# mem_stage_seq

### Zoomed window, mem_stage_seq

Window x 42 to 92, y 71 to 121 um. Cells in gray, sequential cells in the stronger gray; small squares are vias.
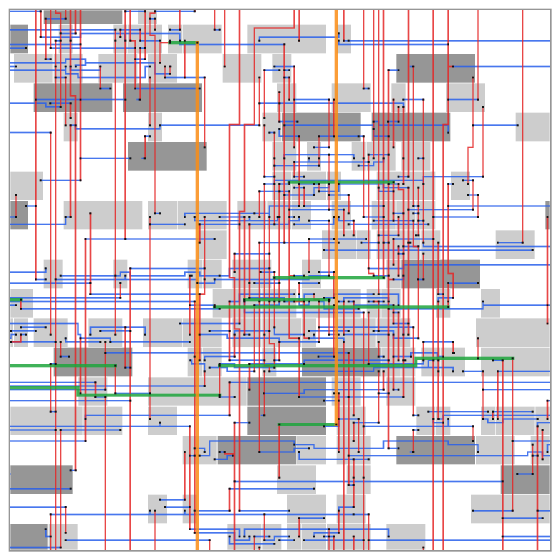

`config.mk`:
```
export PLATFORM = sky130hd
export DESIGN_NAME = mem_stage_seq
export DESIGN_NICKNAME = d
export VERILOG_FILES = /design/src/rtl/mem_stage_seq.sv
export SDC_FILE = /design/constraint.sdc
export NUM_CORES = 1
export LEC_CHECK = 0
export ABC_CLOCK_PERIOD_IN_PS = 2700
export CAP_MARGIN = 10
export CORE_AREA = 2 2 133 135
export DETAILED_ROUTE_END_ITERATION = 10
export DIE_AREA = 0 0 135 137
export PLACE_DENSITY = 0.68
export SLEW_MARGIN = 10
export SYNTH_ARGS = -nofsm -noshare
export SYNTH_HDL_FRONTEND = slang
export SYNTH_SLANG_ARGS = --single-unit
```
`constraint.sdc`:
```
create_clock -name clk -period 2.7 [get_ports clk]
set_input_delay 0.405 -clock clk [delete_from_list [all_inputs] [get_ports clk]]
set_output_delay 0.405 -clock clk [all_outputs]
set_load 0.05 [all_outputs]
```
`src/rtl/mem_stage_seq.sv`:
```
// LC-3b memory-stage sequencer: plain, byte and indirect (LDI/STI) accesses over a line-wide Wishbone master.
// Optional MEM_STAGE_STATS_EN adds saturating access/stall counters.
module mem_stage_seq #(
  parameter int unsigned WORD_W = 16,
  parameter int unsigned LINE_W = 128,
  parameter int unsigned ADDR_W = 16
) (
  input  logic                                    clk,
  input  logic                                    rst,
  input  logic                                    req_valid,
  input  logic                                    req_write,
  input  logic                                    req_indirect,
  input  logic                                    req_byte,
  input  logic [ADDR_W-1:0]                       req_addr,
  input  logic [WORD_W-1:0]                       req_wdata,
  output logic                                    proceed,
  output logic [WORD_W-1:0]                       rdata,
  output logic [ADDR_W-$clog2(LINE_W/8)-1:0]      wb_adr,
  output logic [LINE_W-1:0]                       wb_dat_m,
  output logic [LINE_W/8-1:0]                     wb_sel,
  output logic                                    wb_we,
  output logic                                    wb_stb,
  output logic                                    wb_cyc,
  input  logic [LINE_W-1:0]                       wb_dat_s,
`ifdef MEM_STAGE_STATS_EN
  output logic [31:0]                             stat_acc,
  output logic [31:0]                             stat_stall,
`endif
  input  logic                                    wb_ack
);

  localparam int unsigned LANES  = LINE_W / 8;
  localparam int unsigned OFF_W  = $clog2(LANES);
  localparam int unsigned WLANES = WORD_W / 8;
  localparam int unsigned WOFF   = $clog2(WLANES);

  typedef enum logic [2:0] {IDLE, ACCESS, PTR, IND_ACCESS, DONE} state_t;

  state_t            state;
  logic [ADDR_W-1:0] addr_q;
  logic [WORD_W-1:0] wdata_q;
  logic              wr_q;
  logic              byte_q;

  logic [OFF_W-WOFF-1:0] widx;
  logic [OFF_W-1:0]      bidx;
  logic                  byte_act;
  logic [WORD_W-1:0]     rd_word;
  logic [7:0]            rd_byte;
  logic [LANES-1:0]      sel_calc;

  assign widx     = addr_q[OFF_W-1:WOFF];
  assign bidx     = addr_q[OFF_W-1:0];
  // The pointer fetch is always a full word, whatever the final access size.
  assign byte_act = byte_q && (state != PTR);

  always_comb begin
    rd_word  = WORD_W'(wb_dat_s >> (WORD_W * widx));
    rd_byte  = 8'(wb_dat_s >> (8 * bidx));
    sel_calc = byte_act ? (LANES'(1) << bidx)
                        : (LANES'({WLANES{1'b1}}) << (WLANES * widx));
    wb_dat_m = byte_act ? {LANES{wdata_q[7:0]}}
                        : (LINE_W'(wdata_q) << (WORD_W * widx));
  end

  assign wb_adr  = addr_q[ADDR_W-1:OFF_W];
  assign wb_sel  = wb_stb ? sel_calc : '0;
  assign proceed = !rst && (((state == IDLE) && !req_valid) || (state == DONE));

  always_ff @(posedge clk) begin
    if (rst) begin
      state   <= IDLE;
      addr_q  <= '0;
      wdata_q <= '0;
      wr_q    <= 1'b0;
      byte_q  <= 1'b0;
      wb_stb  <= 1'b0;
      wb_cyc  <= 1'b0;
      wb_we   <= 1'b0;
      rdata   <= '0;
    end else begin
      case (state)
        IDLE: begin
          if (req_valid) begin
            addr_q  <= req_addr;
            wdata_q <= req_wdata;
            wr_q    <= req_write;
            byte_q  <= req_byte;
            wb_stb  <= 1'b1;
            wb_cyc  <= 1'b1;
            if (req_indirect) begin
              state <= PTR;
              wb_we <= 1'b0;
            end else begin
              state <= ACCESS;
              wb_we <= req_write;
            end
          end
        end
        PTR: begin
          if (wb_ack) begin
            addr_q <= ADDR_W'(rd_word);
            wb_stb <= 1'b0;
            wb_cyc <= 1'b0;
            wb_we  <= 1'b0;
            state  <= IND_ACCESS;
          end
        end
        ACCESS, IND_ACCESS: begin
          // IND_ACCESS enters with the bus idle for one cycle, then strobes.
          if (!wb_stb) begin
            wb_stb <= 1'b1;
            wb_cyc <= 1'b1;
            wb_we  <= wr_q;
          end else if (wb_ack) begin
            wb_stb <= 1'b0;
            wb_cyc <= 1'b0;
            wb_we  <= 1'b0;
            if (!wr_q)
              rdata <= byte_act ? {{(WORD_W-8){1'b0}}, rd_byte} : rd_word;
            state <= DONE;
          end
        end
        DONE:    state <= IDLE;
        default: state <= IDLE;
      endcase
    end
  end

`ifdef MEM_STAGE_STATS_EN
  always_ff @(posedge clk) begin
    if (rst) begin
      stat_acc   <= '0;
      stat_stall <= '0;
    end else begin
      if ((state == DONE) && (stat_acc != '1))
        stat_acc <= stat_acc + 32'd1;
      if (req_valid && !proceed && (stat_stall != '1))
        stat_stall <= stat_stall + 32'd1;
    end
  end
`endif

endmodule
```
# spi_regbank_slave

File: src/rtl/spi_regbank_pkg.sv
// Shared defaults and helpers for the SPI register-bank slave.
package spi_regbank_pkg;

    localparam int DEF_DW    = 8;
    localparam int DEF_AW    = 8;
    localparam int DEF_NREGS = 16;

    localparam int   SYNC_DEPTH = 2;
    localparam logic IDLE_CS    = 1'b1;
    localparam logic IDLE_SCK   = 1'b0;
    localparam logic IDLE_SDO   = 1'b0;

    // Width needed to count/index n items; never less than one bit.
    function automatic int cnt_w(input int n);
        return (n > 1) ? $clog2(n) : 1;
    endfunction

endpackage

File: src/rtl/spi_regbank_slave_sync.sv
// spi_sync_edge: two-flop synchroniser plus one history flop for edge detection.
module spi_sync_edge
    import spi_regbank_pkg::*;
#(
    parameter logic IDLE = 1'b0
) (
    input  logic fclk,
    input  logic rst_n,
    input  logic din,
    output logic level,
    output logic rise,
    output logic fall
);

    logic [SYNC_DEPTH:0] sr;

    always_ff @(posedge fclk or negedge rst_n) begin
        if (!rst_n) begin
            sr <= {(SYNC_DEPTH + 1){IDLE}};
        end else begin
            sr <= {sr[SYNC_DEPTH-1:0], din};
        end
    end

    assign level = sr[SYNC_DEPTH-1];
    assign rise  = sr[SYNC_DEPTH-1] & ~sr[SYNC_DEPTH];
    assign fall  = ~sr[SYNC_DEPTH-1] & sr[SYNC_DEPTH];

endmodule

File: src/rtl/spi_regbank_slave.sv
// Oversampled mode-0 SPI slave with an internal register bank and external pass-through port.
// Define SPI_REGBANK_AUTOINC_EN to advance reg_addr after every data word (burst access).
module spi_regbank_slave
    import spi_regbank_pkg::*;
#(
    parameter int             DW      = DEF_DW,
    parameter int             AW      = DEF_AW,
    parameter int             NREGS   = DEF_NREGS,
    parameter logic [DW-1:0]  RST_VAL = '0
) (
    input  logic                fclk,
    input  logic                rst_n,
    input  logic                spics_n,
    input  logic                spick,
    input  logic                spido,
    output logic                spidi,
    input  logic [DW-1:0]       status_in,
    output logic [NREGS*DW-1:0] regs_q,
    output logic [AW-1:0]       reg_addr,
    output logic [DW-1:0]       wr_data,
    output logic                wr_stb,
    input  logic [DW-1:0]       rd_data_ext,
    output logic                rd_stb,
    output logic                frame_end
);

    localparam int            BW      = cnt_w(DW);
    localparam int            IW      = cnt_w(NREGS);
    localparam logic [BW-1:0] LAST    = BW'(DW - 1);
    localparam logic [AW:0]   NREGS_W = (AW + 1)'(NREGS);

    logic scs_n, cs_rise, cs_fall;
    logic sck_lvl, sck_rise, sck_fall;
    logic sdo, sdo_rise, sdo_fall;

    spi_sync_edge #(.IDLE(IDLE_CS))  u_sync_cs  (.fclk(fclk), .rst_n(rst_n), .din(spics_n),
                                                 .level(scs_n), .rise(cs_rise), .fall(cs_fall));
    spi_sync_edge #(.IDLE(IDLE_SCK)) u_sync_sck (.fclk(fclk), .rst_n(rst_n), .din(spick),
                                                 .level(sck_lvl), .rise(sck_rise), .fall(sck_fall));
    spi_sync_edge #(.IDLE(IDLE_SDO)) u_sync_sdo (.fclk(fclk), .rst_n(rst_n), .din(spido),
                                                 .level(sdo), .rise(sdo_rise), .fall(sdo_fall));

    logic unused_edges;
    assign unused_edges = ^{sck_lvl, sck_fall, sdo_rise, sdo_fall};

    logic [DW-1:0] regs [NREGS];
    logic [AW-1:0] addr_sr;
    logic [AW-1:0] next_addr;
    logic [BW-1:0] bit_cnt;
    logic [DW-1:0] shift_in;
    logic [DW-1:0] shift_out;
    logic [DW-1:0] word_in;
    logic          got_word;

    function automatic logic in_bank(input logic [AW-1:0] a);
        return {1'b0, a} < NREGS_W;
    endfunction

    function automatic logic [DW-1:0] readback(input logic [AW-1:0] a);
        if (in_bank(a)) return regs[a[IW-1:0]];
        else            return rd_data_ext;
    endfunction

    assign word_in = {sdo, shift_in[DW-1:1]};
    assign spidi   = shift_out[0];

`ifdef SPI_REGBANK_AUTOINC_EN
    assign next_addr = reg_addr + AW'(1);
`else
    assign next_addr = reg_addr;
`endif

    for (genvar g = 0; g < NREGS; g++) begin : g_flat
        assign regs_q[g*DW +: DW] = regs[g];
    end

    // Internal write lands on the cycle wr_stb is high, regardless of CS activity.
    always_ff @(posedge fclk or negedge rst_n) begin
        if (!rst_n) begin
            for (int i = 0; i < NREGS; i++) regs[i] <= RST_VAL;
        end else if (wr_stb && in_bank(reg_addr)) begin
            regs[reg_addr[IW-1:0]] <= wr_data;
        end
    end

    always_ff @(posedge fclk or negedge rst_n) begin
        if (!rst_n) begin
            addr_sr   <= '0;
            reg_addr  <= '0;
            bit_cnt   <= '0;
            shift_in  <= '0;
            shift_out <= '0;
            wr_data   <= '0;
            wr_stb    <= 1'b0;
            rd_stb    <= 1'b0;
            frame_end <= 1'b0;
            got_word  <= 1'b0;
        end else begin
            wr_stb    <= 1'b0;
            rd_stb    <= 1'b0;
            frame_end <= 1'b0;
            if (cs_fall) begin
                reg_addr  <= addr_sr;
                bit_cnt   <= '0;
                shift_out <= readback(addr_sr);
                rd_stb    <= 1'b1;
                got_word  <= 1'b0;
            end else if (cs_rise) begin
                // Any partially shifted word is dropped here.
                shift_out <= status_in;
                addr_sr   <= '0;
                bit_cnt   <= '0;
                frame_end <= got_word;
                got_word  <= 1'b0;
            end else begin
                if (wr_stb) begin
                    reg_addr  <= next_addr;
                    shift_out <= readback(next_addr);
                    rd_stb    <= 1'b1;
                end
                if (sck_rise) begin
                    shift_out <= {1'b0, shift_out[DW-1:1]};
                    if (scs_n) begin
                        addr_sr <= {sdo, addr_sr[AW-1:1]};
                    end else begin
                        shift_in <= word_in;
                        if (bit_cnt == LAST) begin
                            bit_cnt  <= '0;
                            wr_data  <= word_in;
                            wr_stb   <= 1'b1;
                            got_word <= 1'b1;
                        end else begin
                            bit_cnt <= bit_cnt + BW'(1);
                        end
                    end
                end
            end
        end
    end

endmodule

File: config.mk
export PLATFORM = sky130hd
export DESIGN_NAME = spi_regbank_slave
export DESIGN_NICKNAME = d
export VERILOG_FILES = /design/src/rtl/spi_regbank_pkg.sv /design/src/rtl/spi_regbank_slave_sync.sv /design/src/rtl/spi_regbank_slave.sv
export SDC_FILE = /design/constraint.sdc
export NUM_CORES = 1
export LEC_CHECK = 0
export CAP_MARGIN = 20
export CORE_UTILIZATION = 43
export DETAILED_ROUTE_END_ITERATION = 7
export PLACE_DENSITY = 0.73
export SLEW_MARGIN = 20
export SYNTH_ARGS = -nofsm -noshare
export SYNTH_HDL_FRONTEND = slang
export SYNTH_SLANG_ARGS = --single-unit
export TNS_END_PERCENT = 50
File: constraint.sdc
create_clock -name fclk -period 3.6 [get_ports fclk]
set_input_delay 0.72 -clock fclk [delete_from_list [all_inputs] [get_ports fclk]]
set_output_delay 0.72 -clock fclk [all_outputs]
set_load 0.05 [all_outputs]
### Signal metal coverage by tile, mem_stage_seq

(3 px per um) The die is cut into 27 by 27 equal tiles; dark purple is low, yellow is high, scaled to the fullest tile. Values are wire area over tile area, all layers added.
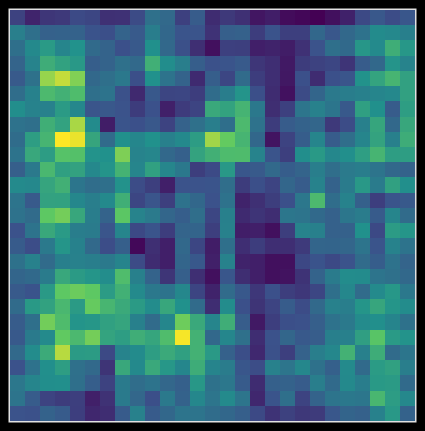
mean over tiles: 0.22
fullest tile: 0.60
nearly empty tiles: 0.30%
tiles over half the peak: 22%
gr usage total: 26.4%
Vias: 6,120

## Picture notes: 'Zoomed window' of mem_stage_seq
[orange] metal 4
[green] metal 3
[red] metal 2
[blue] metal 1
cells with their middle in the window: 130
netlist names of flops here include: addr_q (3), rdata (3), state (3)
most frequent: dfxtp_1 (15), clkdlybuf4s50_1 (15), buf_4 (13)
sequential cells in the window: 15

==> results.py, mem_stage_seq <==
# Synthesis and PnR figures
metrics = {
    "setup_path": {
        "cp_data_arrival_time_ns": 2.16,
        "r2r_start": "addr_q[2]$_SDFFE_PP0P_",
        "critical_path_required_ns": 2.30,
    },
    "hold_path": {
        "hold_class": "register to register",
        "min-delay-start": "wdata_q[13]$_SDFFE_PP0P_",
    },
    "floorplanning": {
        "pin_count": 343,
    },
    "layout": {
        "num_antenna_cells": 2,
        "drive_above_1_share_pct": 31.8,
        "clock_area_share_pct": 1.60,
        "seq_area_um2": 1130,
    },
    "timing": {
        "hold_viol": 0,
        "slew_violations": 0,
    },
    "yosys": {
        "mux_area_share_pct": 32.9,
        "syn_nets": 782,
        "netlist_top_cells_count": "nor2_1, nor2b_1, nand2_1",
    },
    "placement": {
        "gp_congestion": 0.859,
        "post-dp-hpwl_um": 20500,
    },
    "routing": {
        "drt-pass1-iter-count": 4,
    },
    "flow_run": {
        "warnings": 27,
    },
    "power_and_ir_drop": {
        "irDropWorstVdd_v": 0.000286,
        "leakagePower_nw": 3.80,
    },
    "status": {
        "status": "completed",
    },
}
[mem_stage_seq: stage by stage]
stage	power (W)	worst slack (ns)
after floorplan	0.00247	0.119
after global placement	0.00348	0.237
after detailed placement	0.00350	0.228
after CTS	0.00426	-0.0127
after global routing	0.00447	0.0176
final	0.00427	0.135
[mem_stage_seq: timing repair]
action,in CTS,in global routing
setup buffers,1,2
pin swaps,0,1
resized,2,1
endpoints found under the hold margin,0,0
gates cloned,0,0
endpoints found under the setup margin,24,35
[mem_stage_seq: critical path, stage by stage, from the launching register on]
cell,delay [ns]
dfxtp_1,0.31
or3b_1,0.44
nand2_2,0.22
buf_4,0.23
mux2i_1,0.22
buf_4,0.19
nor2_1,0.08
buf_12,0.18
[mem_stage_seq: metal layers]
metal | part of all wire [%] | track usage [%] | wire (um) | vias to the layer above
met5 | 0 | 0 | 0 | -
met3 | 9.2 | 6.85 | 2300 | 29
met4 | 2.3 | 6.71 | 571 | 0
met1 | 38 | 31.2 | 9520 | 2915
met2 | 51 | 47.6 | 12700 | 323
li1 | - | - | - | 2853
### Signal metal coverage by tile, spi_regbank_slave

(2 px per um) The die is cut into 30 by 30 equal tiles; dark purple is low, yellow is high, scaled to the fullest tile. Values are wire area over tile area, all layers added.
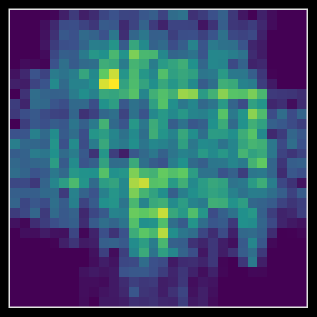
mean over tiles: 0.21
densest ninth of the die: middle
fullest tile: 0.73
emptiest ninth of the die: bottom left
WL/cell: 26.2 um
gr usage total: 27.0%
final wirelength: 28,500 um
Vias: 6,776

==> results.py, spi_regbank_slave <==
# Synthesis and PnR figures
metrics = {
    "status": {
        "status": "completed",
    },
    "setup_path": {
        "crit_buf_inv": 1,
        "path_delay_family": "buffers and inverters",
        "critPathMaxStageDelay_ns": 0.96,
    },
    "layout": {
        "largest_register_ffs": 128,
        "drive_above_1_share_pct": 36.9,
        "logic_gates": 395,
    },
    "floorplanning": {
        "die_w_um": 148,
    },
    "yosys": {
        "ys_warn_count": 0,
        "postSynthSeqShare_pct": 49.5,
    },
    "power_and_ir_drop": {
        "finalPower_w": 0.00428,
    },
    "flow_run": {
        "maxCapViolCount": 0,
    },
    "routing": {
        "met2_length_um": 13900,
    },
    "placement": {
        "port_buffers": 168,
    },
    "timing": {
        "slew_violations": 0,
    },
    "global_route": {
        "globalRouteMet3Util_pct": 5.49,
    },
}
-- spi_regbank_slave: cells by family (layout without fill, tap and decap cells) --
logic type,Yosys count,count (layout),synth area share [%]
muxes,246,246,37.2
DFF,182,182,49.5
AOI/OAI and AO/OA,72,72,5.78
and+or+nand+nor,71,71,4.35
buffers and inverters,53,236,2.34
adders and majority gates,6,6,0.816
-- spi_regbank_slave: synthesized netlist by cell type, drive strengths merged (2+ instances only) --
cell,instances,area share (%)
nor4,2,0.30
mux2,166,20
nand2b,5,0.34
o22a,7,0.67
o22ai,8,0.54
inv,7,0.29
dfstp,3,0.86
clkbuf,29,1.2
nor2,15,0.75
o21ai,5,0.27
dfrtp,179,49
nor3b,3,0.24
a21oi,13,0.71
nand3,12,0.65
and3,2,0.14
nor3,8,0.67
a221oi,7,0.67
mux4,60,15
buf,16,0.83
o211ai,7,0.57
a22o,8,0.76
ha,6,0.82
nand2,16,0.65
nand4,2,0.14
mux2i,20,2.2
o221ai,8,0.76

# pc_fetch_stage

### Cell outlines without signal wires, pc_fetch_stage

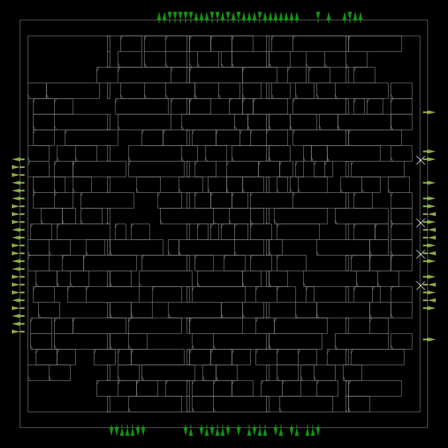

$ cat src/rtl/pc_fetch_stage.sv
// Instruction-fetch stage: program counter, IF/ID pipeline register and RUN/HALTED control.
// Optional macro FETCH_COUNT_EN adds a saturating 16-bit count of captured instructions.
module pc_fetch_stage #(
    parameter logic [7:0]  RESET_PC  = 8'h00,
    parameter logic [31:0] HALT_WORD = 32'hFFFF_FFFF,
    parameter logic [31:0] NOP_WORD  = 32'h0000_0000
) (
    input  logic        clk,
    input  logic        rst_n,
    input  logic [7:0]  next_pc,
    input  logic        stall,
    input  logic        flush,
    input  logic [31:0] imem_instr,
    output logic [7:0]  pc_out,
    output logic [7:0]  pc_plus1,
    output logic [31:0] ifid_instr,
    output logic [7:0]  ifid_pc1,
    output logic        ifid_valid,
    output logic        halted
`ifdef FETCH_COUNT_EN
    ,
    output logic [15:0] fetch_count
`endif
);

    typedef enum logic [0:0] {
        ST_RUN    = 1'b0,
        ST_HALTED = 1'b1
    } state_t;

    state_t      state_q, state_d;
    logic [7:0]  pc_q, pc_d;
    logic [31:0] ifid_instr_q, ifid_instr_d;
    logic [7:0]  ifid_pc1_q, ifid_pc1_d;
    logic        ifid_valid_q, ifid_valid_d;
    logic        halted_q, halted_d;
    logic [7:0]  pc_plus1_s;

    // Incrementer wraps modulo 256; the carry is intentionally dropped.
    assign pc_plus1_s = pc_q + 8'd1;

    // Next-state and datapath selection; flush outranks stall, and HALTED ignores both.
    always_comb begin
        state_d      = state_q;
        pc_d         = pc_q;
        ifid_instr_d = ifid_instr_q;
        ifid_pc1_d   = ifid_pc1_q;
        ifid_valid_d = ifid_valid_q;
        halted_d     = halted_q;
        case (state_q)
            ST_RUN: begin
                if (flush) begin
                    pc_d         = next_pc;
                    ifid_instr_d = NOP_WORD;
                    ifid_pc1_d   = 8'h00;
                    ifid_valid_d = 1'b0;
                end else if (stall) begin
                    pc_d         = pc_q;
                    ifid_instr_d = ifid_instr_q;
                end else begin
                    ifid_instr_d = imem_instr;
                    ifid_pc1_d   = pc_plus1_s;
                    ifid_valid_d = 1'b1;
                    // The halt word itself is captured, but the PC freezes on it.
                    if (imem_instr == HALT_WORD) begin
                        state_d  = ST_HALTED;
                        halted_d = 1'b1;
                    end else begin
                        pc_d = next_pc;
                    end
                end
            end
            ST_HALTED: begin
                ifid_instr_d = NOP_WORD;
                ifid_valid_d = 1'b0;
                halted_d     = 1'b1;
            end
            default: begin
                state_d      = ST_RUN;
                ifid_instr_d = NOP_WORD;
                ifid_valid_d = 1'b0;
                halted_d     = 1'b0;
            end
        endcase
    end

    // State and pipeline registers with asynchronous active-low reset.
    always_ff @(posedge clk or negedge rst_n) begin
        if (!rst_n) begin
            state_q      <= ST_RUN;
            pc_q         <= RESET_PC;
            ifid_instr_q <= NOP_WORD;
            ifid_pc1_q   <= 8'h00;
            ifid_valid_q <= 1'b0;
            halted_q     <= 1'b0;
        end else begin
            state_q      <= state_d;
            pc_q         <= pc_d;
            ifid_instr_q <= ifid_instr_d;
            ifid_pc1_q   <= ifid_pc1_d;
            ifid_valid_q <= ifid_valid_d;
            halted_q     <= halted_d;
        end
    end

    assign pc_out     = pc_q;
    assign pc_plus1   = pc_plus1_s;
    assign ifid_instr = ifid_instr_q;
    assign ifid_pc1   = ifid_pc1_q;
    assign ifid_valid = ifid_valid_q;
    assign halted     = halted_q;

`ifdef FETCH_COUNT_EN
    logic        capture_s;
    logic [15:0] fetch_count_q, fetch_count_d;

    assign capture_s = (state_q == ST_RUN) && !flush && !stall;

    // Saturating count of normal captures, halt capture included.
    always_comb begin
        fetch_count_d = fetch_count_q;
        if (capture_s && (fetch_count_q != 16'hFFFF)) begin
            fetch_count_d = fetch_count_q + 16'd1;
        end else begin
            fetch_count_d = fetch_count_q;
        end
    end

    // Counter register.
    always_ff @(posedge clk or negedge rst_n) begin
        if (!rst_n) begin
            fetch_count_q <= 16'h0000;
        end else begin
            fetch_count_q <= fetch_count_d;
        end
    end

    assign fetch_count = fetch_count_q;
`endif

endmodule

$ cat config.mk
export PLATFORM = sky130hd
export DESIGN_NAME = pc_fetch_stage
export DESIGN_NICKNAME = d
export VERILOG_FILES = /design/src/rtl/pc_fetch_stage.sv
export SDC_FILE = /design/constraint.sdc
export NUM_CORES = 1
export LEC_CHECK = 0
export CAP_MARGIN = 20
export CORE_UTILIZATION = 43
export DETAILED_ROUTE_END_ITERATION = 8
export PLACE_DENSITY = 0.85
export SETUP_SLACK_MARGIN = 0.2
export SKIP_LAST_GASP = 1
export SYNTH_ARGS = -nofsm -noshare
export SYNTH_HDL_FRONTEND = slang
export SYNTH_SLANG_ARGS = --single-unit
$ cat constraint.sdc
create_clock -name clk -period 2.45 [get_ports clk]
set_input_delay 0.49 -clock clk [delete_from_list [all_inputs] [get_ports clk]]
set_output_delay 0.49 -clock clk [all_outputs]
set_load 0.005 [all_outputs]
# mux_nway_pipe

## src/rtl/mux_nway_pkg.sv

```systemverilog
// Shared definitions for the N-way pipelined word multiplexer: mode encoding,
// channel-count bound and the round-robin grant search.
package mux_nway_pkg;

  typedef enum logic {
    MODE_FIXED = 1'b0,
    MODE_RR    = 1'b1
  } mode_e;

  localparam int MAX_NUM_IN = 16;
  localparam int MAX_IDX_W  = 4;

  // One-hot grant for the first set request at or above ptr, wrapping at n-1.
  function automatic logic [MAX_NUM_IN-1:0] rr_next_grant(
    input logic [MAX_NUM_IN-1:0] req,
    input int                    ptr,
    input int                    n
  );
    logic [MAX_NUM_IN-1:0] grant;
    logic                  found;
    int                    idx;
    grant = '0;
    found = 1'b0;
    for (int k = 0; k < MAX_NUM_IN; k++) begin
      idx = ptr + k;
      if (idx >= n) idx = idx - n;
      if (k < n && !found && req[idx[MAX_IDX_W-1:0]]) begin
        grant[idx[MAX_IDX_W-1:0]] = 1'b1;
        found = 1'b1;
      end
    end
    return grant;
  endfunction

endpackage

```

## src/rtl/mux_nway_pipe_rr_arbiter.sv

```systemverilog
// Round-robin arbiter: grants the first requester from the pointer upward and
// advances the pointer past the winner whenever the grant is used.
module rr_arbiter
  import mux_nway_pkg::*;
#(
  parameter  int NUM_IN = 4,
  localparam int SEL_W  = $clog2(NUM_IN)
) (
  input  logic              i_clk,
  input  logic              i_rst,
  input  logic [NUM_IN-1:0] i_req,
  input  logic              i_advance,
  output logic [NUM_IN-1:0] o_grant,
  output logic [SEL_W-1:0]  o_grant_idx,
  output logic              o_has_grant
);

  logic [SEL_W-1:0]      r_ptr;
  logic [MAX_NUM_IN-1:0] w_req_ext;
  logic [MAX_NUM_IN-1:0] w_grant_ext;

  always_comb begin
    w_req_ext              = '0;
    w_req_ext[NUM_IN-1:0]  = i_req;
    w_grant_ext            = rr_next_grant(w_req_ext, int'(r_ptr), NUM_IN);
    o_grant                = w_grant_ext[NUM_IN-1:0];
    o_has_grant            = |w_grant_ext;
    o_grant_idx            = '0;
    for (int i = 0; i < NUM_IN; i++) begin
      if (o_grant[i]) o_grant_idx = SEL_W'(i);
    end
  end

  always_ff @(posedge i_clk) begin
    if (i_rst) begin
      r_ptr <= '0;
    end else if (i_advance && o_has_grant) begin
      r_ptr <= (o_grant_idx == SEL_W'(NUM_IN - 1)) ? '0 : o_grant_idx + SEL_W'(1);
    end
  end

endmodule

```

## src/rtl/mux_nway_pipe.sv

```systemverilog
// N-input word mux with registered output, valid/ready on every channel, fixed
// or round-robin selection. Define MUX_NWAY_SKID_EN to add a one-entry skid buffer.
module mux_nway_pipe
  import mux_nway_pkg::*;
#(
  parameter  int WIDTH  = 32,
  parameter  int NUM_IN = 4,
  localparam int SEL_W  = $clog2(NUM_IN)
) (
  input  logic                    Clk,
  input  logic                    Rst,
  input  logic [NUM_IN*WIDTH-1:0] In_Data,
  input  logic [NUM_IN-1:0]       In_Valid,
  output logic [NUM_IN-1:0]       In_Ready,
  input  logic [SEL_W-1:0]        Sel,
  input  logic                    Mode_RR,
  output logic [WIDTH-1:0]        Out_Data,
  output logic                    Out_Valid,
  input  logic                    Out_Ready,
  output logic [SEL_W-1:0]        Out_Src,
  output logic                    Sel_Err
);

  localparam logic [SEL_W:0] NUM_IN_L = (SEL_W + 1)'(NUM_IN);

  logic [WIDTH-1:0]  r_out_data;
  logic              r_out_valid;
  logic [SEL_W-1:0]  r_out_src;
  logic              r_sel_err;

  logic              w_rr;
  logic              w_sel_oor;
  logic              w_accept_en;
  logic              w_xfer;
  logic              w_has_grant;
  logic [NUM_IN-1:0] w_fix_req;
  logic [NUM_IN-1:0] w_grant;
  logic [NUM_IN-1:0] w_ready;
  logic [NUM_IN-1:0] w_xfer_vec;
  logic [SEL_W-1:0]  w_grant_idx;
  logic [SEL_W-1:0]  w_src;
  logic [WIDTH-1:0]  w_data;

  assign w_rr      = (mode_e'(Mode_RR) == MODE_RR);
  assign w_sel_oor = ({1'b0, Sel} >= NUM_IN_L);

`ifdef MUX_NWAY_SKID_EN
  logic [WIDTH-1:0] r_skid_data;
  logic [SEL_W-1:0] r_skid_src;
  logic             r_skid_valid;

  // Readiness depends only on skid occupancy, never on Out_Ready.
  assign w_accept_en = !r_skid_valid;
`else
  assign w_accept_en = !r_out_valid || Out_Ready;
`endif

  rr_arbiter #(
    .NUM_IN (NUM_IN)
  ) u_rr_arbiter (
    .i_clk       (Clk),
    .i_rst       (Rst),
    .i_req       (In_Valid),
    .i_advance   (w_rr && w_xfer),
    .o_grant     (w_grant),
    .o_grant_idx (w_grant_idx),
    .o_has_grant (w_has_grant)
  );

  always_comb begin
    w_fix_req = '0;
    for (int i = 0; i < NUM_IN; i++) begin
      w_fix_req[i] = !w_sel_oor && (Sel == SEL_W'(i));
    end
  end

  always_comb begin
    w_ready = '0;
    if (!Rst && w_accept_en) begin
      w_ready = w_rr ? (w_has_grant ? w_grant : '0) : w_fix_req;
    end
    w_xfer_vec = In_Valid & w_ready;
    w_xfer     = |w_xfer_vec;
    w_src      = w_rr ? w_grant_idx : Sel;
    w_data     = '0;
    for (int i = 0; i < NUM_IN; i++) begin
      if (w_xfer_vec[i]) w_data = In_Data[i*WIDTH +: WIDTH];
    end
  end

`ifdef MUX_NWAY_SKID_EN
  always_ff @(posedge Clk) begin
    if (Rst) begin
      r_out_data   <= '0;
      r_out_valid  <= 1'b0;
      r_out_src    <= '0;
      r_sel_err    <= 1'b0;
      r_skid_data  <= '0;
      r_skid_src   <= '0;
      r_skid_valid <= 1'b0;
    end else begin
      r_sel_err <= !w_rr && w_sel_oor && w_accept_en;
      // A full skid blocks all inputs, so it only ever drains here.
      if (r_skid_valid) begin
        if (Out_Ready) begin
          r_out_data   <= r_skid_data;
          r_out_src    <= r_skid_src;
          r_skid_valid <= 1'b0;
        end
      end else if (w_xfer) begin
        if (!r_out_valid || Out_Ready) begin
          r_out_data  <= w_data;
          r_out_src   <= w_src;
          r_out_valid <= 1'b1;
        end else begin
          r_skid_data  <= w_data;
          r_skid_src   <= w_src;
          r_skid_valid <= 1'b1;
        end
      end else if (Out_Ready) begin
        r_out_valid <= 1'b0;
      end
    end
  end
`else
  always_ff @(posedge Clk) begin
    if (Rst) begin
      r_out_data  <= '0;
      r_out_valid <= 1'b0;
      r_out_src   <= '0;
      r_sel_err   <= 1'b0;
    end else begin
      r_sel_err <= !w_rr && w_sel_oor && w_accept_en;
      if (w_xfer) begin
        r_out_data  <= w_data;
        r_out_src   <= w_src;
        r_out_valid <= 1'b1;
      end else if (Out_Ready) begin
        r_out_valid <= 1'b0;
      end
    end
  end
`endif

  assign In_Ready  = w_ready;
  assign Out_Data  = r_out_data;
  assign Out_Valid = r_out_valid;
  assign Out_Src   = r_out_src;
  assign Sel_Err   = r_sel_err;

endmodule

```

## config.mk

```make
export PLATFORM = sky130hd
export DESIGN_NAME = mux_nway_pipe
export DESIGN_NICKNAME = d
export VERILOG_FILES = /design/src/rtl/mux_nway_pkg.sv /design/src/rtl/mux_nway_pipe_rr_arbiter.sv /design/src/rtl/mux_nway_pipe.sv
export SDC_FILE = /design/constraint.sdc
export NUM_CORES = 1
export LEC_CHECK = 0
export CORE_ASPECT_RATIO = 0.5
export CORE_MARGIN = 4
export CORE_UTILIZATION = 33
export CTS_CLUSTER_DIAMETER = 40
export DETAILED_ROUTE_END_ITERATION = 7
export PLACE_DENSITY = 0.78
export SYNTH_ARGS = -nofsm -noshare
export SYNTH_HDL_FRONTEND = slang
export SYNTH_SLANG_ARGS = --single-unit
```

## constraint.sdc

```tcl
create_clock -name Clk -period 3.3 [get_ports Clk]
set_clock_uncertainty 0.1 [all_clocks]
set_input_delay 0.66 -clock Clk [delete_from_list [all_inputs] [get_ports Clk]]
set_output_delay 0.66 -clock Clk [all_outputs]
set_load 0.05 [all_outputs]
```

# wb_arbiter

==> src/rtl/wb_arbiter_pkg.sv <==
// rtl/wb_arbiter_pkg.sv - shared widths and skid-buffer entry type for the writeback arbiter
package wb_arbiter_pkg;

  localparam int XLEN           = 32;
  localparam int RF_IDX_WIDTH   = 5;
  localparam int CSR_ADDR_WIDTH = 12;

  typedef struct packed {
    logic                    valid;
    logic [RF_IDX_WIDTH-1:0] rd;
    logic [XLEN-1:0]         data;
  } wb_entry_t;

endpackage

==> src/rtl/wb_skid_fifo.sv <==
// rtl/wb_skid_fifo.sv - in-order skid buffer with push/pop, kill-by-rd and age-ordered read-out
module wb_skid_fifo
  import wb_arbiter_pkg::*;
#(
  parameter int DEPTH = 2
) (
  input  logic                          clk,
  input  logic                          rst,
  input  logic                          push_i,
  input  wb_entry_t                     push_entry_i,
  input  logic                          pop_i,
  input  logic                          kill_i,
  input  logic [RF_IDX_WIDTH-1:0]       kill_rd_i,
  output wb_entry_t                     head_o,
  output logic [$clog2(DEPTH):0]        count_o,
  output wb_entry_t [DEPTH-1:0]         entries_o
);

  localparam int PW = $clog2(DEPTH);

  wb_entry_t [DEPTH-1:0] mem_q;
  logic [PW-1:0]         head_q;
  logic [PW-1:0]         tail_q;
  logic [PW:0]           count_q;

  // Popped slots are invalidated so empty slots never look like live entries.
  always_ff @(posedge clk or posedge rst) begin
    if (rst) begin
      mem_q   <= '0;
      head_q  <= '0;
      tail_q  <= '0;
      count_q <= '0;
    end else begin
      for (int i = 0; i < DEPTH; i++) begin
        if (kill_i && (mem_q[i].rd == kill_rd_i)) begin
          mem_q[i].valid <= 1'b0;
        end
      end
      if (pop_i) begin
        mem_q[head_q].valid <= 1'b0;
        head_q              <= head_q + 1'b1;
      end
      if (push_i) begin
        mem_q[tail_q] <= push_entry_i;
        tail_q        <= tail_q + 1'b1;
      end
      count_q <= count_q + (PW+1)'(push_i) - (PW+1)'(pop_i);
    end
  end

  assign head_o  = mem_q[head_q];
  assign count_o = count_q;

  // entries_o[0] is the oldest entry, higher indices are younger.
  always_comb begin
    for (int i = 0; i < DEPTH; i++) begin
      entries_o[i] = mem_q[head_q + PW'(i)];
    end
  end

endmodule

==> src/rtl/wb_arbiter.sv <==
// rtl/wb_arbiter.sv - writeback arbiter merging EX, load and CSR results; WB_FWD_EN enables forwarding
module wb_arbiter
  import wb_arbiter_pkg::*;
#(
  parameter int DEPTH = 2
) (
  input  logic                      clk,
  input  logic                      rst,
  input  logic                      ex_en,
  input  logic [RF_IDX_WIDTH-1:0]   ex_rd,
  input  logic [XLEN-1:0]           ex_data,
  input  logic                      m_en,
  input  logic [RF_IDX_WIDTH-1:0]   m_rd,
  input  logic [XLEN-1:0]           m_data,
  input  logic                      csr_en,
  input  logic [CSR_ADDR_WIDTH-1:0] csr_idx,
  input  logic [XLEN-1:0]           csr_data,
  output logic                      rf_we,
  output logic [RF_IDX_WIDTH-1:0]   rf_waddr,
  output logic [XLEN-1:0]           rf_wdata,
  output logic                      csr_we,
  output logic [CSR_ADDR_WIDTH-1:0] csr_waddr,
  output logic [XLEN-1:0]           csr_wdata,
  output logic                      wb_stall,
  output logic                      wb_ovf,
  input  logic [RF_IDX_WIDTH-1:0]   rs1_idx,
  input  logic [RF_IDX_WIDTH-1:0]   rs2_idx,
  output logic                      fwd1_hit,
  output logic                      fwd2_hit,
  output logic [XLEN-1:0]           fwd1_data,
  output logic [XLEN-1:0]           fwd2_data
);

  localparam int            CW        = $clog2(DEPTH) + 1;
  localparam logic [CW-1:0] FULL      = CW'(DEPTH);
  localparam logic [CW-1:0] STALL_LVL = CW'(DEPTH - 1);

  logic                      m_act, ex_act;
  logic                      push, pop, push_ok, ovf_set;
  logic [CW-1:0]             count, count_nxt;
  wb_entry_t                 head, ex_entry;
  wb_entry_t [DEPTH-1:0]     entries;

  logic                      rf_we_d, rf_we_q;
  logic [RF_IDX_WIDTH-1:0]   rf_waddr_d, rf_waddr_q;
  logic [XLEN-1:0]           rf_wdata_d, rf_wdata_q;
  logic                      csr_we_q;
  logic [CSR_ADDR_WIDTH-1:0] csr_waddr_q;
  logic [XLEN-1:0]           csr_wdata_q;
  logic                      stall_q, ovf_q;

  // x0 writes vanish here, before they can reach the port or the buffer.
  assign m_act    = m_en && (m_rd != '0);
  assign ex_act   = ex_en && (ex_rd != '0);
  assign ex_entry = '{valid: 1'b1, rd: ex_rd, data: ex_data};

  always_comb begin
    rf_we_d    = 1'b0;
    rf_waddr_d = '0;
    rf_wdata_d = '0;
    push       = 1'b0;
    pop        = 1'b0;
    if (m_act) begin
      rf_we_d    = 1'b1;
      rf_waddr_d = m_rd;
      rf_wdata_d = m_data;
      push       = ex_act;
    end else if (count != '0) begin
      pop        = 1'b1;
      rf_we_d    = head.valid;
      rf_waddr_d = head.rd;
      rf_wdata_d = head.data;
      push       = ex_act;
    end else if (ex_act) begin
      rf_we_d    = 1'b1;
      rf_waddr_d = ex_rd;
      rf_wdata_d = ex_data;
    end
    push_ok   = push && ((count != FULL) || pop);
    ovf_set   = push && !push_ok;
    count_nxt = count + CW'(push_ok) - CW'(pop);
  end

  wb_skid_fifo #(.DEPTH(DEPTH)) u_skid (
    .clk          (clk),
    .rst          (rst),
    .push_i       (push_ok),
    .push_entry_i (ex_entry),
    .pop_i        (pop),
    .kill_i       (m_act),
    .kill_rd_i    (m_rd),
    .head_o       (head),
    .count_o      (count),
    .entries_o    (entries)
  );

  always_ff @(posedge clk or posedge rst) begin
    if (rst) begin
      rf_we_q     <= 1'b0;
      rf_waddr_q  <= '0;
      rf_wdata_q  <= '0;
      csr_we_q    <= 1'b0;
      csr_waddr_q <= '0;
      csr_wdata_q <= '0;
      stall_q     <= 1'b0;
      ovf_q       <= 1'b0;
    end else begin
      rf_we_q     <= rf_we_d;
      rf_waddr_q  <= rf_waddr_d;
      rf_wdata_q  <= rf_wdata_d;
      csr_we_q    <= csr_en;
      csr_waddr_q <= csr_idx;
      csr_wdata_q <= csr_data;
      stall_q     <= (count_nxt >= STALL_LVL);
      ovf_q       <= ovf_q | ovf_set;
    end
  end

  assign rf_we     = rf_we_q;
  assign rf_waddr  = rf_waddr_q;
  assign rf_wdata  = rf_wdata_q;
  assign csr_we    = csr_we_q;
  assign csr_waddr = csr_waddr_q;
  assign csr_wdata = csr_wdata_q;
  assign wb_stall  = stall_q;
  assign wb_ovf    = ovf_q;

`ifdef WB_FWD_EN
  logic [1:0]              fwd_hit;
  logic [XLEN-1:0]         fwd_data [2];
  logic [RF_IDX_WIDTH-1:0] rs_idx   [2];

  assign rs_idx[0] = rs1_idx;
  assign rs_idx[1] = rs2_idx;

  // Later matches override earlier ones, so the youngest source wins.
  always_comb begin
    for (int k = 0; k < 2; k++) begin
      fwd_hit[k]  = 1'b0;
      fwd_data[k] = '0;
      if (rs_idx[k] != '0) begin
        if (rf_we_q && (rf_waddr_q == rs_idx[k])) begin
          fwd_hit[k]  = 1'b1;
          fwd_data[k] = rf_wdata_q;
        end
        for (int i = 0; i < DEPTH; i++) begin
          if (entries[i].valid && (entries[i].rd == rs_idx[k])) begin
            fwd_hit[k]  = 1'b1;
            fwd_data[k] = entries[i].data;
          end
        end
      end
    end
  end

  assign fwd1_hit  = fwd_hit[0];
  assign fwd2_hit  = fwd_hit[1];
  assign fwd1_data = fwd_data[0];
  assign fwd2_data = fwd_data[1];
`else
  logic unused_fwd;
  assign unused_fwd = ^{rs1_idx, rs2_idx, entries};
  assign fwd1_hit   = 1'b0;
  assign fwd2_hit   = 1'b0;
  assign fwd1_data  = '0;
  assign fwd2_data  = '0;
`endif

endmodule

==> config.mk <==
export PLATFORM = sky130hd
export DESIGN_NAME = wb_arbiter
export DESIGN_NICKNAME = d
export VERILOG_FILES = /design/src/rtl/wb_arbiter_pkg.sv /design/src/rtl/wb_skid_fifo.sv /design/src/rtl/wb_arbiter.sv
export SDC_FILE = /design/constraint.sdc
export NUM_CORES = 1
export LEC_CHECK = 0
export CORE_ASPECT_RATIO = 0.7
export CORE_MARGIN = 5
export CORE_UTILIZATION = 44
export DETAILED_ROUTE_END_ITERATION = 8
export PLACE_DENSITY = 0.92
export REMOVE_ABC_BUFFERS = 1
export SLEW_MARGIN = 20
export SYNTH_ARGS = -nofsm -noshare
export SYNTH_HDL_FRONTEND = slang
export SYNTH_SLANG_ARGS = --single-unit
==> constraint.sdc <==
create_clock -name clk -period 6.49 [get_ports clk]
set_input_delay 0.649 -clock clk [delete_from_list [all_inputs] [get_ports clk]]
set_output_delay 0.649 -clock clk [all_outputs]
set_load 0.01 [all_outputs]

## Gallery

Signal metal coverage by tile.
panel A
(2 px per um) The die is cut into 33 by 23 equal tiles; dark purple is low, yellow is high, scaled to the fullest tile. Values are wire area over tile area, all layers added.
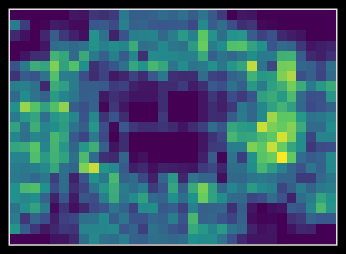
panel B
(4 px per um) The die is cut into 27 by 14 equal tiles; dark purple is low, yellow is high, scaled to the fullest tile. Values are wire area over tile area, all layers added.
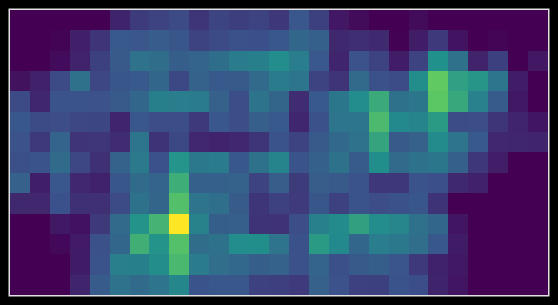
panel C
(6 px per um) The die is cut into 14 by 14 equal tiles; dark purple is low, yellow is high, scaled to the fullest tile. Values are wire area over tile area, all layers added.
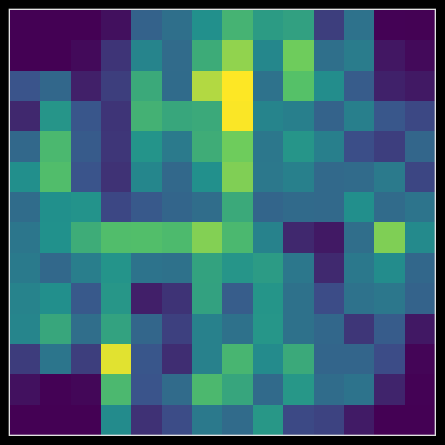
- largest die: panel A
- smallest die: panel C
wb_arbiter: panel A
mux_nway_pipe: panel B
pc_fetch_stage: panel C

### Cell sizes after repair, mux_nway_pipe

(3 px per um)
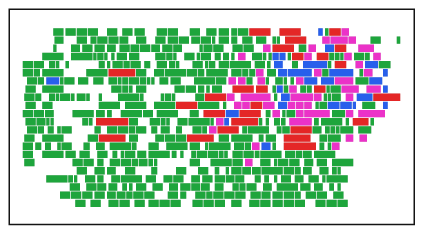
[green] _0 and _1 cells | cells: 433 | share: 81%
[blue] _2 cells | cells: 27 | share: 5.0%
[red] _6 and larger | cells: 28 | share: 5.2%
[magenta] _3 and _4 cells | cells: 47 | share: 8.8%
setup ws final: 0.0444 ns
Non-clk bufs: 228
synthesis-to-layout area growth: 98.3%
final instance area: 5240 um2

### Sequential cells grouped by signal name, mux_nway_pipe

(4 px per um) Other sequential cells in the stronger gray, the rest of the logic in the fainter gray.
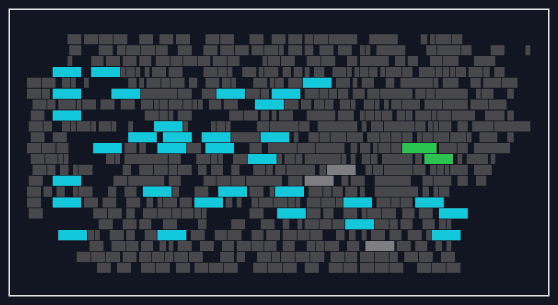
[cyan] Out_Data | sequential cells: 32
[green] u_rr_arbiter.r_ptr | sequential cells: 2
not colored: 3
sequential logic power: 0.000535 W
Final Util: 69.4%

==> results.py, mux_nway_pipe <==
# Synthesis and PnR figures
metrics = {
    "status": {
        "status": "completed",
    },
    "routing": {
        "met2_length_um": 6000,
        "drt-wirelength-per-cell_um": 18.1,
        "dr_wl_met3_um": 557,
        "drt-initial-drc-count": 170,
    },
    "flow_run": {
        "maxCapViolCount": 0,
    },
    "setup_path": {
        "critPathMaxStageDelay_ns": 0.63,
    },
    "yosys": {
        "synth_chip_area_um2": 2640,
        "avgSynthCellArea_um2": 8.02,
    },
    "clock_tree": {
        "cts_made_buffers": 5,
    },
    "power_and_ir_drop": {
        "power-top-group": "combinational logic",
    },
    "layout": {
        "logic_area_um2": 1830,
        "sh_seq_area_pct": 14.2,
        "inv_count": 6,
    },
    "global_route": {
        "grt_max_degree": 26,
    },
}
mux_nway_pipe: timing repair:
action	in CTS	in global routing
buffers inserted	6	4
pin swaps	4	8
gates resized	28	22
gates cloned	0	1
setup endpoints to repair	41	40
hold endpoints to repair	0	0
mux_nway_pipe: cells in the final DEF (no fill, tap or decap), types with 17 or more instances in the layout:
cell type / netlist / final
dfxtp_1: 37 / 36
a22o_1: 17 / 17
o221ai_1: 17 / 17
nor2_1: 43 / 41
clkdlybuf4s50_1: 0 / 168
a21oi_1: 28 / 24
buf_4: 4 / 35
or3_1: 18 / 18
nand2_1: 30 / 29
mux_nway_pipe: worst max-delay path by stage:
stage	to	depth (start not counted)
after floorplan	In_Ready[1]	10
after global placement	Out_Data[11]$_SDFFE_PP0P_	12
after detailed placement	Out_Data[7]$_SDFFE_PP0P_	10
after CTS	In_Ready[2]	8
after global routing	In_Ready[2]	11
final	In_Ready[2]	10
mux_nway_pipe: registers in the layout (all words and copies together), names as in the netlist:
| signal | flops |
|---|---|
| u_rr_arbiter.r_ptr | 2 |
| Out_Data | 32 |
| Out_Valid | 1 |
| Out_Src | 2 |
### Cell outlines without signal wires, wb_arbiter

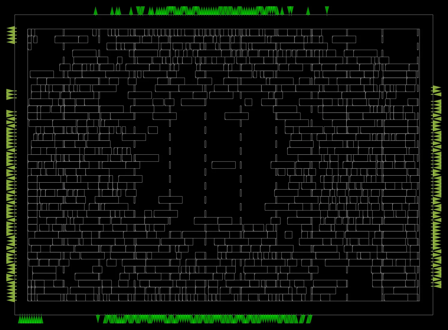
n_taps: 225
row count: 39
Flop Count: 165

==> results.py, wb_arbiter <==
# Synthesis and PnR figures
metrics = {
    "floorplanning": {
        "die_area_um2": 19100,
        "die_w_um": 163,
        "pin_count": 284,
    },
    "power_and_ir_drop": {
        "clkPwrFrac_pct": 23.6,
        "power-top-group": "registers",
        "p_per_area_nw_per_um2": 424,
        "switching_share_pct": 32.0,
    },
    "yosys": {
        "synth_chip_area_um2": 7210,
        "ys_sh_xor_pct": 1.70,
        "yosysTopAreaCellShare_pct": 57.3,
        "synthAoiAreaFrac_pct": 6.96,
        "mux_area_share_pct": 18.8,
        "ys_sh_adder_pct": 0.347,
    },
    "timing": {
        "hold_viol": 0,
        "fin_crit_ns": 2.89,
    },
    "layout": {
        "drive_above_1_share_pct": 15.4,
        "logic_area_um2": 2650,
        "most-common-layout-cells": "clkdlybuf4s50_1, dfrtp_1, conb_1, a21oi_1",
        "lay_top_count": "clkdlybuf4s50_1",
    },
    "setup_path": {
        "crit_chain": "nor2_4 -> o311a_1 -> buf_4 -> a21oi_1 -> o21ai_0",
        "worst-setup-path-type": "register to register",
        "cp_data_arrival_time_ns": 3.21,
    },
    "placement": {
        "dp.cells": 978,
        "pre_cts_slack_ns": 3.28,
    },
    "clock_tree": {
        "cts_root_buf": "clkbuf_16",
        "clk_path_buf_depth": 2,
        "cts_sinks": 165,
    },
    "status": {
        "status": "completed",
    },
    "hold_path": {
        "min-delay-start": "wb_ovf$_DFF_PP0_",
    },
    "routing": {
        "drc": 0,
    },
}
-- wb_arbiter: registers in the layout, summed over array words and instances (netlist names), 2 cells and up --
name / cells
u_skid.mem_q: 76
csr_wdata: 32
rf_wdata: 32
csr_waddr: 12
rf_waddr: 5
u_skid.count_o: 2
-- wb_arbiter: synthesized netlist by cell type (2+ instances only) --
cell type and instances:
xnor2_1 8, buf_4 66, nand2_1 35, nand3_1 2
a22o_1 3, nor4_1 3, ha_1 2, buf_6 7
buf_2 5, mux2_2 36, mux2_4 38, inv_1 3
dfrtp_1 165, o31a_1 2, a21oi_1 39, or2_2 5
a31oi_1 2, mux2i_1 38, clkbuf_1 19, nor2_1 37
o31ai_1 3, xor2_1 6, o21ai_0 37, buf_1 3
-- wb_arbiter: routing by layer --
metal / share of wire [%] / routed length [um]
met1: 44 / 7460
met2: 47 / 7940
met3: 7.5 / 1260
met4: 1.1 / 189
met5: 0 / 0
-- wb_arbiter: stage by stage --
step	instance area (um2)	util [%]
after floorplan	6770	-
after CTS	9750	60.2
final	9750	60.2
after global routing	9750	60.2
after global placement	9180	56.7
after detailed placement	9180	56.7
### Floorplan with the power grid, pc_fetch_stage

(6 px per um) Pins as bars on the die edge.
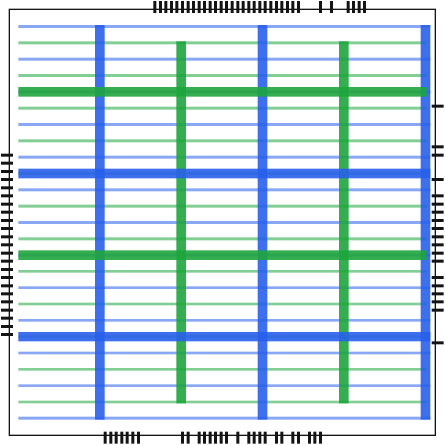
[blue] VSS
[green] VDD
rows: 24
met5 straps: 4
met4 straps: 5
peak supply drop: 0.000282 V
Die Y: 70.8 um

About 'Cell outlines without signal wires' of pc_fetch_stage:
Flop Count: 51
core area: 4440 um2
n_taps: 52

==> results.py, pc_fetch_stage <==
# Synthesis and PnR figures
metrics = {
    "yosys": {
        "ys_seq_elements": 51,
        "ys_cells": 149,
        "area_leaders": "dfrtp_1, a22o_1, mux2_2, nand4_1, xnor2_1",
        "yosysTopAreaCellShare_pct": 62.8,
    },
    "routing": {
        "drt-wirelength-per-cell_um": 17.3,
        "drc": 8,
    },
    "setup_path": {
        "crit_end": "pc_plus1[6]",
        "path_delay_family": "buffers and inverters",
    },
    "global_route": {
        "track_usage_pct": 22.2,
        "grt_max_degree": 39,
        "grt_remaining_overflow": 0,
    },
    "timing": {
        "fin_ws_ns": 0.196,
        "skew_ns": 0.00232,
        "grt_setup_unrepaired": "true",
        "setup_tns_ns": 0,
    },
    "status": {
        "failed_checks": "DRC",
        "status": "finished, violations left",
    },
    "clock_tree": {
        "cts_sinks": 51,
        "postCtsSetupBuffers": 5,
    },
    "placement": {
        "dp.cells": 298,
    },
}
pc_fetch_stage: cells by family (layout without fill, tap and decap cells):
family | Yosys count | count (layout) | synth area share, %
AND-OR/OR-AND | 44 | 44 | 18.9
XOR/XNOR | 6 | 6 | 2.58
adder cells (fa/ha/maj) | 1 | 1 | 0.615
buffers and inverters | 9 | 117 | 1.91
flip-flops | 51 | 51 | 62.8
multiplexers | 8 | 8 | 4.43
AND/OR/NAND/NOR | 30 | 30 | 8.80
pc_fetch_stage: final cells by class:
type / count / area, um2
repair buffers: 110 / 1100
inverters: 1 / 3.75
clock buffers: 6 / 72.6
multi-input cells: 89 / 766
flip-flops and latches: 51 / 1280
well taps: 52 / 65.1
fillers: 325 / 1160
pc_fetch_stage: cell usage after synthesis (2+ instances only):
library cell  count
dfrtp_1          51
a22o_1           36
mux2_2            8
nand3_1           6
nand4_1           6
buf_2             4
clkbuf_1          4
nand2_1           4
nor2_1            4
xnor2_1           4
and3_1            3
nand2b_1          3
o21ai_0           3
xor2_1            2
pc_fetch_stage: state kept, by name, indices dropped and copies added (netlist names):
register / count
state_q: 1
halted: 1
ifid_pc1: 8
pc_out: 8
ifid_valid: 1
ifid_instr: 32

# vec_inst_issue_flat

### Signal metal coverage by tile, vec_inst_issue_flat

(2 px per um) The die is cut into 20 by 18 equal tiles; dark purple is low, yellow is high, scaled to the fullest tile. Values are wire area over tile area, all layers added.
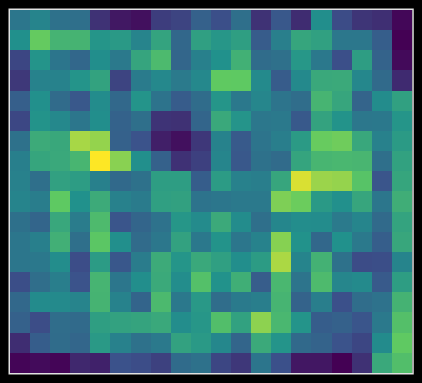

===== config.mk =====
export PLATFORM = sky130hd
export DESIGN_NAME = vec_inst_issue_flat
export DESIGN_NICKNAME = d
export VERILOG_FILES = /design/src/rtl/vec_inst_issue_if.sv /design/src/rtl/vec_inst_issue.sv /design/src/flat_wrapper.sv
export SDC_FILE = /design/constraint.sdc
export NUM_CORES = 1
export LEC_CHECK = 0
export ABC_AREA = 1
export CORE_ASPECT_RATIO = 0.9
export CORE_MARGIN = 2
export CORE_UTILIZATION = 54
export CTS_CLUSTER_SIZE = 24
export DETAILED_ROUTE_END_ITERATION = 8
export HOLD_SLACK_MARGIN = 0.08
export PLACE_DENSITY_LB_ADDON = 0.12
export SETUP_SLACK_MARGIN = 0.4
export SKIP_LAST_GASP = 1
export SLEW_MARGIN = 20
export SYNTH_ARGS = -nofsm -noshare
export SYNTH_HDL_FRONTEND = slang
export SYNTH_SLANG_ARGS = --single-unit

===== constraint.sdc =====
create_clock -name clk -period 7 [get_ports clk]
set_clock_uncertainty 0.15 [all_clocks]
set_input_delay 2.1 -clock clk [delete_from_list [all_inputs] [get_ports clk]]
set_output_delay 2.1 -clock clk [all_outputs]
set_load 0.02 [all_outputs]

===== src/rtl/vec_inst_issue_if.sv =====
// rtl/vec_inst_issue_if.sv - scalar-core / vector-unit issue bus bundle
interface vec_inst_issue_if #(
   parameter int XLEN  = 32,
   parameter int DEPTH = 4
);
   localparam int CW = $clog2(DEPTH) + 1;

   logic            s_valid;
   logic [31:0]     s_inst;
   logic [XLEN-1:0] s_rs1_data;
   logic [XLEN-1:0] s_rs2_data;
   logic            s_ready;
   logic            s_illegal;
   logic            flush;
   logic            vec_ready;
   logic [31:0]     vec_inst;
   logic [XLEN-1:0] rs1_data;
   logic [XLEN-1:0] rs2_data;
   logic [XLEN-1:0] csr_out;
   logic            rd_wb_valid;
   logic [4:0]      rd_wb_addr;
   logic [XLEN-1:0] rd_wb_data;
   logic [CW-1:0]   fifo_count;

   modport slave (
      input  s_valid, s_inst, s_rs1_data, s_rs2_data, flush, vec_ready, csr_out,
      output s_ready, s_illegal, vec_inst, rs1_data, rs2_data,
             rd_wb_valid, rd_wb_addr, rd_wb_data, fifo_count
   );

   modport master (
      output s_valid, s_inst, s_rs1_data, s_rs2_data, flush, vec_ready, csr_out,
      input  s_ready, s_illegal, vec_inst, rs1_data, rs2_data,
             rd_wb_valid, rd_wb_addr, rd_wb_data, fifo_count
   );
endinterface


===== src/rtl/vec_inst_issue.sv =====
// rtl/vec_inst_issue.sv - vector instruction issue FIFO with vset writeback sequencing
// Optional VEC_ISSUE_BYPASS_EN: empty idle unit loads accepted words straight to the outputs.
module vec_inst_issue #(
   parameter int XLEN  = 32,
   parameter int DEPTH = 4
) (
   input logic             clk,
   input logic             n_rst,
   vec_inst_issue_if.slave bus
);
   localparam int            AW   = $clog2(DEPTH);
   localparam int            CW   = AW + 1;
   localparam logic [CW-1:0] FULL = CW'(DEPTH);

   typedef enum logic [1:0] {IDLE, CFG_ISSUE, CFG_WAIT} state_t;

   state_t          r_state, w_next;
   logic [31:0]     r_mem_inst [DEPTH];
   logic [XLEN-1:0] r_mem_rs1  [DEPTH];
   logic [XLEN-1:0] r_mem_rs2  [DEPTH];
   logic [AW-1:0]   r_wptr, r_rptr;
   logic [CW-1:0]   r_count;
   logic [31:0]     r_vec_inst;
   logic [XLEN-1:0] r_rs1, r_rs2;
   logic            r_illegal;
   logic [4:0]      r_rd_addr;

   logic            w_full, w_empty, w_accept, w_is_vec;
   logic            w_push, w_pop, w_bypass, w_load, w_wb;
   logic [31:0]     w_load_inst;
   logic [XLEN-1:0] w_load_rs1, w_load_rs2;

   function automatic logic f_is_vec(input logic [31:0] inst);
      return (inst[6:0] == 7'h57) ||
             (((inst[6:0] == 7'h07) || (inst[6:0] == 7'h27)) &&
              ((inst[14:12] == 3'b000) || (inst[14:12] == 3'b101) ||
               (inst[14:12] == 3'b110) || (inst[14:12] == 3'b111)));
   endfunction

   function automatic logic f_is_vset(input logic [31:0] inst);
      return (inst[6:0] == 7'h57) && (inst[14:12] == 3'b111);
   endfunction

   assign w_full   = (r_count == FULL);
   assign w_empty  = (r_count == '0);
   assign w_accept = bus.s_valid && !w_full;
   assign w_is_vec = f_is_vec(bus.s_inst);

   always_comb begin
      w_next      = r_state;
      w_pop       = 1'b0;
      w_bypass    = 1'b0;
      w_load_inst = r_mem_inst[r_rptr];
      w_load_rs1  = r_mem_rs1[r_rptr];
      w_load_rs2  = r_mem_rs2[r_rptr];
      case (r_state)
         IDLE: begin
            if (!bus.flush && bus.vec_ready && !w_empty) begin
               w_pop = 1'b1;
            end
`ifdef VEC_ISSUE_BYPASS_EN
            else if (!bus.flush && bus.vec_ready && w_accept && w_is_vec) begin
               w_bypass    = 1'b1;
               w_load_inst = bus.s_inst;
               w_load_rs1  = bus.s_rs1_data;
               w_load_rs2  = bus.s_rs2_data;
            end
`endif
            if ((w_pop || w_bypass) && f_is_vset(w_load_inst)) begin
               w_next = CFG_ISSUE;
            end
         end
         CFG_ISSUE: w_next = CFG_WAIT;
         CFG_WAIT:  w_next = IDLE;
         default:   w_next = IDLE;
      endcase
   end

   assign w_load = w_pop || w_bypass;
   // A bypassed word never occupies a FIFO slot; flush drops any same-edge push.
   assign w_push = w_accept && w_is_vec && !bus.flush && !w_bypass;

   always_ff @(posedge clk or negedge n_rst) begin
      if (!n_rst) begin
         r_state <= IDLE;
      end else begin
         r_state <= w_next;
      end
   end

   always_ff @(posedge clk) begin
      if (w_push) begin
         r_mem_inst[r_wptr] <= bus.s_inst;
         r_mem_rs1[r_wptr]  <= bus.s_rs1_data;
         r_mem_rs2[r_wptr]  <= bus.s_rs2_data;
      end
   end

   always_ff @(posedge clk or negedge n_rst) begin
      if (!n_rst) begin
         r_wptr  <= '0;
         r_rptr  <= '0;
         r_count <= '0;
      end else if (bus.flush) begin
         r_wptr  <= '0;
         r_rptr  <= '0;
         r_count <= '0;
      end else begin
         if (w_push) r_wptr <= r_wptr + 1'b1;
         if (w_pop)  r_rptr <= r_rptr + 1'b1;
         r_count <= r_count + CW'(w_push) - CW'(w_pop);
      end
   end

   always_ff @(posedge clk or negedge n_rst) begin
      if (!n_rst) begin
         r_vec_inst <= '0;
         r_rs1      <= '0;
         r_rs2      <= '0;
         r_illegal  <= 1'b0;
         r_rd_addr  <= '0;
      end else begin
         r_vec_inst <= w_load ? w_load_inst : '0;
         r_rs1      <= w_load ? w_load_rs1  : '0;
         r_rs2      <= w_load ? w_load_rs2  : '0;
         r_illegal  <= w_accept && !w_is_vec;
         if (w_load) r_rd_addr <= w_load_inst[11:7];
      end
   end

   assign w_wb = (r_state == CFG_WAIT);

   assign bus.s_ready     = !w_full;
   assign bus.s_illegal   = r_illegal;
   assign bus.vec_inst    = r_vec_inst;
   assign bus.rs1_data    = r_rs1;
   assign bus.rs2_data    = r_rs2;
   assign bus.rd_wb_valid = w_wb;
   assign bus.rd_wb_addr  = w_wb ? r_rd_addr : 5'd0;
   assign bus.rd_wb_data  = w_wb ? bus.csr_out : '0;
   assign bus.fifo_count  = r_count;
endmodule


===== src/flat_wrapper.sv =====
// flat-port wrapper written by rule: the top's interface ports become plain ports
module vec_inst_issue_flat 
#(
   parameter int XLEN  = 32,
   parameter int DEPTH = 4
)
  (clk, n_rst, bus_s_valid, bus_s_inst, bus_s_rs1_data, bus_s_rs2_data, bus_flush, bus_vec_ready, bus_csr_out, bus_s_ready, bus_s_illegal, bus_vec_inst, bus_rs1_data, bus_rs2_data, bus_rd_wb_valid, bus_rd_wb_addr, bus_rd_wb_data, bus_fifo_count);
  vec_inst_issue_if #(.XLEN(XLEN), .DEPTH(DEPTH)) bus_i ();
  input logic clk;
  input logic n_rst;
  input wire logic [$bits(bus_i.s_valid)-1:0] bus_s_valid;
  input wire logic [$bits(bus_i.s_inst)-1:0] bus_s_inst;
  input wire logic [$bits(bus_i.s_rs1_data)-1:0] bus_s_rs1_data;
  input wire logic [$bits(bus_i.s_rs2_data)-1:0] bus_s_rs2_data;
  input wire logic [$bits(bus_i.flush)-1:0] bus_flush;
  input wire logic [$bits(bus_i.vec_ready)-1:0] bus_vec_ready;
  input wire logic [$bits(bus_i.csr_out)-1:0] bus_csr_out;
  output wire logic [$bits(bus_i.s_ready)-1:0] bus_s_ready;
  output wire logic [$bits(bus_i.s_illegal)-1:0] bus_s_illegal;
  output wire logic [$bits(bus_i.vec_inst)-1:0] bus_vec_inst;
  output wire logic [$bits(bus_i.rs1_data)-1:0] bus_rs1_data;
  output wire logic [$bits(bus_i.rs2_data)-1:0] bus_rs2_data;
  output wire logic [$bits(bus_i.rd_wb_valid)-1:0] bus_rd_wb_valid;
  output wire logic [$bits(bus_i.rd_wb_addr)-1:0] bus_rd_wb_addr;
  output wire logic [$bits(bus_i.rd_wb_data)-1:0] bus_rd_wb_data;
  output wire logic [$bits(bus_i.fifo_count)-1:0] bus_fifo_count;
  assign bus_i.s_valid = bus_s_valid;
  assign bus_i.s_inst = bus_s_inst;
  assign bus_i.s_rs1_data = bus_s_rs1_data;
  assign bus_i.s_rs2_data = bus_s_rs2_data;
  assign bus_i.flush = bus_flush;
  assign bus_i.vec_ready = bus_vec_ready;
  assign bus_i.csr_out = bus_csr_out;
  assign bus_s_ready = bus_i.s_ready;
  assign bus_s_illegal = bus_i.s_illegal;
  assign bus_vec_inst = bus_i.vec_inst;
  assign bus_rs1_data = bus_i.rs1_data;
  assign bus_rs2_data = bus_i.rs2_data;
  assign bus_rd_wb_valid = bus_i.rd_wb_valid;
  assign bus_rd_wb_addr = bus_i.rd_wb_addr;
  assign bus_rd_wb_data = bus_i.rd_wb_data;
  assign bus_fifo_count = bus_i.fifo_count;
  vec_inst_issue #(.XLEN(XLEN), .DEPTH(DEPTH)) u_core (.clk(clk), .n_rst(n_rst), .bus(bus_i));
endmodule

# mem_bus_arbiter

[config.mk]
export PLATFORM = sky130hd
export DESIGN_NAME = mem_bus_arbiter
export DESIGN_NICKNAME = d
export VERILOG_FILES = /design/src/rtl/mem_bus_arbiter.sv
export SDC_FILE = /design/constraint.sdc
export NUM_CORES = 1
export LEC_CHECK = 0
export CAP_MARGIN = 20
export CORE_AREA = 4 4 93 139
export DETAILED_ROUTE_END_ITERATION = 8
export DIE_AREA = 0 0 97 143
export PLACE_DENSITY = 0.81
export SYNTH_ARGS = -nofsm -noshare
export SYNTH_HDL_FRONTEND = slang
export SYNTH_SLANG_ARGS = --single-unit
[constraint.sdc]
create_clock -name clk -period 1.4 [get_ports clk]
set_input_delay 0.28 -clock clk [delete_from_list [all_inputs] [get_ports clk]]
set_output_delay 0.28 -clock clk [all_outputs]
set_load 0.02 [all_outputs]
[src/rtl/mem_bus_arbiter.sv]
// Shares one SRAM-like bus between the fetch (i_*) and data (d_*) ports, one transaction at a time.
// Define ARB_ROUND_ROBIN_EN for round-robin arbitration; otherwise data has fixed priority over fetch.
module mem_bus_arbiter #(
    parameter int ADDR_W = 32,
    parameter int DATA_W = 32
) (
    input  logic              clk,
    input  logic              resetn,
    input  logic              i_req,
    input  logic [ADDR_W-1:0] i_addr,
    output logic              i_addr_ok,
    output logic              i_data_ok,
    output logic [DATA_W-1:0] i_rdata,
    input  logic              d_req,
    input  logic              d_wr,
    input  logic [1:0]        d_size,
    input  logic [ADDR_W-1:0] d_addr,
    input  logic [DATA_W-1:0] d_wdata,
    output logic              d_addr_ok,
    output logic              d_data_ok,
    output logic [DATA_W-1:0] d_rdata,
    output logic              bus_req,
    output logic              bus_wr,
    output logic [1:0]        bus_size,
    output logic [ADDR_W-1:0] bus_addr,
    output logic [DATA_W-1:0] bus_wdata,
    input  logic              bus_addr_ok,
    input  logic              bus_data_ok,
    input  logic [DATA_W-1:0] bus_rdata
);

    localparam logic [1:0] S_IDLE = 2'd0;
    localparam logic [1:0] S_REQ  = 2'd1;
    localparam logic [1:0] S_WAIT = 2'd2;

    logic [1:0]        state;
    logic [1:0]        state_nxt;
    logic              owner;
    logic              wr_q;
    logic [1:0]        size_q;
    logic [ADDR_W-1:0] addr_q;
    logic [DATA_W-1:0] wdata_q;

    logic              grant_i;
    logic              grant_d;
    logic              accept;
    logic              done;

`ifdef ARB_ROUND_ROBIN_EN
    // rr_pref_d = 1 means data is preferred on the next tie; flips to the loser on every grant
    logic rr_pref_d;

    always_ff @(posedge clk or negedge resetn) begin
        if (!resetn) begin
            rr_pref_d <= 1'b0;
        end else if (accept) begin
            rr_pref_d <= grant_i;
        end
    end

    assign grant_d = d_req && (!i_req || rr_pref_d);
`else
    assign grant_d = d_req;
`endif

    assign grant_i = i_req && !grant_d;

    // Gated by resetn so no grant leaks out combinationally while reset is held
    assign accept    = resetn && (state == S_IDLE) && (grant_i || grant_d);
    assign i_addr_ok = accept && grant_i;
    assign d_addr_ok = accept && grant_d;

    assign done      = ((state == S_REQ) && bus_addr_ok && bus_data_ok) ||
                       ((state == S_WAIT) && bus_data_ok);
    assign i_data_ok = done && !owner;
    assign d_data_ok = done && owner;

    assign i_rdata   = bus_rdata;
    assign d_rdata   = bus_rdata;

    assign bus_req   = (state == S_REQ);
    assign bus_wr    = wr_q;
    assign bus_size  = size_q;
    assign bus_addr  = addr_q;
    assign bus_wdata = wdata_q;

    always_comb begin
        state_nxt = state;
        case (state)
            S_IDLE: begin
                if (accept) begin
                    state_nxt = S_REQ;
                end
            end
            S_REQ: begin
                if (bus_addr_ok) begin
                    state_nxt = bus_data_ok ? S_IDLE : S_WAIT;
                end
            end
            S_WAIT: begin
                if (bus_data_ok) begin
                    state_nxt = S_IDLE;
                end
            end
            default: state_nxt = S_IDLE;
        endcase
    end

    always_ff @(posedge clk or negedge resetn) begin
        if (!resetn) begin
            state   <= S_IDLE;
            owner   <= 1'b0;
            wr_q    <= 1'b0;
            size_q  <= '0;
            addr_q  <= '0;
            wdata_q <= '0;
        end else begin
            state <= state_nxt;
            if (accept) begin
                owner   <= grant_d;
                wr_q    <= grant_d ? d_wr : 1'b0;
                size_q  <= grant_d ? d_size : 2'd2;
                addr_q  <= grant_d ? d_addr : i_addr;
                wdata_q <= grant_d ? d_wdata : '0;
            end
        end
    end

endmodule

# uart_cfg

[config.mk]
export PLATFORM = sky130hd
export DESIGN_NAME = uart_cfg
export DESIGN_NICKNAME = d
export VERILOG_FILES = /design/src/rtl/uart_pkg.sv /design/src/rtl/uart_bit_timer.sv /design/src/rtl/uart_cfg.sv
export SDC_FILE = /design/constraint.sdc
export NUM_CORES = 1
export LEC_CHECK = 0
export ABC_AREA = 1
export CORE_UTILIZATION = 40
export CTS_CLUSTER_SIZE = 30
export DETAILED_ROUTE_END_ITERATION = 7
export GPL_ROUTABILITY_DRIVEN = 0
export PLACE_DENSITY_LB_ADDON = 0.1
export SLEW_MARGIN = 20
export SYNTH_ARGS = -nofsm -noshare
export SYNTH_HDL_FRONTEND = slang
export SYNTH_SLANG_ARGS = --single-unit
[constraint.sdc]
create_clock -name ipClk -period 2.2 [get_ports ipClk]
set_clock_uncertainty 0.2 [all_clocks]
set_input_delay 0.44 -clock ipClk [delete_from_list [all_inputs] [get_ports ipClk]]
set_output_delay 0.44 -clock ipClk [all_outputs]
set_load 0.1 [all_outputs]
[src/rtl/uart_pkg.sv]
// Shared types, state encodings and helper functions for the configurable UART.
package uart_pkg;

    typedef enum logic [1:0] {
        PARITY_NONE = 2'd0,
        PARITY_ODD  = 2'd1,
        PARITY_EVEN = 2'd2
    } parity_t;

    localparam int MAX_DATA_BITS = 9;

    // State encodings are plain constants so older blocks can compare against them directly
    typedef logic [2:0] tx_state_t;
    localparam tx_state_t TX_IDLE   = 3'd0;
    localparam tx_state_t TX_START  = 3'd1;
    localparam tx_state_t TX_DATA   = 3'd2;
    localparam tx_state_t TX_PARITY = 3'd3;
    localparam tx_state_t TX_STOP   = 3'd4;

    typedef logic [2:0] rx_state_t;
    localparam rx_state_t RX_IDLE   = 3'd0;
    localparam rx_state_t RX_START  = 3'd1;
    localparam rx_state_t RX_DATA   = 3'd2;
    localparam rx_state_t RX_PARITY = 3'd3;
    localparam rx_state_t RX_STOP   = 3'd4;
    localparam rx_state_t RX_BREAK  = 3'd5;

    // Clocks per bit, rounded to the nearest integer
    function automatic int unsigned cpb(input int unsigned clkHz, input int unsigned baud);
        return (clkHz + baud / 2) / baud;
    endfunction

    // Parity bit for a payload; unused upper bits must be zero so they do not disturb the XOR
    function automatic logic parity_bit(input logic [MAX_DATA_BITS-1:0] data, input parity_t mode);
        case (mode)
            PARITY_EVEN: return ^data;
            PARITY_ODD:  return ~(^data);
            default:     return 1'b0;
        endcase
    endfunction

endpackage

[src/rtl/uart_bit_timer.sv]
// Loadable down-counter: loading a period of N gives a terminal-count pulse N cycles later.
module uart_bit_timer #(
    parameter int WIDTH = 9
) (
    input  logic           ipClk,
    input  logic           rst,
    input  logic           load_i,
    input  logic [WIDTH:0] period_i,
    output logic           tc_o
);

    logic [WIDTH-1:0] cnt_q;
    logic [WIDTH-1:0] cnt_d;

    // Load stores N-1 so that the zero state is the Nth cycle; otherwise count down and park at zero
    always_comb begin
        cnt_d = cnt_q;
        if (load_i) begin
            cnt_d = WIDTH'(period_i - (WIDTH+1)'(1));
        end else if (cnt_q != '0) begin
            cnt_d = cnt_q - WIDTH'(1);
        end
    end

    // Counter register
    always_ff @(posedge ipClk) begin
        if (rst) begin
            cnt_q <= '0;
        end else begin
            cnt_q <= cnt_d;
        end
    end

    assign tc_o = (cnt_q == '0);

endmodule

[src/rtl/uart_cfg.sv]
// Parametrised full-duplex UART with valid/ready transmit and mid-bit sampling receive.
module uart_cfg
    import uart_pkg::*;
#(
    parameter int unsigned CLK_HZ    = 50_000_000,
    parameter int unsigned BAUD      = 115_200,
    parameter int unsigned DATA_BITS = 8,
    parameter parity_t     PARITY    = PARITY_NONE,
    parameter int unsigned STOP_BITS = 1
) (
    input  logic                 ipClk,
    input  logic                 rst,
    input  logic [DATA_BITS-1:0] ipTxData,
    input  logic                 ipTxValid,
    output logic                 opTxReady,
    output logic                 opTx,
    input  logic                 ipRx,
    output logic [DATA_BITS-1:0] opRxData,
    output logic                 opRxValid,
    output logic                 opRxParityErr,
    output logic                 opRxFrameErr
);

    localparam int unsigned CPB = cpb(CLK_HZ, BAUD);
    localparam int          W   = $clog2(CPB);
    localparam int          WP1 = W + 1;
    localparam logic [W:0]  FULL_PERIOD = WP1'(CPB);
    localparam logic [W:0]  HALF_PERIOD = WP1'(CPB / 2);
    localparam logic [3:0]  LAST_DATA   = 4'(DATA_BITS - 1);
    localparam logic [3:0]  LAST_STOP   = 4'(STOP_BITS - 1);
    localparam bit          HAS_PARITY  = (PARITY != PARITY_NONE);

    if (CPB < 4) begin : gBadCpb
        $error("uart_cfg: clocks per bit must be at least 4");
    end
    if (DATA_BITS < 5 || DATA_BITS > 9) begin : gBadData
        $error("uart_cfg: DATA_BITS must be 5..9");
    end
    if (STOP_BITS < 1 || STOP_BITS > 2) begin : gBadStop
        $error("uart_cfg: STOP_BITS must be 1 or 2");
    end

    // ---------------- transmitter ----------------
    tx_state_t            txState_q, txState_d;
    logic [DATA_BITS-1:0] txShift_q, txShift_d;
    logic                 txPar_q, txPar_d;
    logic [3:0]           txBitCnt_q, txBitCnt_d;
    logic                 txLoad;
    logic                 txTc;

    uart_bit_timer #(.WIDTH(W)) txTimer (
        .ipClk    (ipClk),
        .rst      (rst),
        .load_i   (txLoad),
        .period_i (FULL_PERIOD),
        .tc_o     (txTc)
    );

    // Transmit sequencing: every state transition reloads a full bit period except the return to idle
    always_comb begin
        txState_d  = txState_q;
        txShift_d  = txShift_q;
        txPar_d    = txPar_q;
        txBitCnt_d = txBitCnt_q;
        txLoad     = 1'b0;
        case (txState_q)
            TX_IDLE: begin
                if (ipTxValid) begin
                    txShift_d = ipTxData;
                    txPar_d   = parity_bit(MAX_DATA_BITS'(ipTxData), PARITY);
                    txState_d = TX_START;
                    txLoad    = 1'b1;
                end
            end
            TX_START: begin
                if (txTc) begin
                    txState_d  = TX_DATA;
                    txBitCnt_d = 4'd0;
                    txLoad     = 1'b1;
                end
            end
            TX_DATA: begin
                if (txTc) begin
                    txShift_d = txShift_q >> 1;
                    txLoad    = 1'b1;
                    if (txBitCnt_q == LAST_DATA) begin
                        txBitCnt_d = 4'd0;
                        txState_d  = HAS_PARITY ? TX_PARITY : TX_STOP;
                    end else begin
                        txBitCnt_d = txBitCnt_q + 4'd1;
                    end
                end
            end
            TX_PARITY: begin
                if (txTc) begin
                    txState_d  = TX_STOP;
                    txBitCnt_d = 4'd0;
                    txLoad     = 1'b1;
                end
            end
            TX_STOP: begin
                if (txTc) begin
                    if (txBitCnt_q == LAST_STOP) begin
                        txState_d = TX_IDLE;
                    end else begin
                        txBitCnt_d = txBitCnt_q + 4'd1;
                        txLoad     = 1'b1;
                    end
                end
            end
            default: txState_d = TX_IDLE;
        endcase
    end

    // Transmit registers
    always_ff @(posedge ipClk) begin
        if (rst) begin
            txState_q  <= TX_IDLE;
            txShift_q  <= '0;
            txPar_q    <= 1'b0;
            txBitCnt_q <= 4'd0;
        end else begin
            txState_q  <= txState_d;
            txShift_q  <= txShift_d;
            txPar_q    <= txPar_d;
            txBitCnt_q <= txBitCnt_d;
        end
    end

    // Line level follows the registered state, so it changes in the cycle after each transition
    always_comb begin
        case (txState_q)
            TX_START:  opTx = 1'b0;
            TX_DATA:   opTx = txShift_q[0];
            TX_PARITY: opTx = txPar_q;
            default:   opTx = 1'b1;
        endcase
    end

    assign opTxReady = (txState_q == TX_IDLE);

    // ---------------- receiver ----------------
    logic                 rxMeta_q, rxs_q;
    rx_state_t            rxState_q, rxState_d;
    logic [DATA_BITS-1:0] rxShift_q, rxShift_d;
    logic [3:0]           rxBitCnt_q, rxBitCnt_d;
    logic                 rxParBad_q, rxParBad_d;
    logic [DATA_BITS-1:0] rxData_q, rxData_d;
    logic                 rxValid_q, rxValid_d;
    logic                 rxParErr_q, rxParErr_d;
    logic                 rxFrameErr_q, rxFrameErr_d;
    logic                 rxLoad;
    logic [W:0]           rxPeriod;
    logic                 rxTc;

    uart_bit_timer #(.WIDTH(W)) rxTimer (
        .ipClk    (ipClk),
        .rst      (rst),
        .load_i   (rxLoad),
        .period_i (rxPeriod),
        .tc_o     (rxTc)
    );

    // Receive sequencing: half a bit to the start centre, then whole bits; flags exist only with the valid pulse
    always_comb begin
        rxState_d    = rxState_q;
        rxShift_d    = rxShift_q;
        rxBitCnt_d   = rxBitCnt_q;
        rxParBad_d   = rxParBad_q;
        rxData_d     = rxData_q;
        rxValid_d    = 1'b0;
        rxParErr_d   = 1'b0;
        rxFrameErr_d = 1'b0;
        rxLoad       = 1'b0;
        rxPeriod     = FULL_PERIOD;
        case (rxState_q)
            RX_IDLE: begin
                // rxs is high and about to take the low value already in the first flop
                if (rxs_q && !rxMeta_q) begin
                    rxState_d  = RX_START;
                    rxParBad_d = 1'b0;
                    rxLoad     = 1'b1;
                    rxPeriod   = HALF_PERIOD;
                end
            end
            RX_START: begin
                if (rxTc) begin
                    if (rxs_q) begin
                        rxState_d = RX_IDLE;
                    end else begin
                        rxState_d  = RX_DATA;
                        rxBitCnt_d = 4'd0;
                        rxLoad     = 1'b1;
                    end
                end
            end
            RX_DATA: begin
                if (rxTc) begin
                    rxShift_d = {rxs_q, rxShift_q[DATA_BITS-1:1]};
                    rxLoad    = 1'b1;
                    if (rxBitCnt_q == LAST_DATA) begin
                        rxBitCnt_d = 4'd0;
                        rxState_d  = HAS_PARITY ? RX_PARITY : RX_STOP;
                    end else begin
                        rxBitCnt_d = rxBitCnt_q + 4'd1;
                    end
                end
            end
            RX_PARITY: begin
                if (rxTc) begin
                    rxParBad_d = rxs_q ^ parity_bit(MAX_DATA_BITS'(rxShift_q), PARITY);
                    rxState_d  = RX_STOP;
                    rxLoad     = 1'b1;
                end
            end
            RX_STOP: begin
                if (rxTc) begin
                    rxValid_d    = 1'b1;
                    rxData_d     = rxShift_q;
                    rxParErr_d   = rxParBad_q;
                    rxFrameErr_d = ~rxs_q;
                    rxState_d    = rxs_q ? RX_IDLE : RX_BREAK;
                end
            end
            RX_BREAK: begin
                if (rxs_q) begin
                    rxState_d = RX_IDLE;
                end
            end
            default: rxState_d = RX_IDLE;
        endcase
    end

    // Synchroniser and receive registers; the synchroniser resets to the idle line level
    always_ff @(posedge ipClk) begin
        if (rst) begin
            rxMeta_q     <= 1'b1;
            rxs_q        <= 1'b1;
            rxState_q    <= RX_IDLE;
            rxShift_q    <= '0;
            rxBitCnt_q   <= 4'd0;
            rxParBad_q   <= 1'b0;
            rxData_q     <= '0;
            rxValid_q    <= 1'b0;
            rxParErr_q   <= 1'b0;
            rxFrameErr_q <= 1'b0;
        end else begin
            rxMeta_q     <= ipRx;
            rxs_q        <= rxMeta_q;
            rxState_q    <= rxState_d;
            rxShift_q    <= rxShift_d;
            rxBitCnt_q   <= rxBitCnt_d;
            rxParBad_q   <= rxParBad_d;
            rxData_q     <= rxData_d;
            rxValid_q    <= rxValid_d;
            rxParErr_q   <= rxParErr_d;
            rxFrameErr_q <= rxFrameErr_d;
        end
    end

    assign opRxData      = rxData_q;
    assign opRxValid     = rxValid_q;
    assign opRxParityErr = rxParErr_q;
    assign opRxFrameErr  = rxFrameErr_q;

endmodule
### Floorplan with the power grid, vec_inst_issue_flat

(2 px per um) Pins as bars on the die edge.
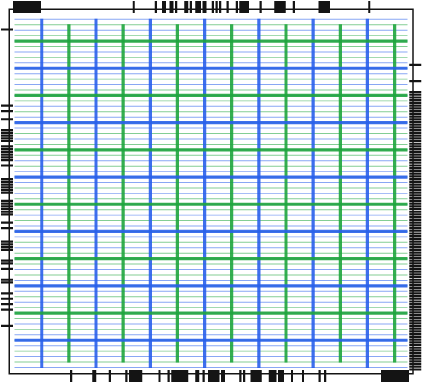
[blue] VSS
[green] VDD
met4 straps: 14
rows: 64
signal pins: 272
Die Y: 181 um
core area: 34,200 um2
Die X: 201 um

### Cell outlines without signal wires, vec_inst_issue_flat

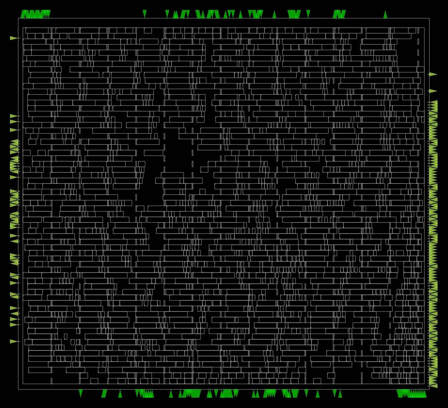
fillcell total: 2,427
row count: 64
Finished Layout Cells: 2,211
fraction of area in registers: 61.0%
Flop Count: 495

## Picture notes: 'Signal metal coverage by tile' of vec_inst_issue_flat
densest ninth of the die: right middle
mean over tiles: 0.18
tiles over half the peak: 35%
nearly empty tiles: 1.4%
fullest tile: 0.41
WL/cell: 18.3 um
gr usage total: 22.2%
Vias: 11.4k
final wirelength: 40,500 um

==> results.py, vec_inst_issue_flat <==
# Synthesis and PnR figures
metrics = {
    "timing": {
        "relSlewSlack_pct": 27.4,
        "fmax_mhz": 179,
        "hold_viol": 0,
    },
    "clock_tree": {
        "cts_root_buf": "clkbuf_16",
        "cts_tree": "built",
        "ctsResizeCount": 0,
    },
    "layout": {
        "drive_above_1_share_pct": 10.7,
        "postLayoutCellArea_um2": 23500,
    },
    "power_and_ir_drop": {
        "leakagePower_nw": 8.68,
        "p_per_area_nw_per_um2": 277,
    },
    "setup_path": {
        "cp_slowest_cell": "clkdlybuf4s50_1",
        "critPathCaptureType": "primary output",
        "worst-setup-path-type": "input port to primary output",
        "r2r_cells": 11,
        "crit_chain": "clkdlybuf4s50_1 -> inv_1 -> nor2_1 -> clkdlybuf4s50_1",
        "cp_max_fo": 1,
    },
    "yosys": {
        "netlist_top_cells_count": "nor2_1, edfxtp_1, o21ai_0",
        "area_leaders": "edfxtp_1, dfrtp_1, nor2_1, o21ai_0, a21oi_2",
        "ys_seq_elements": 495,
        "synth_chip_area_um2": 18900,
    },
    "placement": {
        "placed_cell_area_um2": 21900,
        "post-dp-hpwl_um": 22400,
    },
    "global_route": {
        "use_met2_pct": 37.3,
        "antenna_found_initial": 4,
    },
    "hold_path": {
        "min-delay-start": "u_core.r_state[1]$_DFFE_PN0P_",
    },
    "routing": {
        "drt-pass1-iter-count": 5,
    },
    "status": {
        "status": "completed",
    },
}
## vec_inst_issue_flat: kinds of logic after synthesis
logic type	after synthesis	share of synthesized area (%)
DFF	495	75.7
xor gates and xnor gates	2	0.0927
AOI/OAI and AO/OA	270	9.02
and+or+nand+nor	512	10.5
adders and majority gates	7	0.503
buffers and inverters	163	4.11
## vec_inst_issue_flat: registers in the layout (all words and copies together) (netlist names)
name and count:
u_core.bus.fifo_count 3, u_core.bus.rs1_data 32, u_core.bus.rs2_data 32, u_core.bus.s_illegal 1
u_core.bus.vec_inst 32, u_core.r_mem_inst 128, u_core.r_mem_rs1 128, u_core.r_mem_rs2 128
u_core.r_rd_addr 5, u_core.r_rptr 2, u_core.r_state 2, u_core.r_wptr 2
## vec_inst_issue_flat: cell type report
class	count	area share (%)
repair buffers	286	12.3
inverters	86	1.40
well taps	462	2.46
multi-input cells	791	16.4
flip-flops and latches	495	61.0
diodes	3	0.0320
clock inverters	13	0.405
clock buffers	75	6.03
## vec_inst_issue_flat: power by group
part | internal [W] | switching, W
sequential | 0.00325 | 0.0000521
combinational | 0.000288 | 0.000457
clock | 0.00142 | 0.00103
### Zoomed window, mem_bus_arbiter

Window x 24 to 74, y 75 to 125 um. Cells in gray, sequential cells in the stronger gray; small squares are vias.
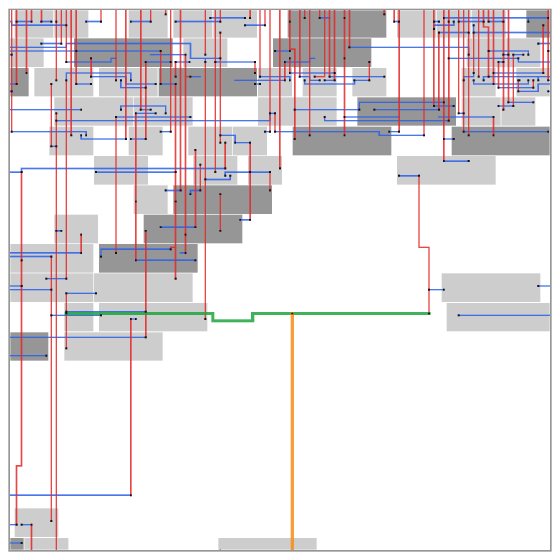
[blue] metal 1
[red] metal 2
[orange] metal 4
[green] metal 3
most frequent: dfrtp_1 (10), dlygate4sd2_1 (10), clkdlybuf4s50_1 (6)
netlist names of flops here include: bus_addr (5), bus_wdata (5)
cells with their middle in the window: 53
sequential cells in the window: 10

==> results.py, mem_bus_arbiter <==
# Synthesis and PnR figures
metrics = {
    "status": {
        "status": "finished, violations left",
        "failed_checks": "setup timing",
    },
    "yosys": {
        "avgSynthCellArea_um2": 13.6,
        "syn_nets": 401,
        "synth.largest_area_cell": "dfrtp_1",
        "synth_chip_area_um2": 3590,
    },
    "floorplanning": {
        "die_w_um": 97,
        "die_h_um": 143,
        "pin_count": 273,
    },
    "layout": {
        "lay_top_count": "clkdlybuf4s50_1",
        "logic_area_um2": 1230,
        "layoutNonFillerInstCount": 567,
        "dominant_cells": "buffers",
    },
    "timing": {
        "slew_violations": 0,
        "worstMarginPinSlew_ns": 0.887,
        "fin_ws_ns": -0.425,
        "skew_ns": 0.00789,
        "setup_violations": 73,
    },
    "power_and_ir_drop": {
        "clkPwrFrac_pct": 25.5,
        "p_per_area_nw_per_um2": 1570,
    },
    "placement": {
        "gp_congestion": 0.713,
    },
    "setup_path": {
        "r2r_cells": 8,
        "rrSetupSlack_ns": -0.40,
    },
    "clock_tree": {
        "cts_sinks": 70,
    },
}
## mem_bus_arbiter: synthesized netlist by cell type (all sizes together)
cell type,n
buf,79
a22o,34
and2,1
dfrtp,70
mux2,64
a22oi,1
and3b,1
a21o,1
and2b,1
nand2,1
nor3b,2
or2b,1
inv,3
o21ai,2
a21oi,1
nor2,2
## mem_bus_arbiter: cells by family (layout without fill, tap and decap cells)
logic type / Yosys count / count (layout) / share of synthesized area [%]
simple gates: 9 / 9 / 1.88
mux: 64 / 64 / 22.0
compound gates: 39 / 39 / 9.45
flops: 70 / 70 / 48.8
buf+inv: 82 / 232 / 17.9
## mem_bus_arbiter: power by group through the flow
stage               clock network, W  logic [W]  registers [W]
floorplan                          0    0.00132        0.00381
global placement                   0    0.00370        0.00302
detailed placement                 0    0.00376        0.00305
CTS                          0.00236    0.00375        0.00300
global route                 0.00246    0.00394        0.00306
finish                       0.00229    0.00372        0.00299
## mem_bus_arbiter: what timing repair did
action / CTS / global route
pin swaps: 3 / 1
endpoints found under the setup margin: 130 / 72
buffers inserted: 12 / 2
gates resized: 111 / 5
hold endpoints to repair: 0 / 0
cloned: 9 / 0
### Signal metal coverage by tile, uart_cfg

(4 px per um) The die is cut into 18 by 18 equal tiles; dark purple is low, yellow is high, scaled to the fullest tile. Values are wire area over tile area, all layers added.
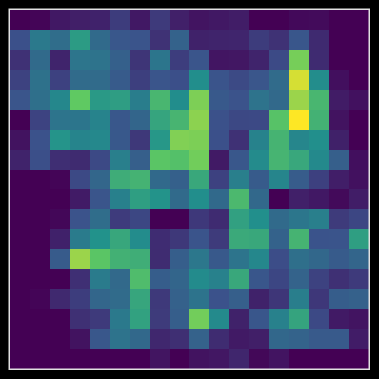
nearly empty tiles: 16%
densest ninth of the die: middle
emptiest ninth of the die: bottom left
tiles over half the peak: 15%
mean over tiles: 0.12
fullest tile: 0.45
final wirelength: 6160 um
WL/cell: 11.2 um

### Floorplan with the power grid, uart_cfg

(6 px per um) Pins as bars on the die edge.
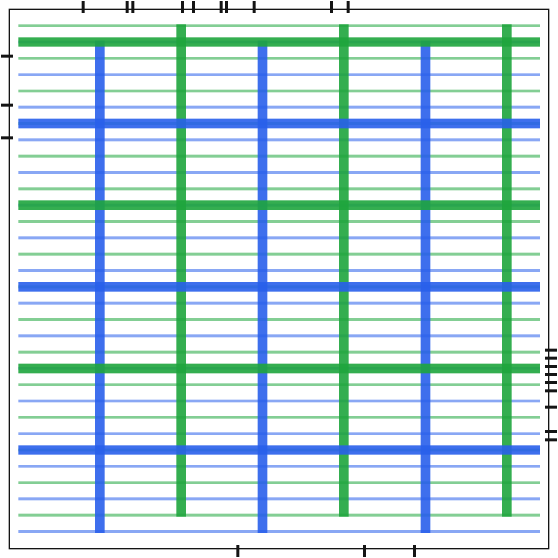
[blue] VSS
[green] VDD
met5 straps: 6
met1 rails: 32
met4 straps: 6
rows: 31
signal pins: 25
peak supply drop: 0.000448 V
Die Y: 89.7 um
Die X: 89.7 um
core area: 7330 um2

==> results.py, uart_cfg <==
# Synthesis and PnR figures
metrics = {
    "routing": {
        "dr_wl_met3_um": 203,
        "antenna_left": 0,
        "m1WireLength_um": 3100,
    },
    "yosys": {
        "syn_nets": 433,
        "synth.largest_area_cell": "dfxtp_1",
    },
    "layout": {
        "syn2layout_area_growth_pct": 21.0,
    },
    "timing": {
        "fin_crit_sh_pct": 91.5,
    },
    "setup_path": {
        "cp-startpoint": "txState_q[2]$_SDFFE_PP0P_",
        "r2r_start": "txState_q[2]$_SDFFE_PP0P_",
    },
    "power_and_ir_drop": {
        "switching_share_pct": 42.9,
        "leakagePower_nw": 1.61,
    },
    "status": {
        "status": "completed",
    },
    "placement": {
        "dp.cells": 536,
        "post-dp-hpwl_um": 4440,
    },
    "clock_tree": {
        "cts_tree": "built",
    },
}
-- uart_cfg: state kept, by name (all words and copies together) (netlist names) --
| signal | cells |
|---|---|
| opRxData | 8 |
| opRxFrameErr | 1 |
| opRxParityErr | 1 |
| opRxValid | 1 |
| rxBitCnt_q | 4 |
| rxMeta_q | 1 |
| rxParBad_q | 1 |
| rxShift_q | 8 |
| rxState_q | 3 |
| rxTimer.cnt_q | 9 |
| rxs_q | 1 |
| txBitCnt_q | 4 |
| txShift_q | 8 |
| txState_q | 3 |
| txTimer.cnt_q | 9 |
-- uart_cfg: cell type report --
| class | instances | area share [%] |
|---|---|---|
| clock buffer | 10 | 3.70 |
| clock inverter | 6 | 3.57 |
| inverter | 60 | 6.13 |
| multi-input combinational | 283 | 42.0 |
| sequential | 62 | 33.4 |
| tap | 99 | 3.33 |
| timing repair buffer | 32 | 7.88 |
-- uart_cfg: kinds of logic after synthesis --
kind of cell	synth area share [%]
AND-OR/OR-AND	16.6
XOR/XNOR	1.14
adder cells (fa/ha/maj)	2.44
buffers and inverters	9.12
flip-flops	40.4
AND/OR/NAND/NOR	30.3
-- uart_cfg: timing repair --
item,in CTS,in global routing
setup endpoints to repair,0,4
hold buffers,0,0
resized,0,1

# led_cmd_scheduler

### Cell sizes after repair, led_cmd_scheduler

(4 px per um)
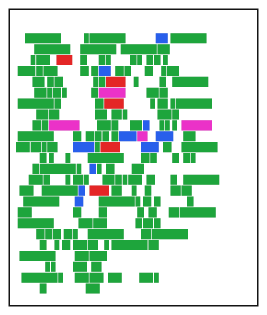

## src/rtl/led_cmd_scheduler.sv

```systemverilog
// led_cmd_scheduler
//   Two-requester round-robin front end for the LED decoder command port.
//   req0 is the fabric/MSS register path, req1 the debounced board switches.
//   Each accepted code is presented on inSwitch with valid held high for
//   HOLD_CYCLES cycles. An idle gap of the same length follows, so that
//   consecutive commands arrive at the decoder clean and well spaced.
//   A HOLD_CYCLES of 0 behaves as 1, so a pulse and a gap are never empty.
module led_cmd_scheduler #(
  parameter int unsigned HOLD_CYCLES = 10,
  parameter int unsigned CNT_W       = 16
) (
  input  logic       clk,
  input  logic       rst,
  input  logic       req0_valid,
  input  logic [1:0] req0_code,
  output logic       req0_ready,
  input  logic       req1_valid,
  input  logic [1:0] req1_code,
  output logic       req1_ready,
  output logic [1:0] inSwitch,
  output logic       valid,
  output logic       busy,
  output logic       last_grant
);

  // Effective hold length: a zero setting is promoted to a single cycle.
  localparam int unsigned HOLD_EFF = (HOLD_CYCLES == 0) ? 1 : HOLD_CYCLES;

  // The counter runs from HOLD_EFF-1 down to 0, so it never wraps.
  localparam logic [CNT_W-1:0] CNT_RELOAD = CNT_W'(HOLD_EFF - 1);
  localparam logic [CNT_W-1:0] CNT_ONE    = CNT_W'(1);
  localparam logic [CNT_W-1:0] CNT_ZERO   = CNT_W'(0);

  typedef enum logic [1:0] {
    ST_IDLE  = 2'b00,
    ST_DRIVE = 2'b01,
    ST_GAP   = 2'b10
  } state_e;

  // Registered state
  state_e           state_q;
  logic [CNT_W-1:0] cnt_q;
  logic             ptr_q;
  logic [1:0]       code_q;
  logic             valid_q;
  logic             busy_q;
  logic             last_grant_q;

  // Next-state values
  state_e           state_d;
  logic [CNT_W-1:0] cnt_d;
  logic             ptr_d;
  logic [1:0]       code_d;
  logic             valid_d;
  logic             busy_d;
  logic             last_grant_d;

  // Arbitration results
  logic             ready0_s;
  logic             ready1_s;
  logic             accept_s;
  logic             grant_idx_s;
  logic [1:0]       grant_code_s;

  // Readies are offered only in IDLE. When both requesters are valid,
  // ptr decides who wins. A lone requester wins regardless of ptr.
  always_comb begin
    ready0_s = 1'b0;
    ready1_s = 1'b0;
    if (state_q == ST_IDLE) begin
      if (req0_valid && req1_valid) begin
        if (ptr_q) begin
          ready1_s = 1'b1;
        end else begin
          ready0_s = 1'b1;
        end
      end else if (req0_valid) begin
        ready0_s = 1'b1;
      end else if (req1_valid) begin
        ready1_s = 1'b1;
      end else begin
        ready0_s = 1'b0;
        ready1_s = 1'b0;
      end
    end else begin
      ready0_s = 1'b0;
      ready1_s = 1'b0;
    end
  end

  // Handshake completion and the identity and code of the winner.
  always_comb begin
    accept_s     = (req0_valid & ready0_s) | (req1_valid & ready1_s);
    grant_idx_s  = req1_valid & ready1_s;
    if (grant_idx_s) begin
      grant_code_s = req1_code;
    end else begin
      grant_code_s = req0_code;
    end
  end

  // Next-state logic for IDLE -> DRIVE -> GAP -> IDLE. valid and busy are
  // derived from the next state, so they are registered together with it.
  always_comb begin
    state_d      = state_q;
    cnt_d        = cnt_q;
    ptr_d        = ptr_q;
    code_d       = code_q;
    last_grant_d = last_grant_q;
    case (state_q)
      ST_IDLE: begin
        if (accept_s) begin
          state_d      = ST_DRIVE;
          cnt_d        = CNT_RELOAD;
          code_d       = grant_code_s;
          last_grant_d = grant_idx_s;
          ptr_d        = ~grant_idx_s;
        end else begin
          state_d      = ST_IDLE;
        end
      end
      ST_DRIVE: begin
        if (cnt_q == CNT_ZERO) begin
          state_d = ST_GAP;
          cnt_d   = CNT_RELOAD;
        end else begin
          cnt_d   = cnt_q - CNT_ONE;
        end
      end
      ST_GAP: begin
        // inSwitch keeps the last code during the gap.
        if (cnt_q == CNT_ZERO) begin
          state_d = ST_IDLE;
        end else begin
          cnt_d   = cnt_q - CNT_ONE;
        end
      end
      default: begin
        state_d = ST_IDLE;
        cnt_d   = CNT_ZERO;
      end
    endcase
    valid_d = (state_d == ST_DRIVE);
    busy_d  = (state_d != ST_IDLE);
  end

  // State and output registers. Reset clears everything asynchronously,
  // so an in-flight command is dropped immediately and is not resumed.
  always_ff @(posedge clk or posedge rst) begin
    if (rst) begin
      state_q      <= ST_IDLE;
      cnt_q        <= CNT_ZERO;
      ptr_q        <= 1'b0;
      code_q       <= 2'b00;
      valid_q      <= 1'b0;
      busy_q       <= 1'b0;
      last_grant_q <= 1'b0;
    end else begin
      state_q      <= state_d;
      cnt_q        <= cnt_d;
      ptr_q        <= ptr_d;
      code_q       <= code_d;
      valid_q      <= valid_d;
      busy_q       <= busy_d;
      last_grant_q <= last_grant_d;
    end
  end

  assign req0_ready = ready0_s;
  assign req1_ready = ready1_s;
  assign inSwitch   = code_q;
  assign valid      = valid_q;
  assign busy       = busy_q;
  assign last_grant = last_grant_q;

endmodule

```

## config.mk

```make
export PLATFORM = sky130hd
export DESIGN_NAME = led_cmd_scheduler
export DESIGN_NICKNAME = d
export VERILOG_FILES = /design/src/rtl/led_cmd_scheduler.sv
export SDC_FILE = /design/constraint.sdc
export NUM_CORES = 1
export LEC_CHECK = 0
export ABC_AREA = 0
export CORE_ASPECT_RATIO = 1.2
export CORE_UTILIZATION = 35
export DETAILED_ROUTE_END_ITERATION = 12
export GPL_TIMING_DRIVEN = 0
export SKIP_CTS_REPAIR_TIMING = 1
export SYNTH_ARGS = -nofsm -noshare
export SYNTH_HDL_FRONTEND = slang
export SYNTH_SLANG_ARGS = --single-unit
```

## constraint.sdc

```tcl
create_clock -name clk -period 2.7 [get_ports clk]
set_input_delay 0.54 -clock clk [delete_from_list [all_inputs] [get_ports clk]]
set_output_delay 0.54 -clock clk [all_outputs]
set_load 0.02 [all_outputs]
```

# inputc_rx_flat

<file path="config.mk">
export PLATFORM = sky130hd
export DESIGN_NAME = inputc_rx_flat
export DESIGN_NICKNAME = d
export VERILOG_FILES = /design/src/rtl/inputc_rx_if.sv /design/src/rtl/inputc_rx.sv /design/src/flat_wrapper.sv
export SDC_FILE = /design/constraint.sdc
export NUM_CORES = 1
export LEC_CHECK = 0
export CORE_ASPECT_RATIO = 1.4
export CORE_UTILIZATION = 60
export CTS_BUF_LIST = sky130_fd_sc_hd__clkbuf_4 sky130_fd_sc_hd__clkbuf_8 sky130_fd_sc_hd__clkbuf_16
export DETAILED_ROUTE_END_ITERATION = 10
export GPL_ROUTABILITY_DRIVEN = 0
export GPL_TIMING_DRIVEN = 0
export PLACE_DENSITY = 0.95
export SYNTH_ARGS = -nofsm -noshare
export SYNTH_HDL_FRONTEND = slang
export SYNTH_SLANG_ARGS = --single-unit
</file>
<file path="constraint.sdc">
create_clock -name clk -period 9 [get_ports clk]
set_input_delay 1.35 -clock clk [delete_from_list [all_inputs] [get_ports clk]]
set_output_delay 1.35 -clock clk [all_outputs]
set_load 0.005 [all_outputs]
</file>
<file path="src/rtl/inputc_rx_if.sv">
// Router link receive port: upstream flit channel, credit/lock return,
// and per-VC FIFO heads facing the local switch.
interface inputc_rx_if #(
    parameter int DATAW = 32
);
    logic [DATAW-1:0] idata;
    logic             ivalid;
    logic             ivch;
    logic [1:0]       oack;
    logic [1:0]       olck;
    logic [DATAW-1:0] odata0;
    logic [DATAW-1:0] odata1;
    logic [1:0]       ovalid;
    logic [1:0]       ideq;
    logic             oerr;

    modport master (
        output idata, ivalid, ivch, ideq,
        input  oack, olck, odata0, odata1, ovalid, oerr
    );

    modport slave (
        input  idata, ivalid, ivch, ideq,
        output oack, olck, odata0, odata1, ovalid, oerr
    );
endinterface

</file>
<file path="src/rtl/inputc_rx.sv">
// Router input channel: two per-VC flit FIFOs with credit acks,
// VC lock status and sticky protocol/overflow error.
module inputc_rx #(
    parameter int ROUTERID = 0,
    parameter int PCHID    = 0,
    parameter int DATAW    = 32,
    parameter int FIFOD    = 4
) (
    input logic         clk,
    input logic         rst,
    inputc_rx_if.slave  bus
);
    localparam int AW = $clog2(FIFOD);
    localparam int CW = AW + 1;

    localparam logic [1:0] T_BODY = 2'b00;
    localparam logic [1:0] T_HEAD = 2'b01;
    localparam logic [1:0] T_TAIL = 2'b10;
    localparam logic [1:0] T_HT   = 2'b11;

    typedef logic [AW-1:0] ptr_t;
    typedef logic [CW-1:0] cnt_t;

    if (FIFOD < 2 || (FIFOD & (FIFOD - 1)) != 0 ||
        ROUTERID < 0 || PCHID < 0) begin : g_bad_param
        $error("inputc_rx: illegal parameters");
    end

    ptr_t wr_ptr_q [2];
    ptr_t wr_ptr_d [2];
    ptr_t rd_ptr_q [2];
    ptr_t rd_ptr_d [2];
    cnt_t cnt_q    [2];
    cnt_t cnt_d    [2];

    logic [1:0] pktopen_q, pktopen_d;
    logic [1:0] oack_q, oack_d;
    logic [1:0] olck_q, olck_d;
    logic       oerr_q, oerr_d;
    logic [1:0] wr_en, pop, hit;
    logic [1:0] ftype;

    logic [DATAW-1:0] mem_q [2][FIFOD];

    assign ftype = bus.idata[DATAW-1 -: 2];

    always_comb begin
        oerr_d    = oerr_q;
        pktopen_d = pktopen_q;
        wr_en     = '0;
        pop       = '0;
        hit       = '0;
        olck_d    = '0;
        for (int v = 0; v < 2; v++) begin
            hit[v]   = bus.ivalid && (bus.ivch == 1'(v));
            wr_en[v] = hit[v] && (cnt_q[v] != cnt_t'(FIFOD));
            pop[v]   = bus.ideq[v] && (cnt_q[v] != '0);
            // Framing is judged against the packet state seen before this flit.
            if (hit[v]) begin
                if (!wr_en[v]) oerr_d = 1'b1;
                unique case (ftype)
                    T_HEAD, T_HT:   if (pktopen_q[v]) oerr_d = 1'b1;
                    T_BODY, T_TAIL: if (!pktopen_q[v]) oerr_d = 1'b1;
                    default: ;
                endcase
            end
            if (wr_en[v] && ftype == T_HEAD) pktopen_d[v] = 1'b1;
            if (wr_en[v] && ftype == T_TAIL) pktopen_d[v] = 1'b0;
            wr_ptr_d[v] = wr_ptr_q[v] + ptr_t'(wr_en[v]);
            rd_ptr_d[v] = rd_ptr_q[v] + ptr_t'(pop[v]);
            cnt_d[v]    = cnt_q[v] + cnt_t'(wr_en[v]) - cnt_t'(pop[v]);
            olck_d[v]   = (cnt_d[v] != '0) || pktopen_d[v];
        end
        oack_d = pop;
    end

    always_ff @(posedge clk or posedge rst) begin
        if (rst) begin
            for (int v = 0; v < 2; v++) begin
                wr_ptr_q[v] <= '0;
                rd_ptr_q[v] <= '0;
                cnt_q[v]    <= '0;
            end
            pktopen_q <= '0;
            oack_q    <= '0;
            olck_q    <= '0;
            oerr_q    <= 1'b0;
        end else begin
            for (int v = 0; v < 2; v++) begin
                wr_ptr_q[v] <= wr_ptr_d[v];
                rd_ptr_q[v] <= rd_ptr_d[v];
                cnt_q[v]    <= cnt_d[v];
            end
            pktopen_q <= pktopen_d;
            oack_q    <= oack_d;
            olck_q    <= olck_d;
            oerr_q    <= oerr_d;
        end
    end

    // Storage needs no reset: entries are only visible once counted.
    always_ff @(posedge clk) begin
        for (int v = 0; v < 2; v++) begin
            if (wr_en[v]) mem_q[v][wr_ptr_q[v]] <= bus.idata;
        end
    end

    assign bus.oack      = oack_q;
    assign bus.olck      = olck_q;
    assign bus.oerr      = oerr_q;
    assign bus.ovalid[0] = (cnt_q[0] != '0);
    assign bus.ovalid[1] = (cnt_q[1] != '0);
    assign bus.odata0    = mem_q[0][rd_ptr_q[0]];
    assign bus.odata1    = mem_q[1][rd_ptr_q[1]];
endmodule

</file>
<file path="src/flat_wrapper.sv">
// flat-port wrapper written by rule: the top's interface ports become plain ports
module inputc_rx_flat 
#(
    parameter int ROUTERID = 0,
    parameter int PCHID    = 0,
    parameter int DATAW    = 32,
    parameter int FIFOD    = 4
)
  (clk, rst, bus_idata, bus_ivalid, bus_ivch, bus_ideq, bus_oack, bus_olck, bus_odata0, bus_odata1, bus_ovalid, bus_oerr);
  inputc_rx_if #(.DATAW(DATAW)) bus_i ();
  input logic clk;
  input logic rst;
  input wire logic [$bits(bus_i.idata)-1:0] bus_idata;
  input wire logic [$bits(bus_i.ivalid)-1:0] bus_ivalid;
  input wire logic [$bits(bus_i.ivch)-1:0] bus_ivch;
  input wire logic [$bits(bus_i.ideq)-1:0] bus_ideq;
  output wire logic [$bits(bus_i.oack)-1:0] bus_oack;
  output wire logic [$bits(bus_i.olck)-1:0] bus_olck;
  output wire logic [$bits(bus_i.odata0)-1:0] bus_odata0;
  output wire logic [$bits(bus_i.odata1)-1:0] bus_odata1;
  output wire logic [$bits(bus_i.ovalid)-1:0] bus_ovalid;
  output wire logic [$bits(bus_i.oerr)-1:0] bus_oerr;
  assign bus_i.idata = bus_idata;
  assign bus_i.ivalid = bus_ivalid;
  assign bus_i.ivch = bus_ivch;
  assign bus_i.ideq = bus_ideq;
  assign bus_oack = bus_i.oack;
  assign bus_olck = bus_i.olck;
  assign bus_odata0 = bus_i.odata0;
  assign bus_odata1 = bus_i.odata1;
  assign bus_ovalid = bus_i.ovalid;
  assign bus_oerr = bus_i.oerr;
  inputc_rx #(.ROUTERID(ROUTERID), .PCHID(PCHID), .DATAW(DATAW), .FIFOD(FIFOD)) u_core (.clk(clk), .rst(rst), .bus(bus_i));
endmodule
</file>

## Gallery

Signal metal coverage by tile.
picture 1
(2 px per um) The die is cut into 23 by 31 equal tiles; dark purple is low, yellow is high, scaled to the fullest tile. Values are wire area over tile area, all layers added.
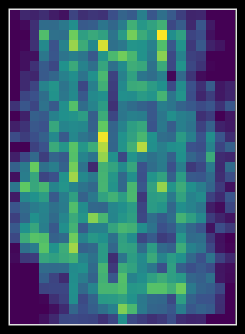
picture 2
(4 px per um) The die is cut into 12 by 15 equal tiles; dark purple is low, yellow is high, scaled to the fullest tile. Values are wire area over tile area, all layers added.
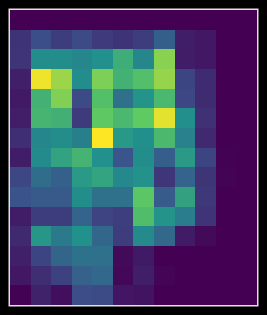
| from | picture |
|---|---|
| inputc_rx_flat | picture 1 |
| led_cmd_scheduler | picture 2 |

Key to picture 1:
nearly empty tiles: 8.7%
emptiest ninth of the die: top right
fullest tile: 0.57

### Cell sizes after repair, inputc_rx_flat

(2 px per um)
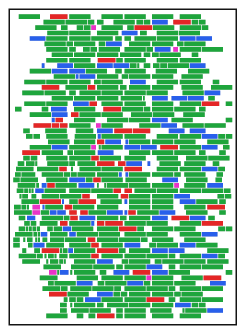
[red] _6 and larger | cells: 54 | share: 9.0%
[green] _0 and _1 cells | cells: 446 | share: 75%
[magenta] _3 and _4 cells | cells: 9 | share: 1.5%
[blue] _2 cells | cells: 88 | share: 15%
setup ws final: 5.17 ns
final instance area: 12,700 um2

### Floorplan with the power grid, inputc_rx_flat

(3 px per um) Pins as bars on the die edge.
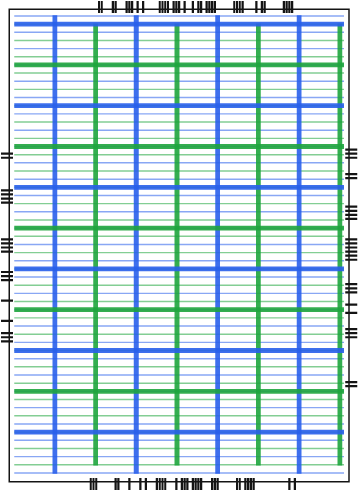
[blue] VSS
[green] VDD
met5 straps: 11
met4 straps: 8
peak supply drop: 0.000218 V
Die Y: 157 um
core area: 16,700 um2
Die X: 113 um

==> results.py, inputc_rx_flat <==
# Synthesis and PnR figures
metrics = {
    "status": {
        "status": "completed",
    },
    "timing": {
        "worst_hold_slack_ns": 0.494,
        "relSlewSlack_pct": 31.9,
    },
    "layout": {
        "seq_area_um2": 8210,
        "syn2layout_area_growth_pct": 23.2,
        "comb_share_pct": 15.4,
        "clock_buffers": 28,
        "num_antenna_cells": 0,
        "logic_gates": 121,
        "fin_util_pct": 75.7,
    },
    "routing": {
        "antenna_left": 0,
        "drc": 0,
        "drt-initial-drc-count": 451,
    },
    "setup_path": {
        "cp-startpoint": "u_core.rd_ptr_q[3]$_DFF_PP0_",
        "worst-setup-path-type": "register to primary output",
        "r2r_cells": 9,
        "crit_end": "bus_odata0[20]",
    },
    "hold_path": {
        "min-delay-start": "u_core.bus.oerr$_DFF_PP0_",
    },
    "flow_run": {
        "warnings": 26,
    },
    "global_route": {
        "grt_remaining_overflow": 0,
    },
    "clock_tree": {
        "clkLatencyLatePin_ns": 0.52,
    },
    "yosys": {
        "synth.largest_area_cell": "edfxtp_1",
        "synth_cells": 426,
        "yosysTopAreaCellShare_pct": 74.6,
    },
}
## inputc_rx_flat: layout by cell type (no fill, tap or decap), drive strengths merged, types with 3 or more instances in the layout
cell	Yosys	final
buf	14	32
ha	6	6
clkinvlp	0	3
xnor2	5	5
mux4	64	64
xor2	6	6
bufinv	0	3
clkinv	0	10
dfrtp	21	21
nor2	4	4
clkdlybuf4s50	0	108
inv	12	13
nand2	4	4
clkbuf	2	30
edfxtp	256	256
nor3b	6	6
or3	3	3
## inputc_rx_flat: per-layer routing
layer  up-vias  global-route usage (%)
li1       2078                       -
met1      2671                    33.3
met2       273                    45.3
met3        45                    4.20
met4         0                    10.7
met5         -                       0
## inputc_rx_flat: logic make-up after synthesis
kind of cell | Yosys count | share of synthesized area (%)
AND-OR/OR-AND | 10 | 0.826
XOR/XNOR | 11 | 0.935
adder cells (fa/ha/maj) | 8 | 1.12
buffers and inverters | 28 | 1.62
flip-flops | 277 | 79.7
multiplexers | 64 | 14.0
AND/OR/NAND/NOR | 28 | 1.77
### Floorplan with the power grid, led_cmd_scheduler

(6 px per um) Pins as bars on the die edge.
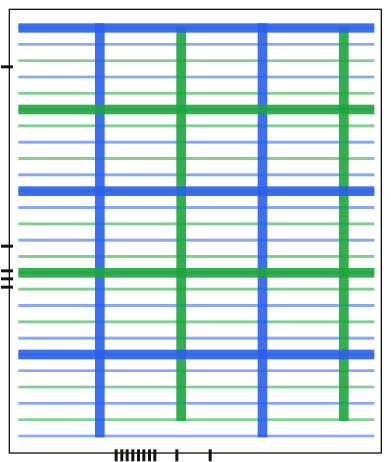
[green] VDD
[blue] VSS
met1 rails: 26
met5 straps: 5
Die X: 61.8 um
core area: 4040 um2
Die Y: 73.7 um
peak supply drop: 0.000477 V

### Sequential cells grouped by signal name, led_cmd_scheduler

(4 px per um) Other sequential cells in the stronger gray, the rest of the logic in the fainter gray.
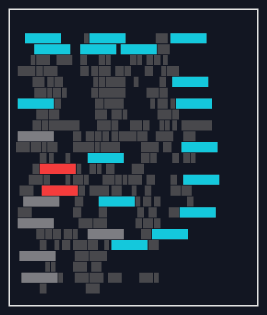
[red] state_q | sequential cells: 2
[cyan] cnt_q | sequential cells: 16 | where: spread over the die
not colored: 6
sequential logic power: 0.000606 W
Final Util: 43.8%
Flop area: 601 um2
fraction of area in registers: 34.0%

About 'Cell sizes after repair' of led_cmd_scheduler:
[red] _6 and larger | cells: 5 | share: 2.7%
[green] _0 and _1 cells | cells: 164 | share: 90%
[magenta] _3 and _4 cells | cells: 4 | share: 2.2%
[blue] _2 cells | cells: 10 | share: 5.5%
Non-clk bufs: 25
setup ws final: 0.156 ns
synthesis-to-layout area growth: 17.8%
final instance area: 1770 um2

==> results.py, led_cmd_scheduler <==
# Synthesis and PnR figures
metrics = {
    "clock_tree": {
        "clk_pin_slew_ns": 0.09,
        "cts_root_buf": "clkbuf_8",
    },
    "routing": {
        "met2_length_um": 1860,
        "antenna_left": 0,
        "dr_wl_met3_um": 84,
        "num_vias": 1338,
    },
    "global_route": {
        "antenna_found_initial": 0,
        "globalRouteMet1Util_pct": 24.2,
        "top_usage_layer": "met2",
    },
    "yosys": {
        "yosysTopAreaCellShare_pct": 40.0,
        "synthAoiAreaFrac_pct": 23.2,
        "syn_nets": 174,
        "yosys.area_share.simple_pct": 27.9,
        "area_leaders": "dfrtp_1, o21ai_0, nand2_1, a21oi_1, nor4_4",
    },
    "timing": {
        "fmax_mhz": 393,
    },
    "status": {
        "status": "completed",
    },
    "flow_run": {
        "warnings": 26,
    },
    "placement": {
        "gp_congestion": 0.805,
    },
    "setup_path": {
        "crit_path_start_kind": "input port",
        "critical_path_required_ns": 2.16,
        "path_delay_family": "buffers and inverters",
        "crit_chain": "clkdlybuf4s50_1 -> and3_1 -> clkdlybuf4s50_1",
        "worst-setup-path-type": "input port to primary output",
    },
    "floorplanning": {
        "pin_count": 15,
    },
}
led_cmd_scheduler: layout make-up:
cell class	count	area share, %
Multi-Input combinational cell	123	46.4
Timing Repair Buffer	14	8.07
Sequential cell	24	34.0
Tap cell	54	3.82
Clock buffer	4	3.11
Buffer	11	3.18
Inverter	7	1.49
led_cmd_scheduler: registers in the layout, indices dropped and copies added (netlist names):
name        flops
state_q         2
inSwitch        2
ptr_q           1
last_grant      1
busy            1
cnt_q          16
valid           1
led_cmd_scheduler: where the power goes:
group	internal, W	switching [W]
clock	0.000130	0.000120
sequential	0.000462	0.000144
combinational	0.000266	0.000307
led_cmd_scheduler: path summary, 6_finish.rpt:
check,to,cells after the start,slack (ns),startpoint
min,inSwitch[0]$_DFFE_PP0N_,2,0.49,inSwitch[0]$_DFFE_PP0N_
min in group asynchronous,cnt_q[15]$_DFFE_PP0P_,2,0.76,rst
max,req0_ready,3,0.16,req0_valid
max reg2reg,cnt_q[15]$_DFFE_PP0P_,6,0.41,cnt_q[0]$_DFFE_PP0P_
min reg2reg,inSwitch[0]$_DFFE_PP0N_,2,0.49,inSwitch[0]$_DFFE_PP0N_
max in group asynchronous,cnt_q[6]$_DFFE_PP0P_,2,1.38,rst

# bound_flasher_prog

`config.mk`:
```
export PLATFORM = sky130hd
export DESIGN_NAME = bound_flasher_prog
export DESIGN_NICKNAME = d
export VERILOG_FILES = /design/src/rtl/bound_flasher_prog.sv
export SDC_FILE = /design/constraint.sdc
export NUM_CORES = 1
export LEC_CHECK = 0
export CAP_MARGIN = 20
export CORE_UTILIZATION = 40
export DETAILED_ROUTE_END_ITERATION = 7
export PLACE_DENSITY = 0.59
export SLEW_MARGIN = 5
export SYNTH_ARGS = -nofsm -noshare
export SYNTH_HDL_FRONTEND = slang
export SYNTH_SLANG_ARGS = --single-unit
```
`constraint.sdc`:
```
create_clock -name clk -period 3.5 [get_ports clk]
set_clock_uncertainty 0.2 [all_clocks]
set_input_delay 0.525 -clock clk [delete_from_list [all_inputs] [get_ports clk]]
set_output_delay 0.525 -clock clk [all_outputs]
set_load 0.02 [all_outputs]
```
`src/rtl/bound_flasher_prog.sv`:
```
// Programmable thermometer lamp bar: ramps the level through a run-time loaded
// table of target levels, with per-stage kickback driven by flick.
//
// state | meaning
// IDLE  | level held, table writable, waiting for flick with seq_len != 0
// RUN   | stepping toward the current stage target once per prescaler tick
module bound_flasher_prog #(
  parameter int WIDTH      = 16,
  parameter int NUM_STAGES = 8,
  parameter int DIV        = 1,
  localparam int LW = $clog2(WIDTH + 1),
  localparam int SW = $clog2(NUM_STAGES),
  localparam int QW = $clog2(NUM_STAGES + 1)
) (
  input  logic             clk,
  input  logic             rst,
  input  logic             flick,
  input  logic [QW-1:0]    seq_len,
  input  logic             cfg_we,
  input  logic [SW-1:0]    cfg_addr,
  input  logic [LW-1:0]    cfg_target,
  input  logic             cfg_kb_en,
  input  logic [SW-1:0]    cfg_kb_stage,
  output logic [WIDTH-1:0] lamp,
  output logic             busy,
  output logic             done,
  output logic [SW-1:0]    stage_idx,
  output logic             cfg_err
);

  localparam int PW = (DIV > 1) ? $clog2(DIV) : 1;
  localparam logic [PW-1:0] PSC_LAST = PW'(DIV - 1);
  localparam logic [LW-1:0] LVL_MAX  = LW'(WIDTH);
  localparam logic [SW-1:0] STG_MAX  = SW'(NUM_STAGES - 1);
  localparam logic [QW-1:0] LEN_MAX  = QW'(NUM_STAGES);

  typedef enum logic {IDLE, RUN} state_t;

  state_t        state_q, state_d;
  logic [LW-1:0] level_q, level_d;
  logic [SW-1:0] stage_q, stage_d;
  logic [QW-1:0] len_q, len_d;
  logic [PW-1:0] psc_q, psc_d;
  logic          done_d;

  logic [LW-1:0] tgt_mem      [NUM_STAGES];
  logic          kb_en_mem    [NUM_STAGES];
  logic [SW-1:0] kb_stage_mem [NUM_STAGES];

  logic          cfg_ok;
  logic          tick;
  logic [LW-1:0] cur_tgt;

  // Zero-extended compares keep the range checks meaningful for any NUM_STAGES.
  assign cfg_ok  = cfg_we && (state_q == IDLE) &&
                   ({1'b0, cfg_addr} < (SW+1)'(NUM_STAGES));
  assign tick    = (psc_q == PSC_LAST);
  assign cur_tgt = tgt_mem[stage_q];

  always_ff @(posedge clk) begin
    if (rst) begin
      for (int i = 0; i < NUM_STAGES; i++) begin
        tgt_mem[i]      <= '0;
        kb_en_mem[i]    <= 1'b0;
        kb_stage_mem[i] <= '0;
      end
      cfg_err <= 1'b0;
    end else begin
      cfg_err <= cfg_we && !cfg_ok;
      if (cfg_ok) begin
        tgt_mem[cfg_addr]      <= (cfg_target > LVL_MAX) ? LVL_MAX : cfg_target;
        kb_en_mem[cfg_addr]    <= cfg_kb_en;
        kb_stage_mem[cfg_addr] <= ({1'b0, cfg_kb_stage} > (SW+1)'(NUM_STAGES - 1)) ?
                                  STG_MAX : cfg_kb_stage;
      end
    end
  end

  always_ff @(posedge clk) begin
    if (rst) begin
      state_q <= IDLE;
      level_q <= '0;
      stage_q <= '0;
      len_q   <= '0;
      psc_q   <= '0;
      done    <= 1'b0;
    end else begin
      state_q <= state_d;
      level_q <= level_d;
      stage_q <= stage_d;
      len_q   <= len_d;
      psc_q   <= psc_d;
      done    <= done_d;
    end
  end

  always_comb begin
    state_d = state_q;
    level_d = level_q;
    stage_d = stage_q;
    len_d   = len_q;
    psc_d   = psc_q;
    done_d  = 1'b0;
    case (state_q)
      IDLE: begin
        if (flick && (seq_len != '0)) begin
          state_d = RUN;
          stage_d = '0;
          psc_d   = '0;
          len_d   = (seq_len > LEN_MAX) ? LEN_MAX : seq_len;
        end
      end
      RUN: begin
        if (!tick) begin
          psc_d = psc_q + 1'b1;
        end else begin
          psc_d = '0;
          if (level_q < cur_tgt) begin
            level_d = level_q + 1'b1;
          end else if (level_q > cur_tgt) begin
            level_d = level_q - 1'b1;
          end else if (kb_en_mem[stage_q] && flick) begin
            stage_d = kb_stage_mem[stage_q];
          // A kickback landing past the active length ends the run at that stage.
          end else if (QW'(stage_q) >= (len_q - 1'b1)) begin
            state_d = IDLE;
            done_d  = 1'b1;
          end else begin
            stage_d = stage_q + 1'b1;
          end
        end
      end
      default: state_d = IDLE;
    endcase
  end

  always_comb begin
    lamp = '0;
    for (int i = 0; i < WIDTH; i++) lamp[i] = (level_q > LW'(i));
  end

  assign busy      = (state_q == RUN);
  assign stage_idx = stage_q;

endmodule

```
### Signal metal coverage by tile, bound_flasher_prog

(3 px per um) The die is cut into 22 by 22 equal tiles; dark purple is low, yellow is high, scaled to the fullest tile. Values are wire area over tile area, all layers added.
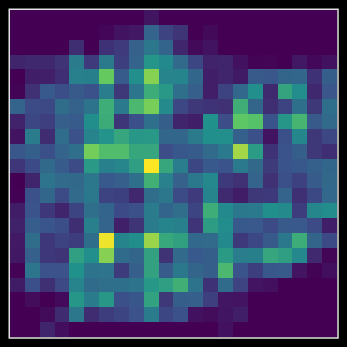
densest ninth of the die: middle
fullest tile: 0.51
tiles over half the peak: 11%
nearly empty tiles: 21%
WL/cell: 16.9 um
gr usage total: 17.7%

==> results.py <==
# Synthesis and PnR figures
metrics = {
    "status": {
        "status": "completed",
    },
    "global_route": {
        "use_met2_pct": 28.6,
        "top_usage_layer": "met2",
        "grt_max_degree": 28,
    },
    "timing": {
        "hold_viol": 0,
        "fin_crit_sh_pct": 93.3,
    },
    "power_and_ir_drop": {
        "p_per_area_nw_per_um2": 486,
        "seq_power_share_pct": 47.0,
        "finalPower_w": 0.00265,
        "clkPwrFrac_pct": 35.9,
        "combPwrFrac_pct": 17.1,
        "switching_share_pct": 25.9,
    },
    "floorplanning": {
        "die_area_um2": 11900,
        "die_w_um": 109,
    },
    "layout": {
        "logic_area_um2": 1930,
        "most-common-layout-cells": "edfxtp_1, nor2_1, clkdlybuf4s50_1, and3_1, nand2_1",
        "fill_cells": 997,
    },
    "routing": {
        "drt-initial-drc-count": 246,
        "antenna_left": 0,
    },
    "yosys": {
        "ys_warn_count": 0,
        "ys_seq_elements": 90,
        "synth_cells": 384,
    },
}
### Cell sizes after repair, bound_flasher_prog

(2 px per um)
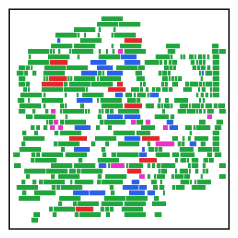
[magenta] _3 and _4 cells | cells: 12 | share: 2.8%
[blue] _2 cells | cells: 29 | share: 6.8%
[green] _0 and _1 cells | cells: 374 | share: 88%
[red] _6 and larger | cells: 12 | share: 2.8%
final instance area: 5460 um2
setup ws final: 0.234 ns
synthesis-to-layout area growth: 18.9%
Non-clk bufs: 50

[power groups by stage]
stage / clock, W / combinational (W) / sequential, W
finish: 0.000951 / 0.000454 / 0.00125
CTS: 0.000975 / 0.000457 / 0.00125
global route: 0.00101 / 0.000503 / 0.00125
floorplan: 0 / 0.000296 / 0.00125
detailed placement: 0 / 0.000455 / 0.00127
global placement: 0 / 0.000446 / 0.00127
[cells in the mapped netlist (2+ instances only)]
cell type and count:
nand2_1 19, and3_1 34, mux4_2 16, o21ai_0 6, nand2b_1 18, edfxtp_1 72
o31ai_1 4, buf_1 4, nor2_1 52, or3_1 2, mux2_2 6, ha_1 16
a21o_1 2, o21ai_1 10, inv_1 9, nand3_1 6, clkbuf_1 13, o21a_1 2
mux2i_1 6, dfxtp_1 18, nor3_1 4, a21oi_1 18, xnor2_1 4, nor3b_1 4
and2_1 10, buf_2 4, nor2b_1 3, o2111ai_1 2
[kinds of logic after synthesis]
group,after synthesis,synth area share [%]
adder cells (fa/ha/maj),16,4.36
AND/OR/NAND/NOR,158,17.7
flip-flops,90,55.0
buffers and inverters,34,3.14
XOR/XNOR,4,0.763
AND-OR/OR-AND,52,7.61
multiplexers,30,11.5


==> screenshots <==
Floorplan with the power grid.
shot_01.png
(3 px per um) Pins as bars on the die edge.
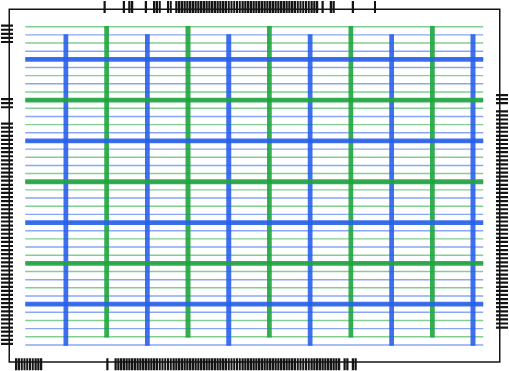
shot_02.png
(4 px per um) Pins as bars on the die edge.
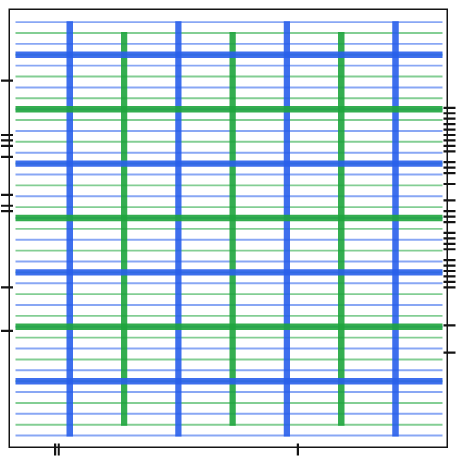
shot_03.png
(3 px per um) Pins as bars on the die edge.
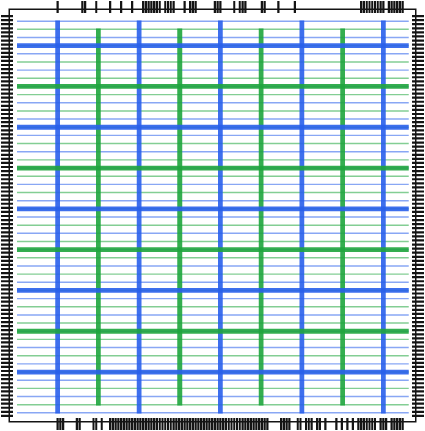
shot_04.png
(3 px per um) Pins as bars on the die edge.
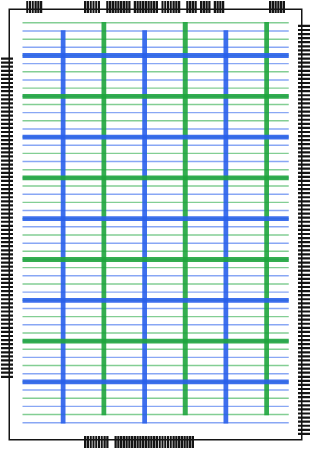
shot_05.png
(4 px per um) Pins as bars on the die edge.
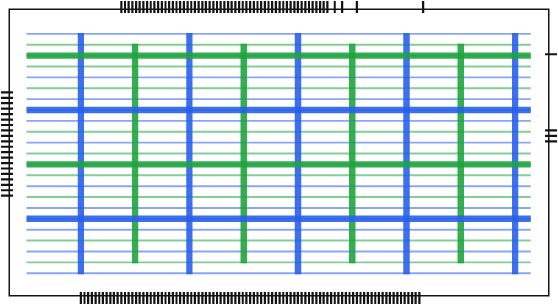
shot_06.png
(3 px per um) Pins as bars on the die edge.
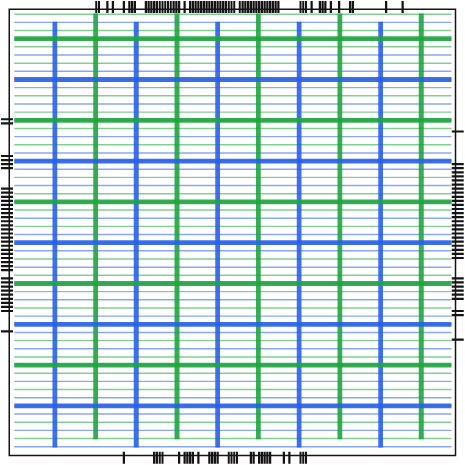
shot_03.png: mem_stage_seq
shot_06.png: spi_regbank_slave
shot_01.png: wb_arbiter
shot_02.png: bound_flasher_prog
shot_05.png: mux_nway_pipe
shot_04.png: mem_bus_arbiter
The one with the fewest pins is shot_02.png.
The one with the most pins is shot_03.png.

Key to shot_03.png:
[blue] VSS
[green] VDD
signal pins: 343
rows: 48
met5 straps: 9
met4 straps: 9


## Gallery

Cell outlines without signal wires.
(a)
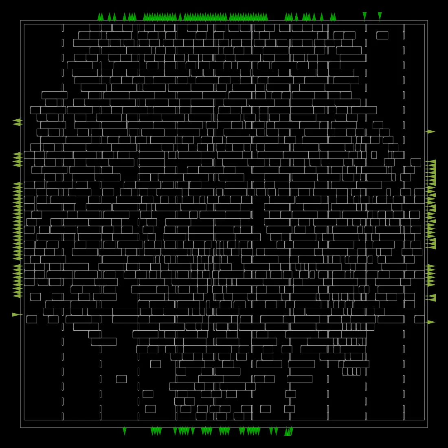
(b)
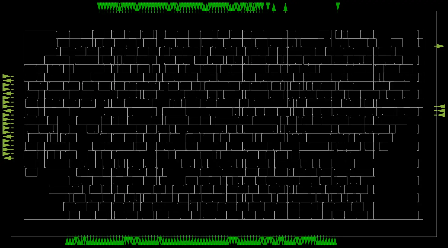
(c)
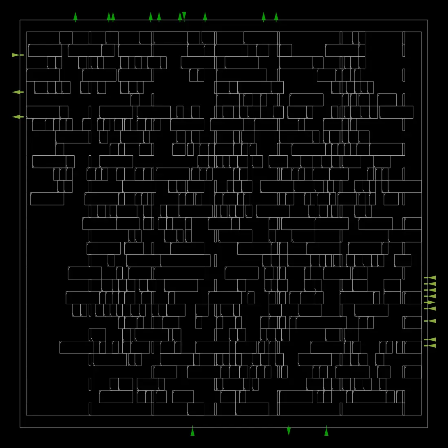
(d)
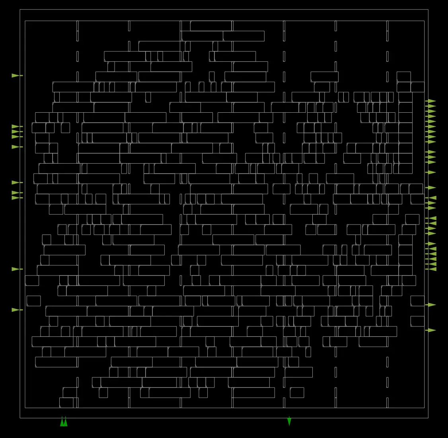
(e)
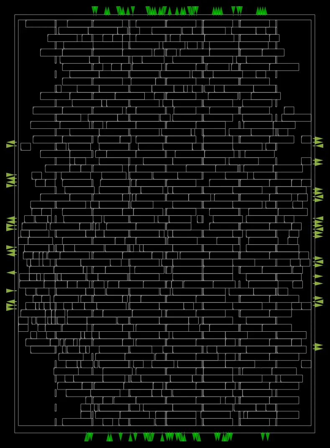
(f)
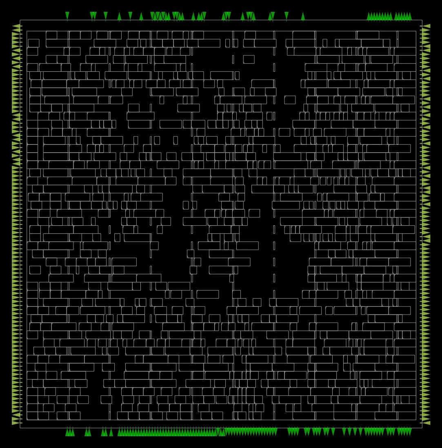
- most sequential cells: (e)
- fewest sequential cells: (b)
(b): mux_nway_pipe
(e): inputc_rx_flat
(a): spi_regbank_slave
(d): bound_flasher_prog
(c): uart_cfg
(f): mem_stage_seq

No activity file was given, so power comes from the tool's default toggle rates.
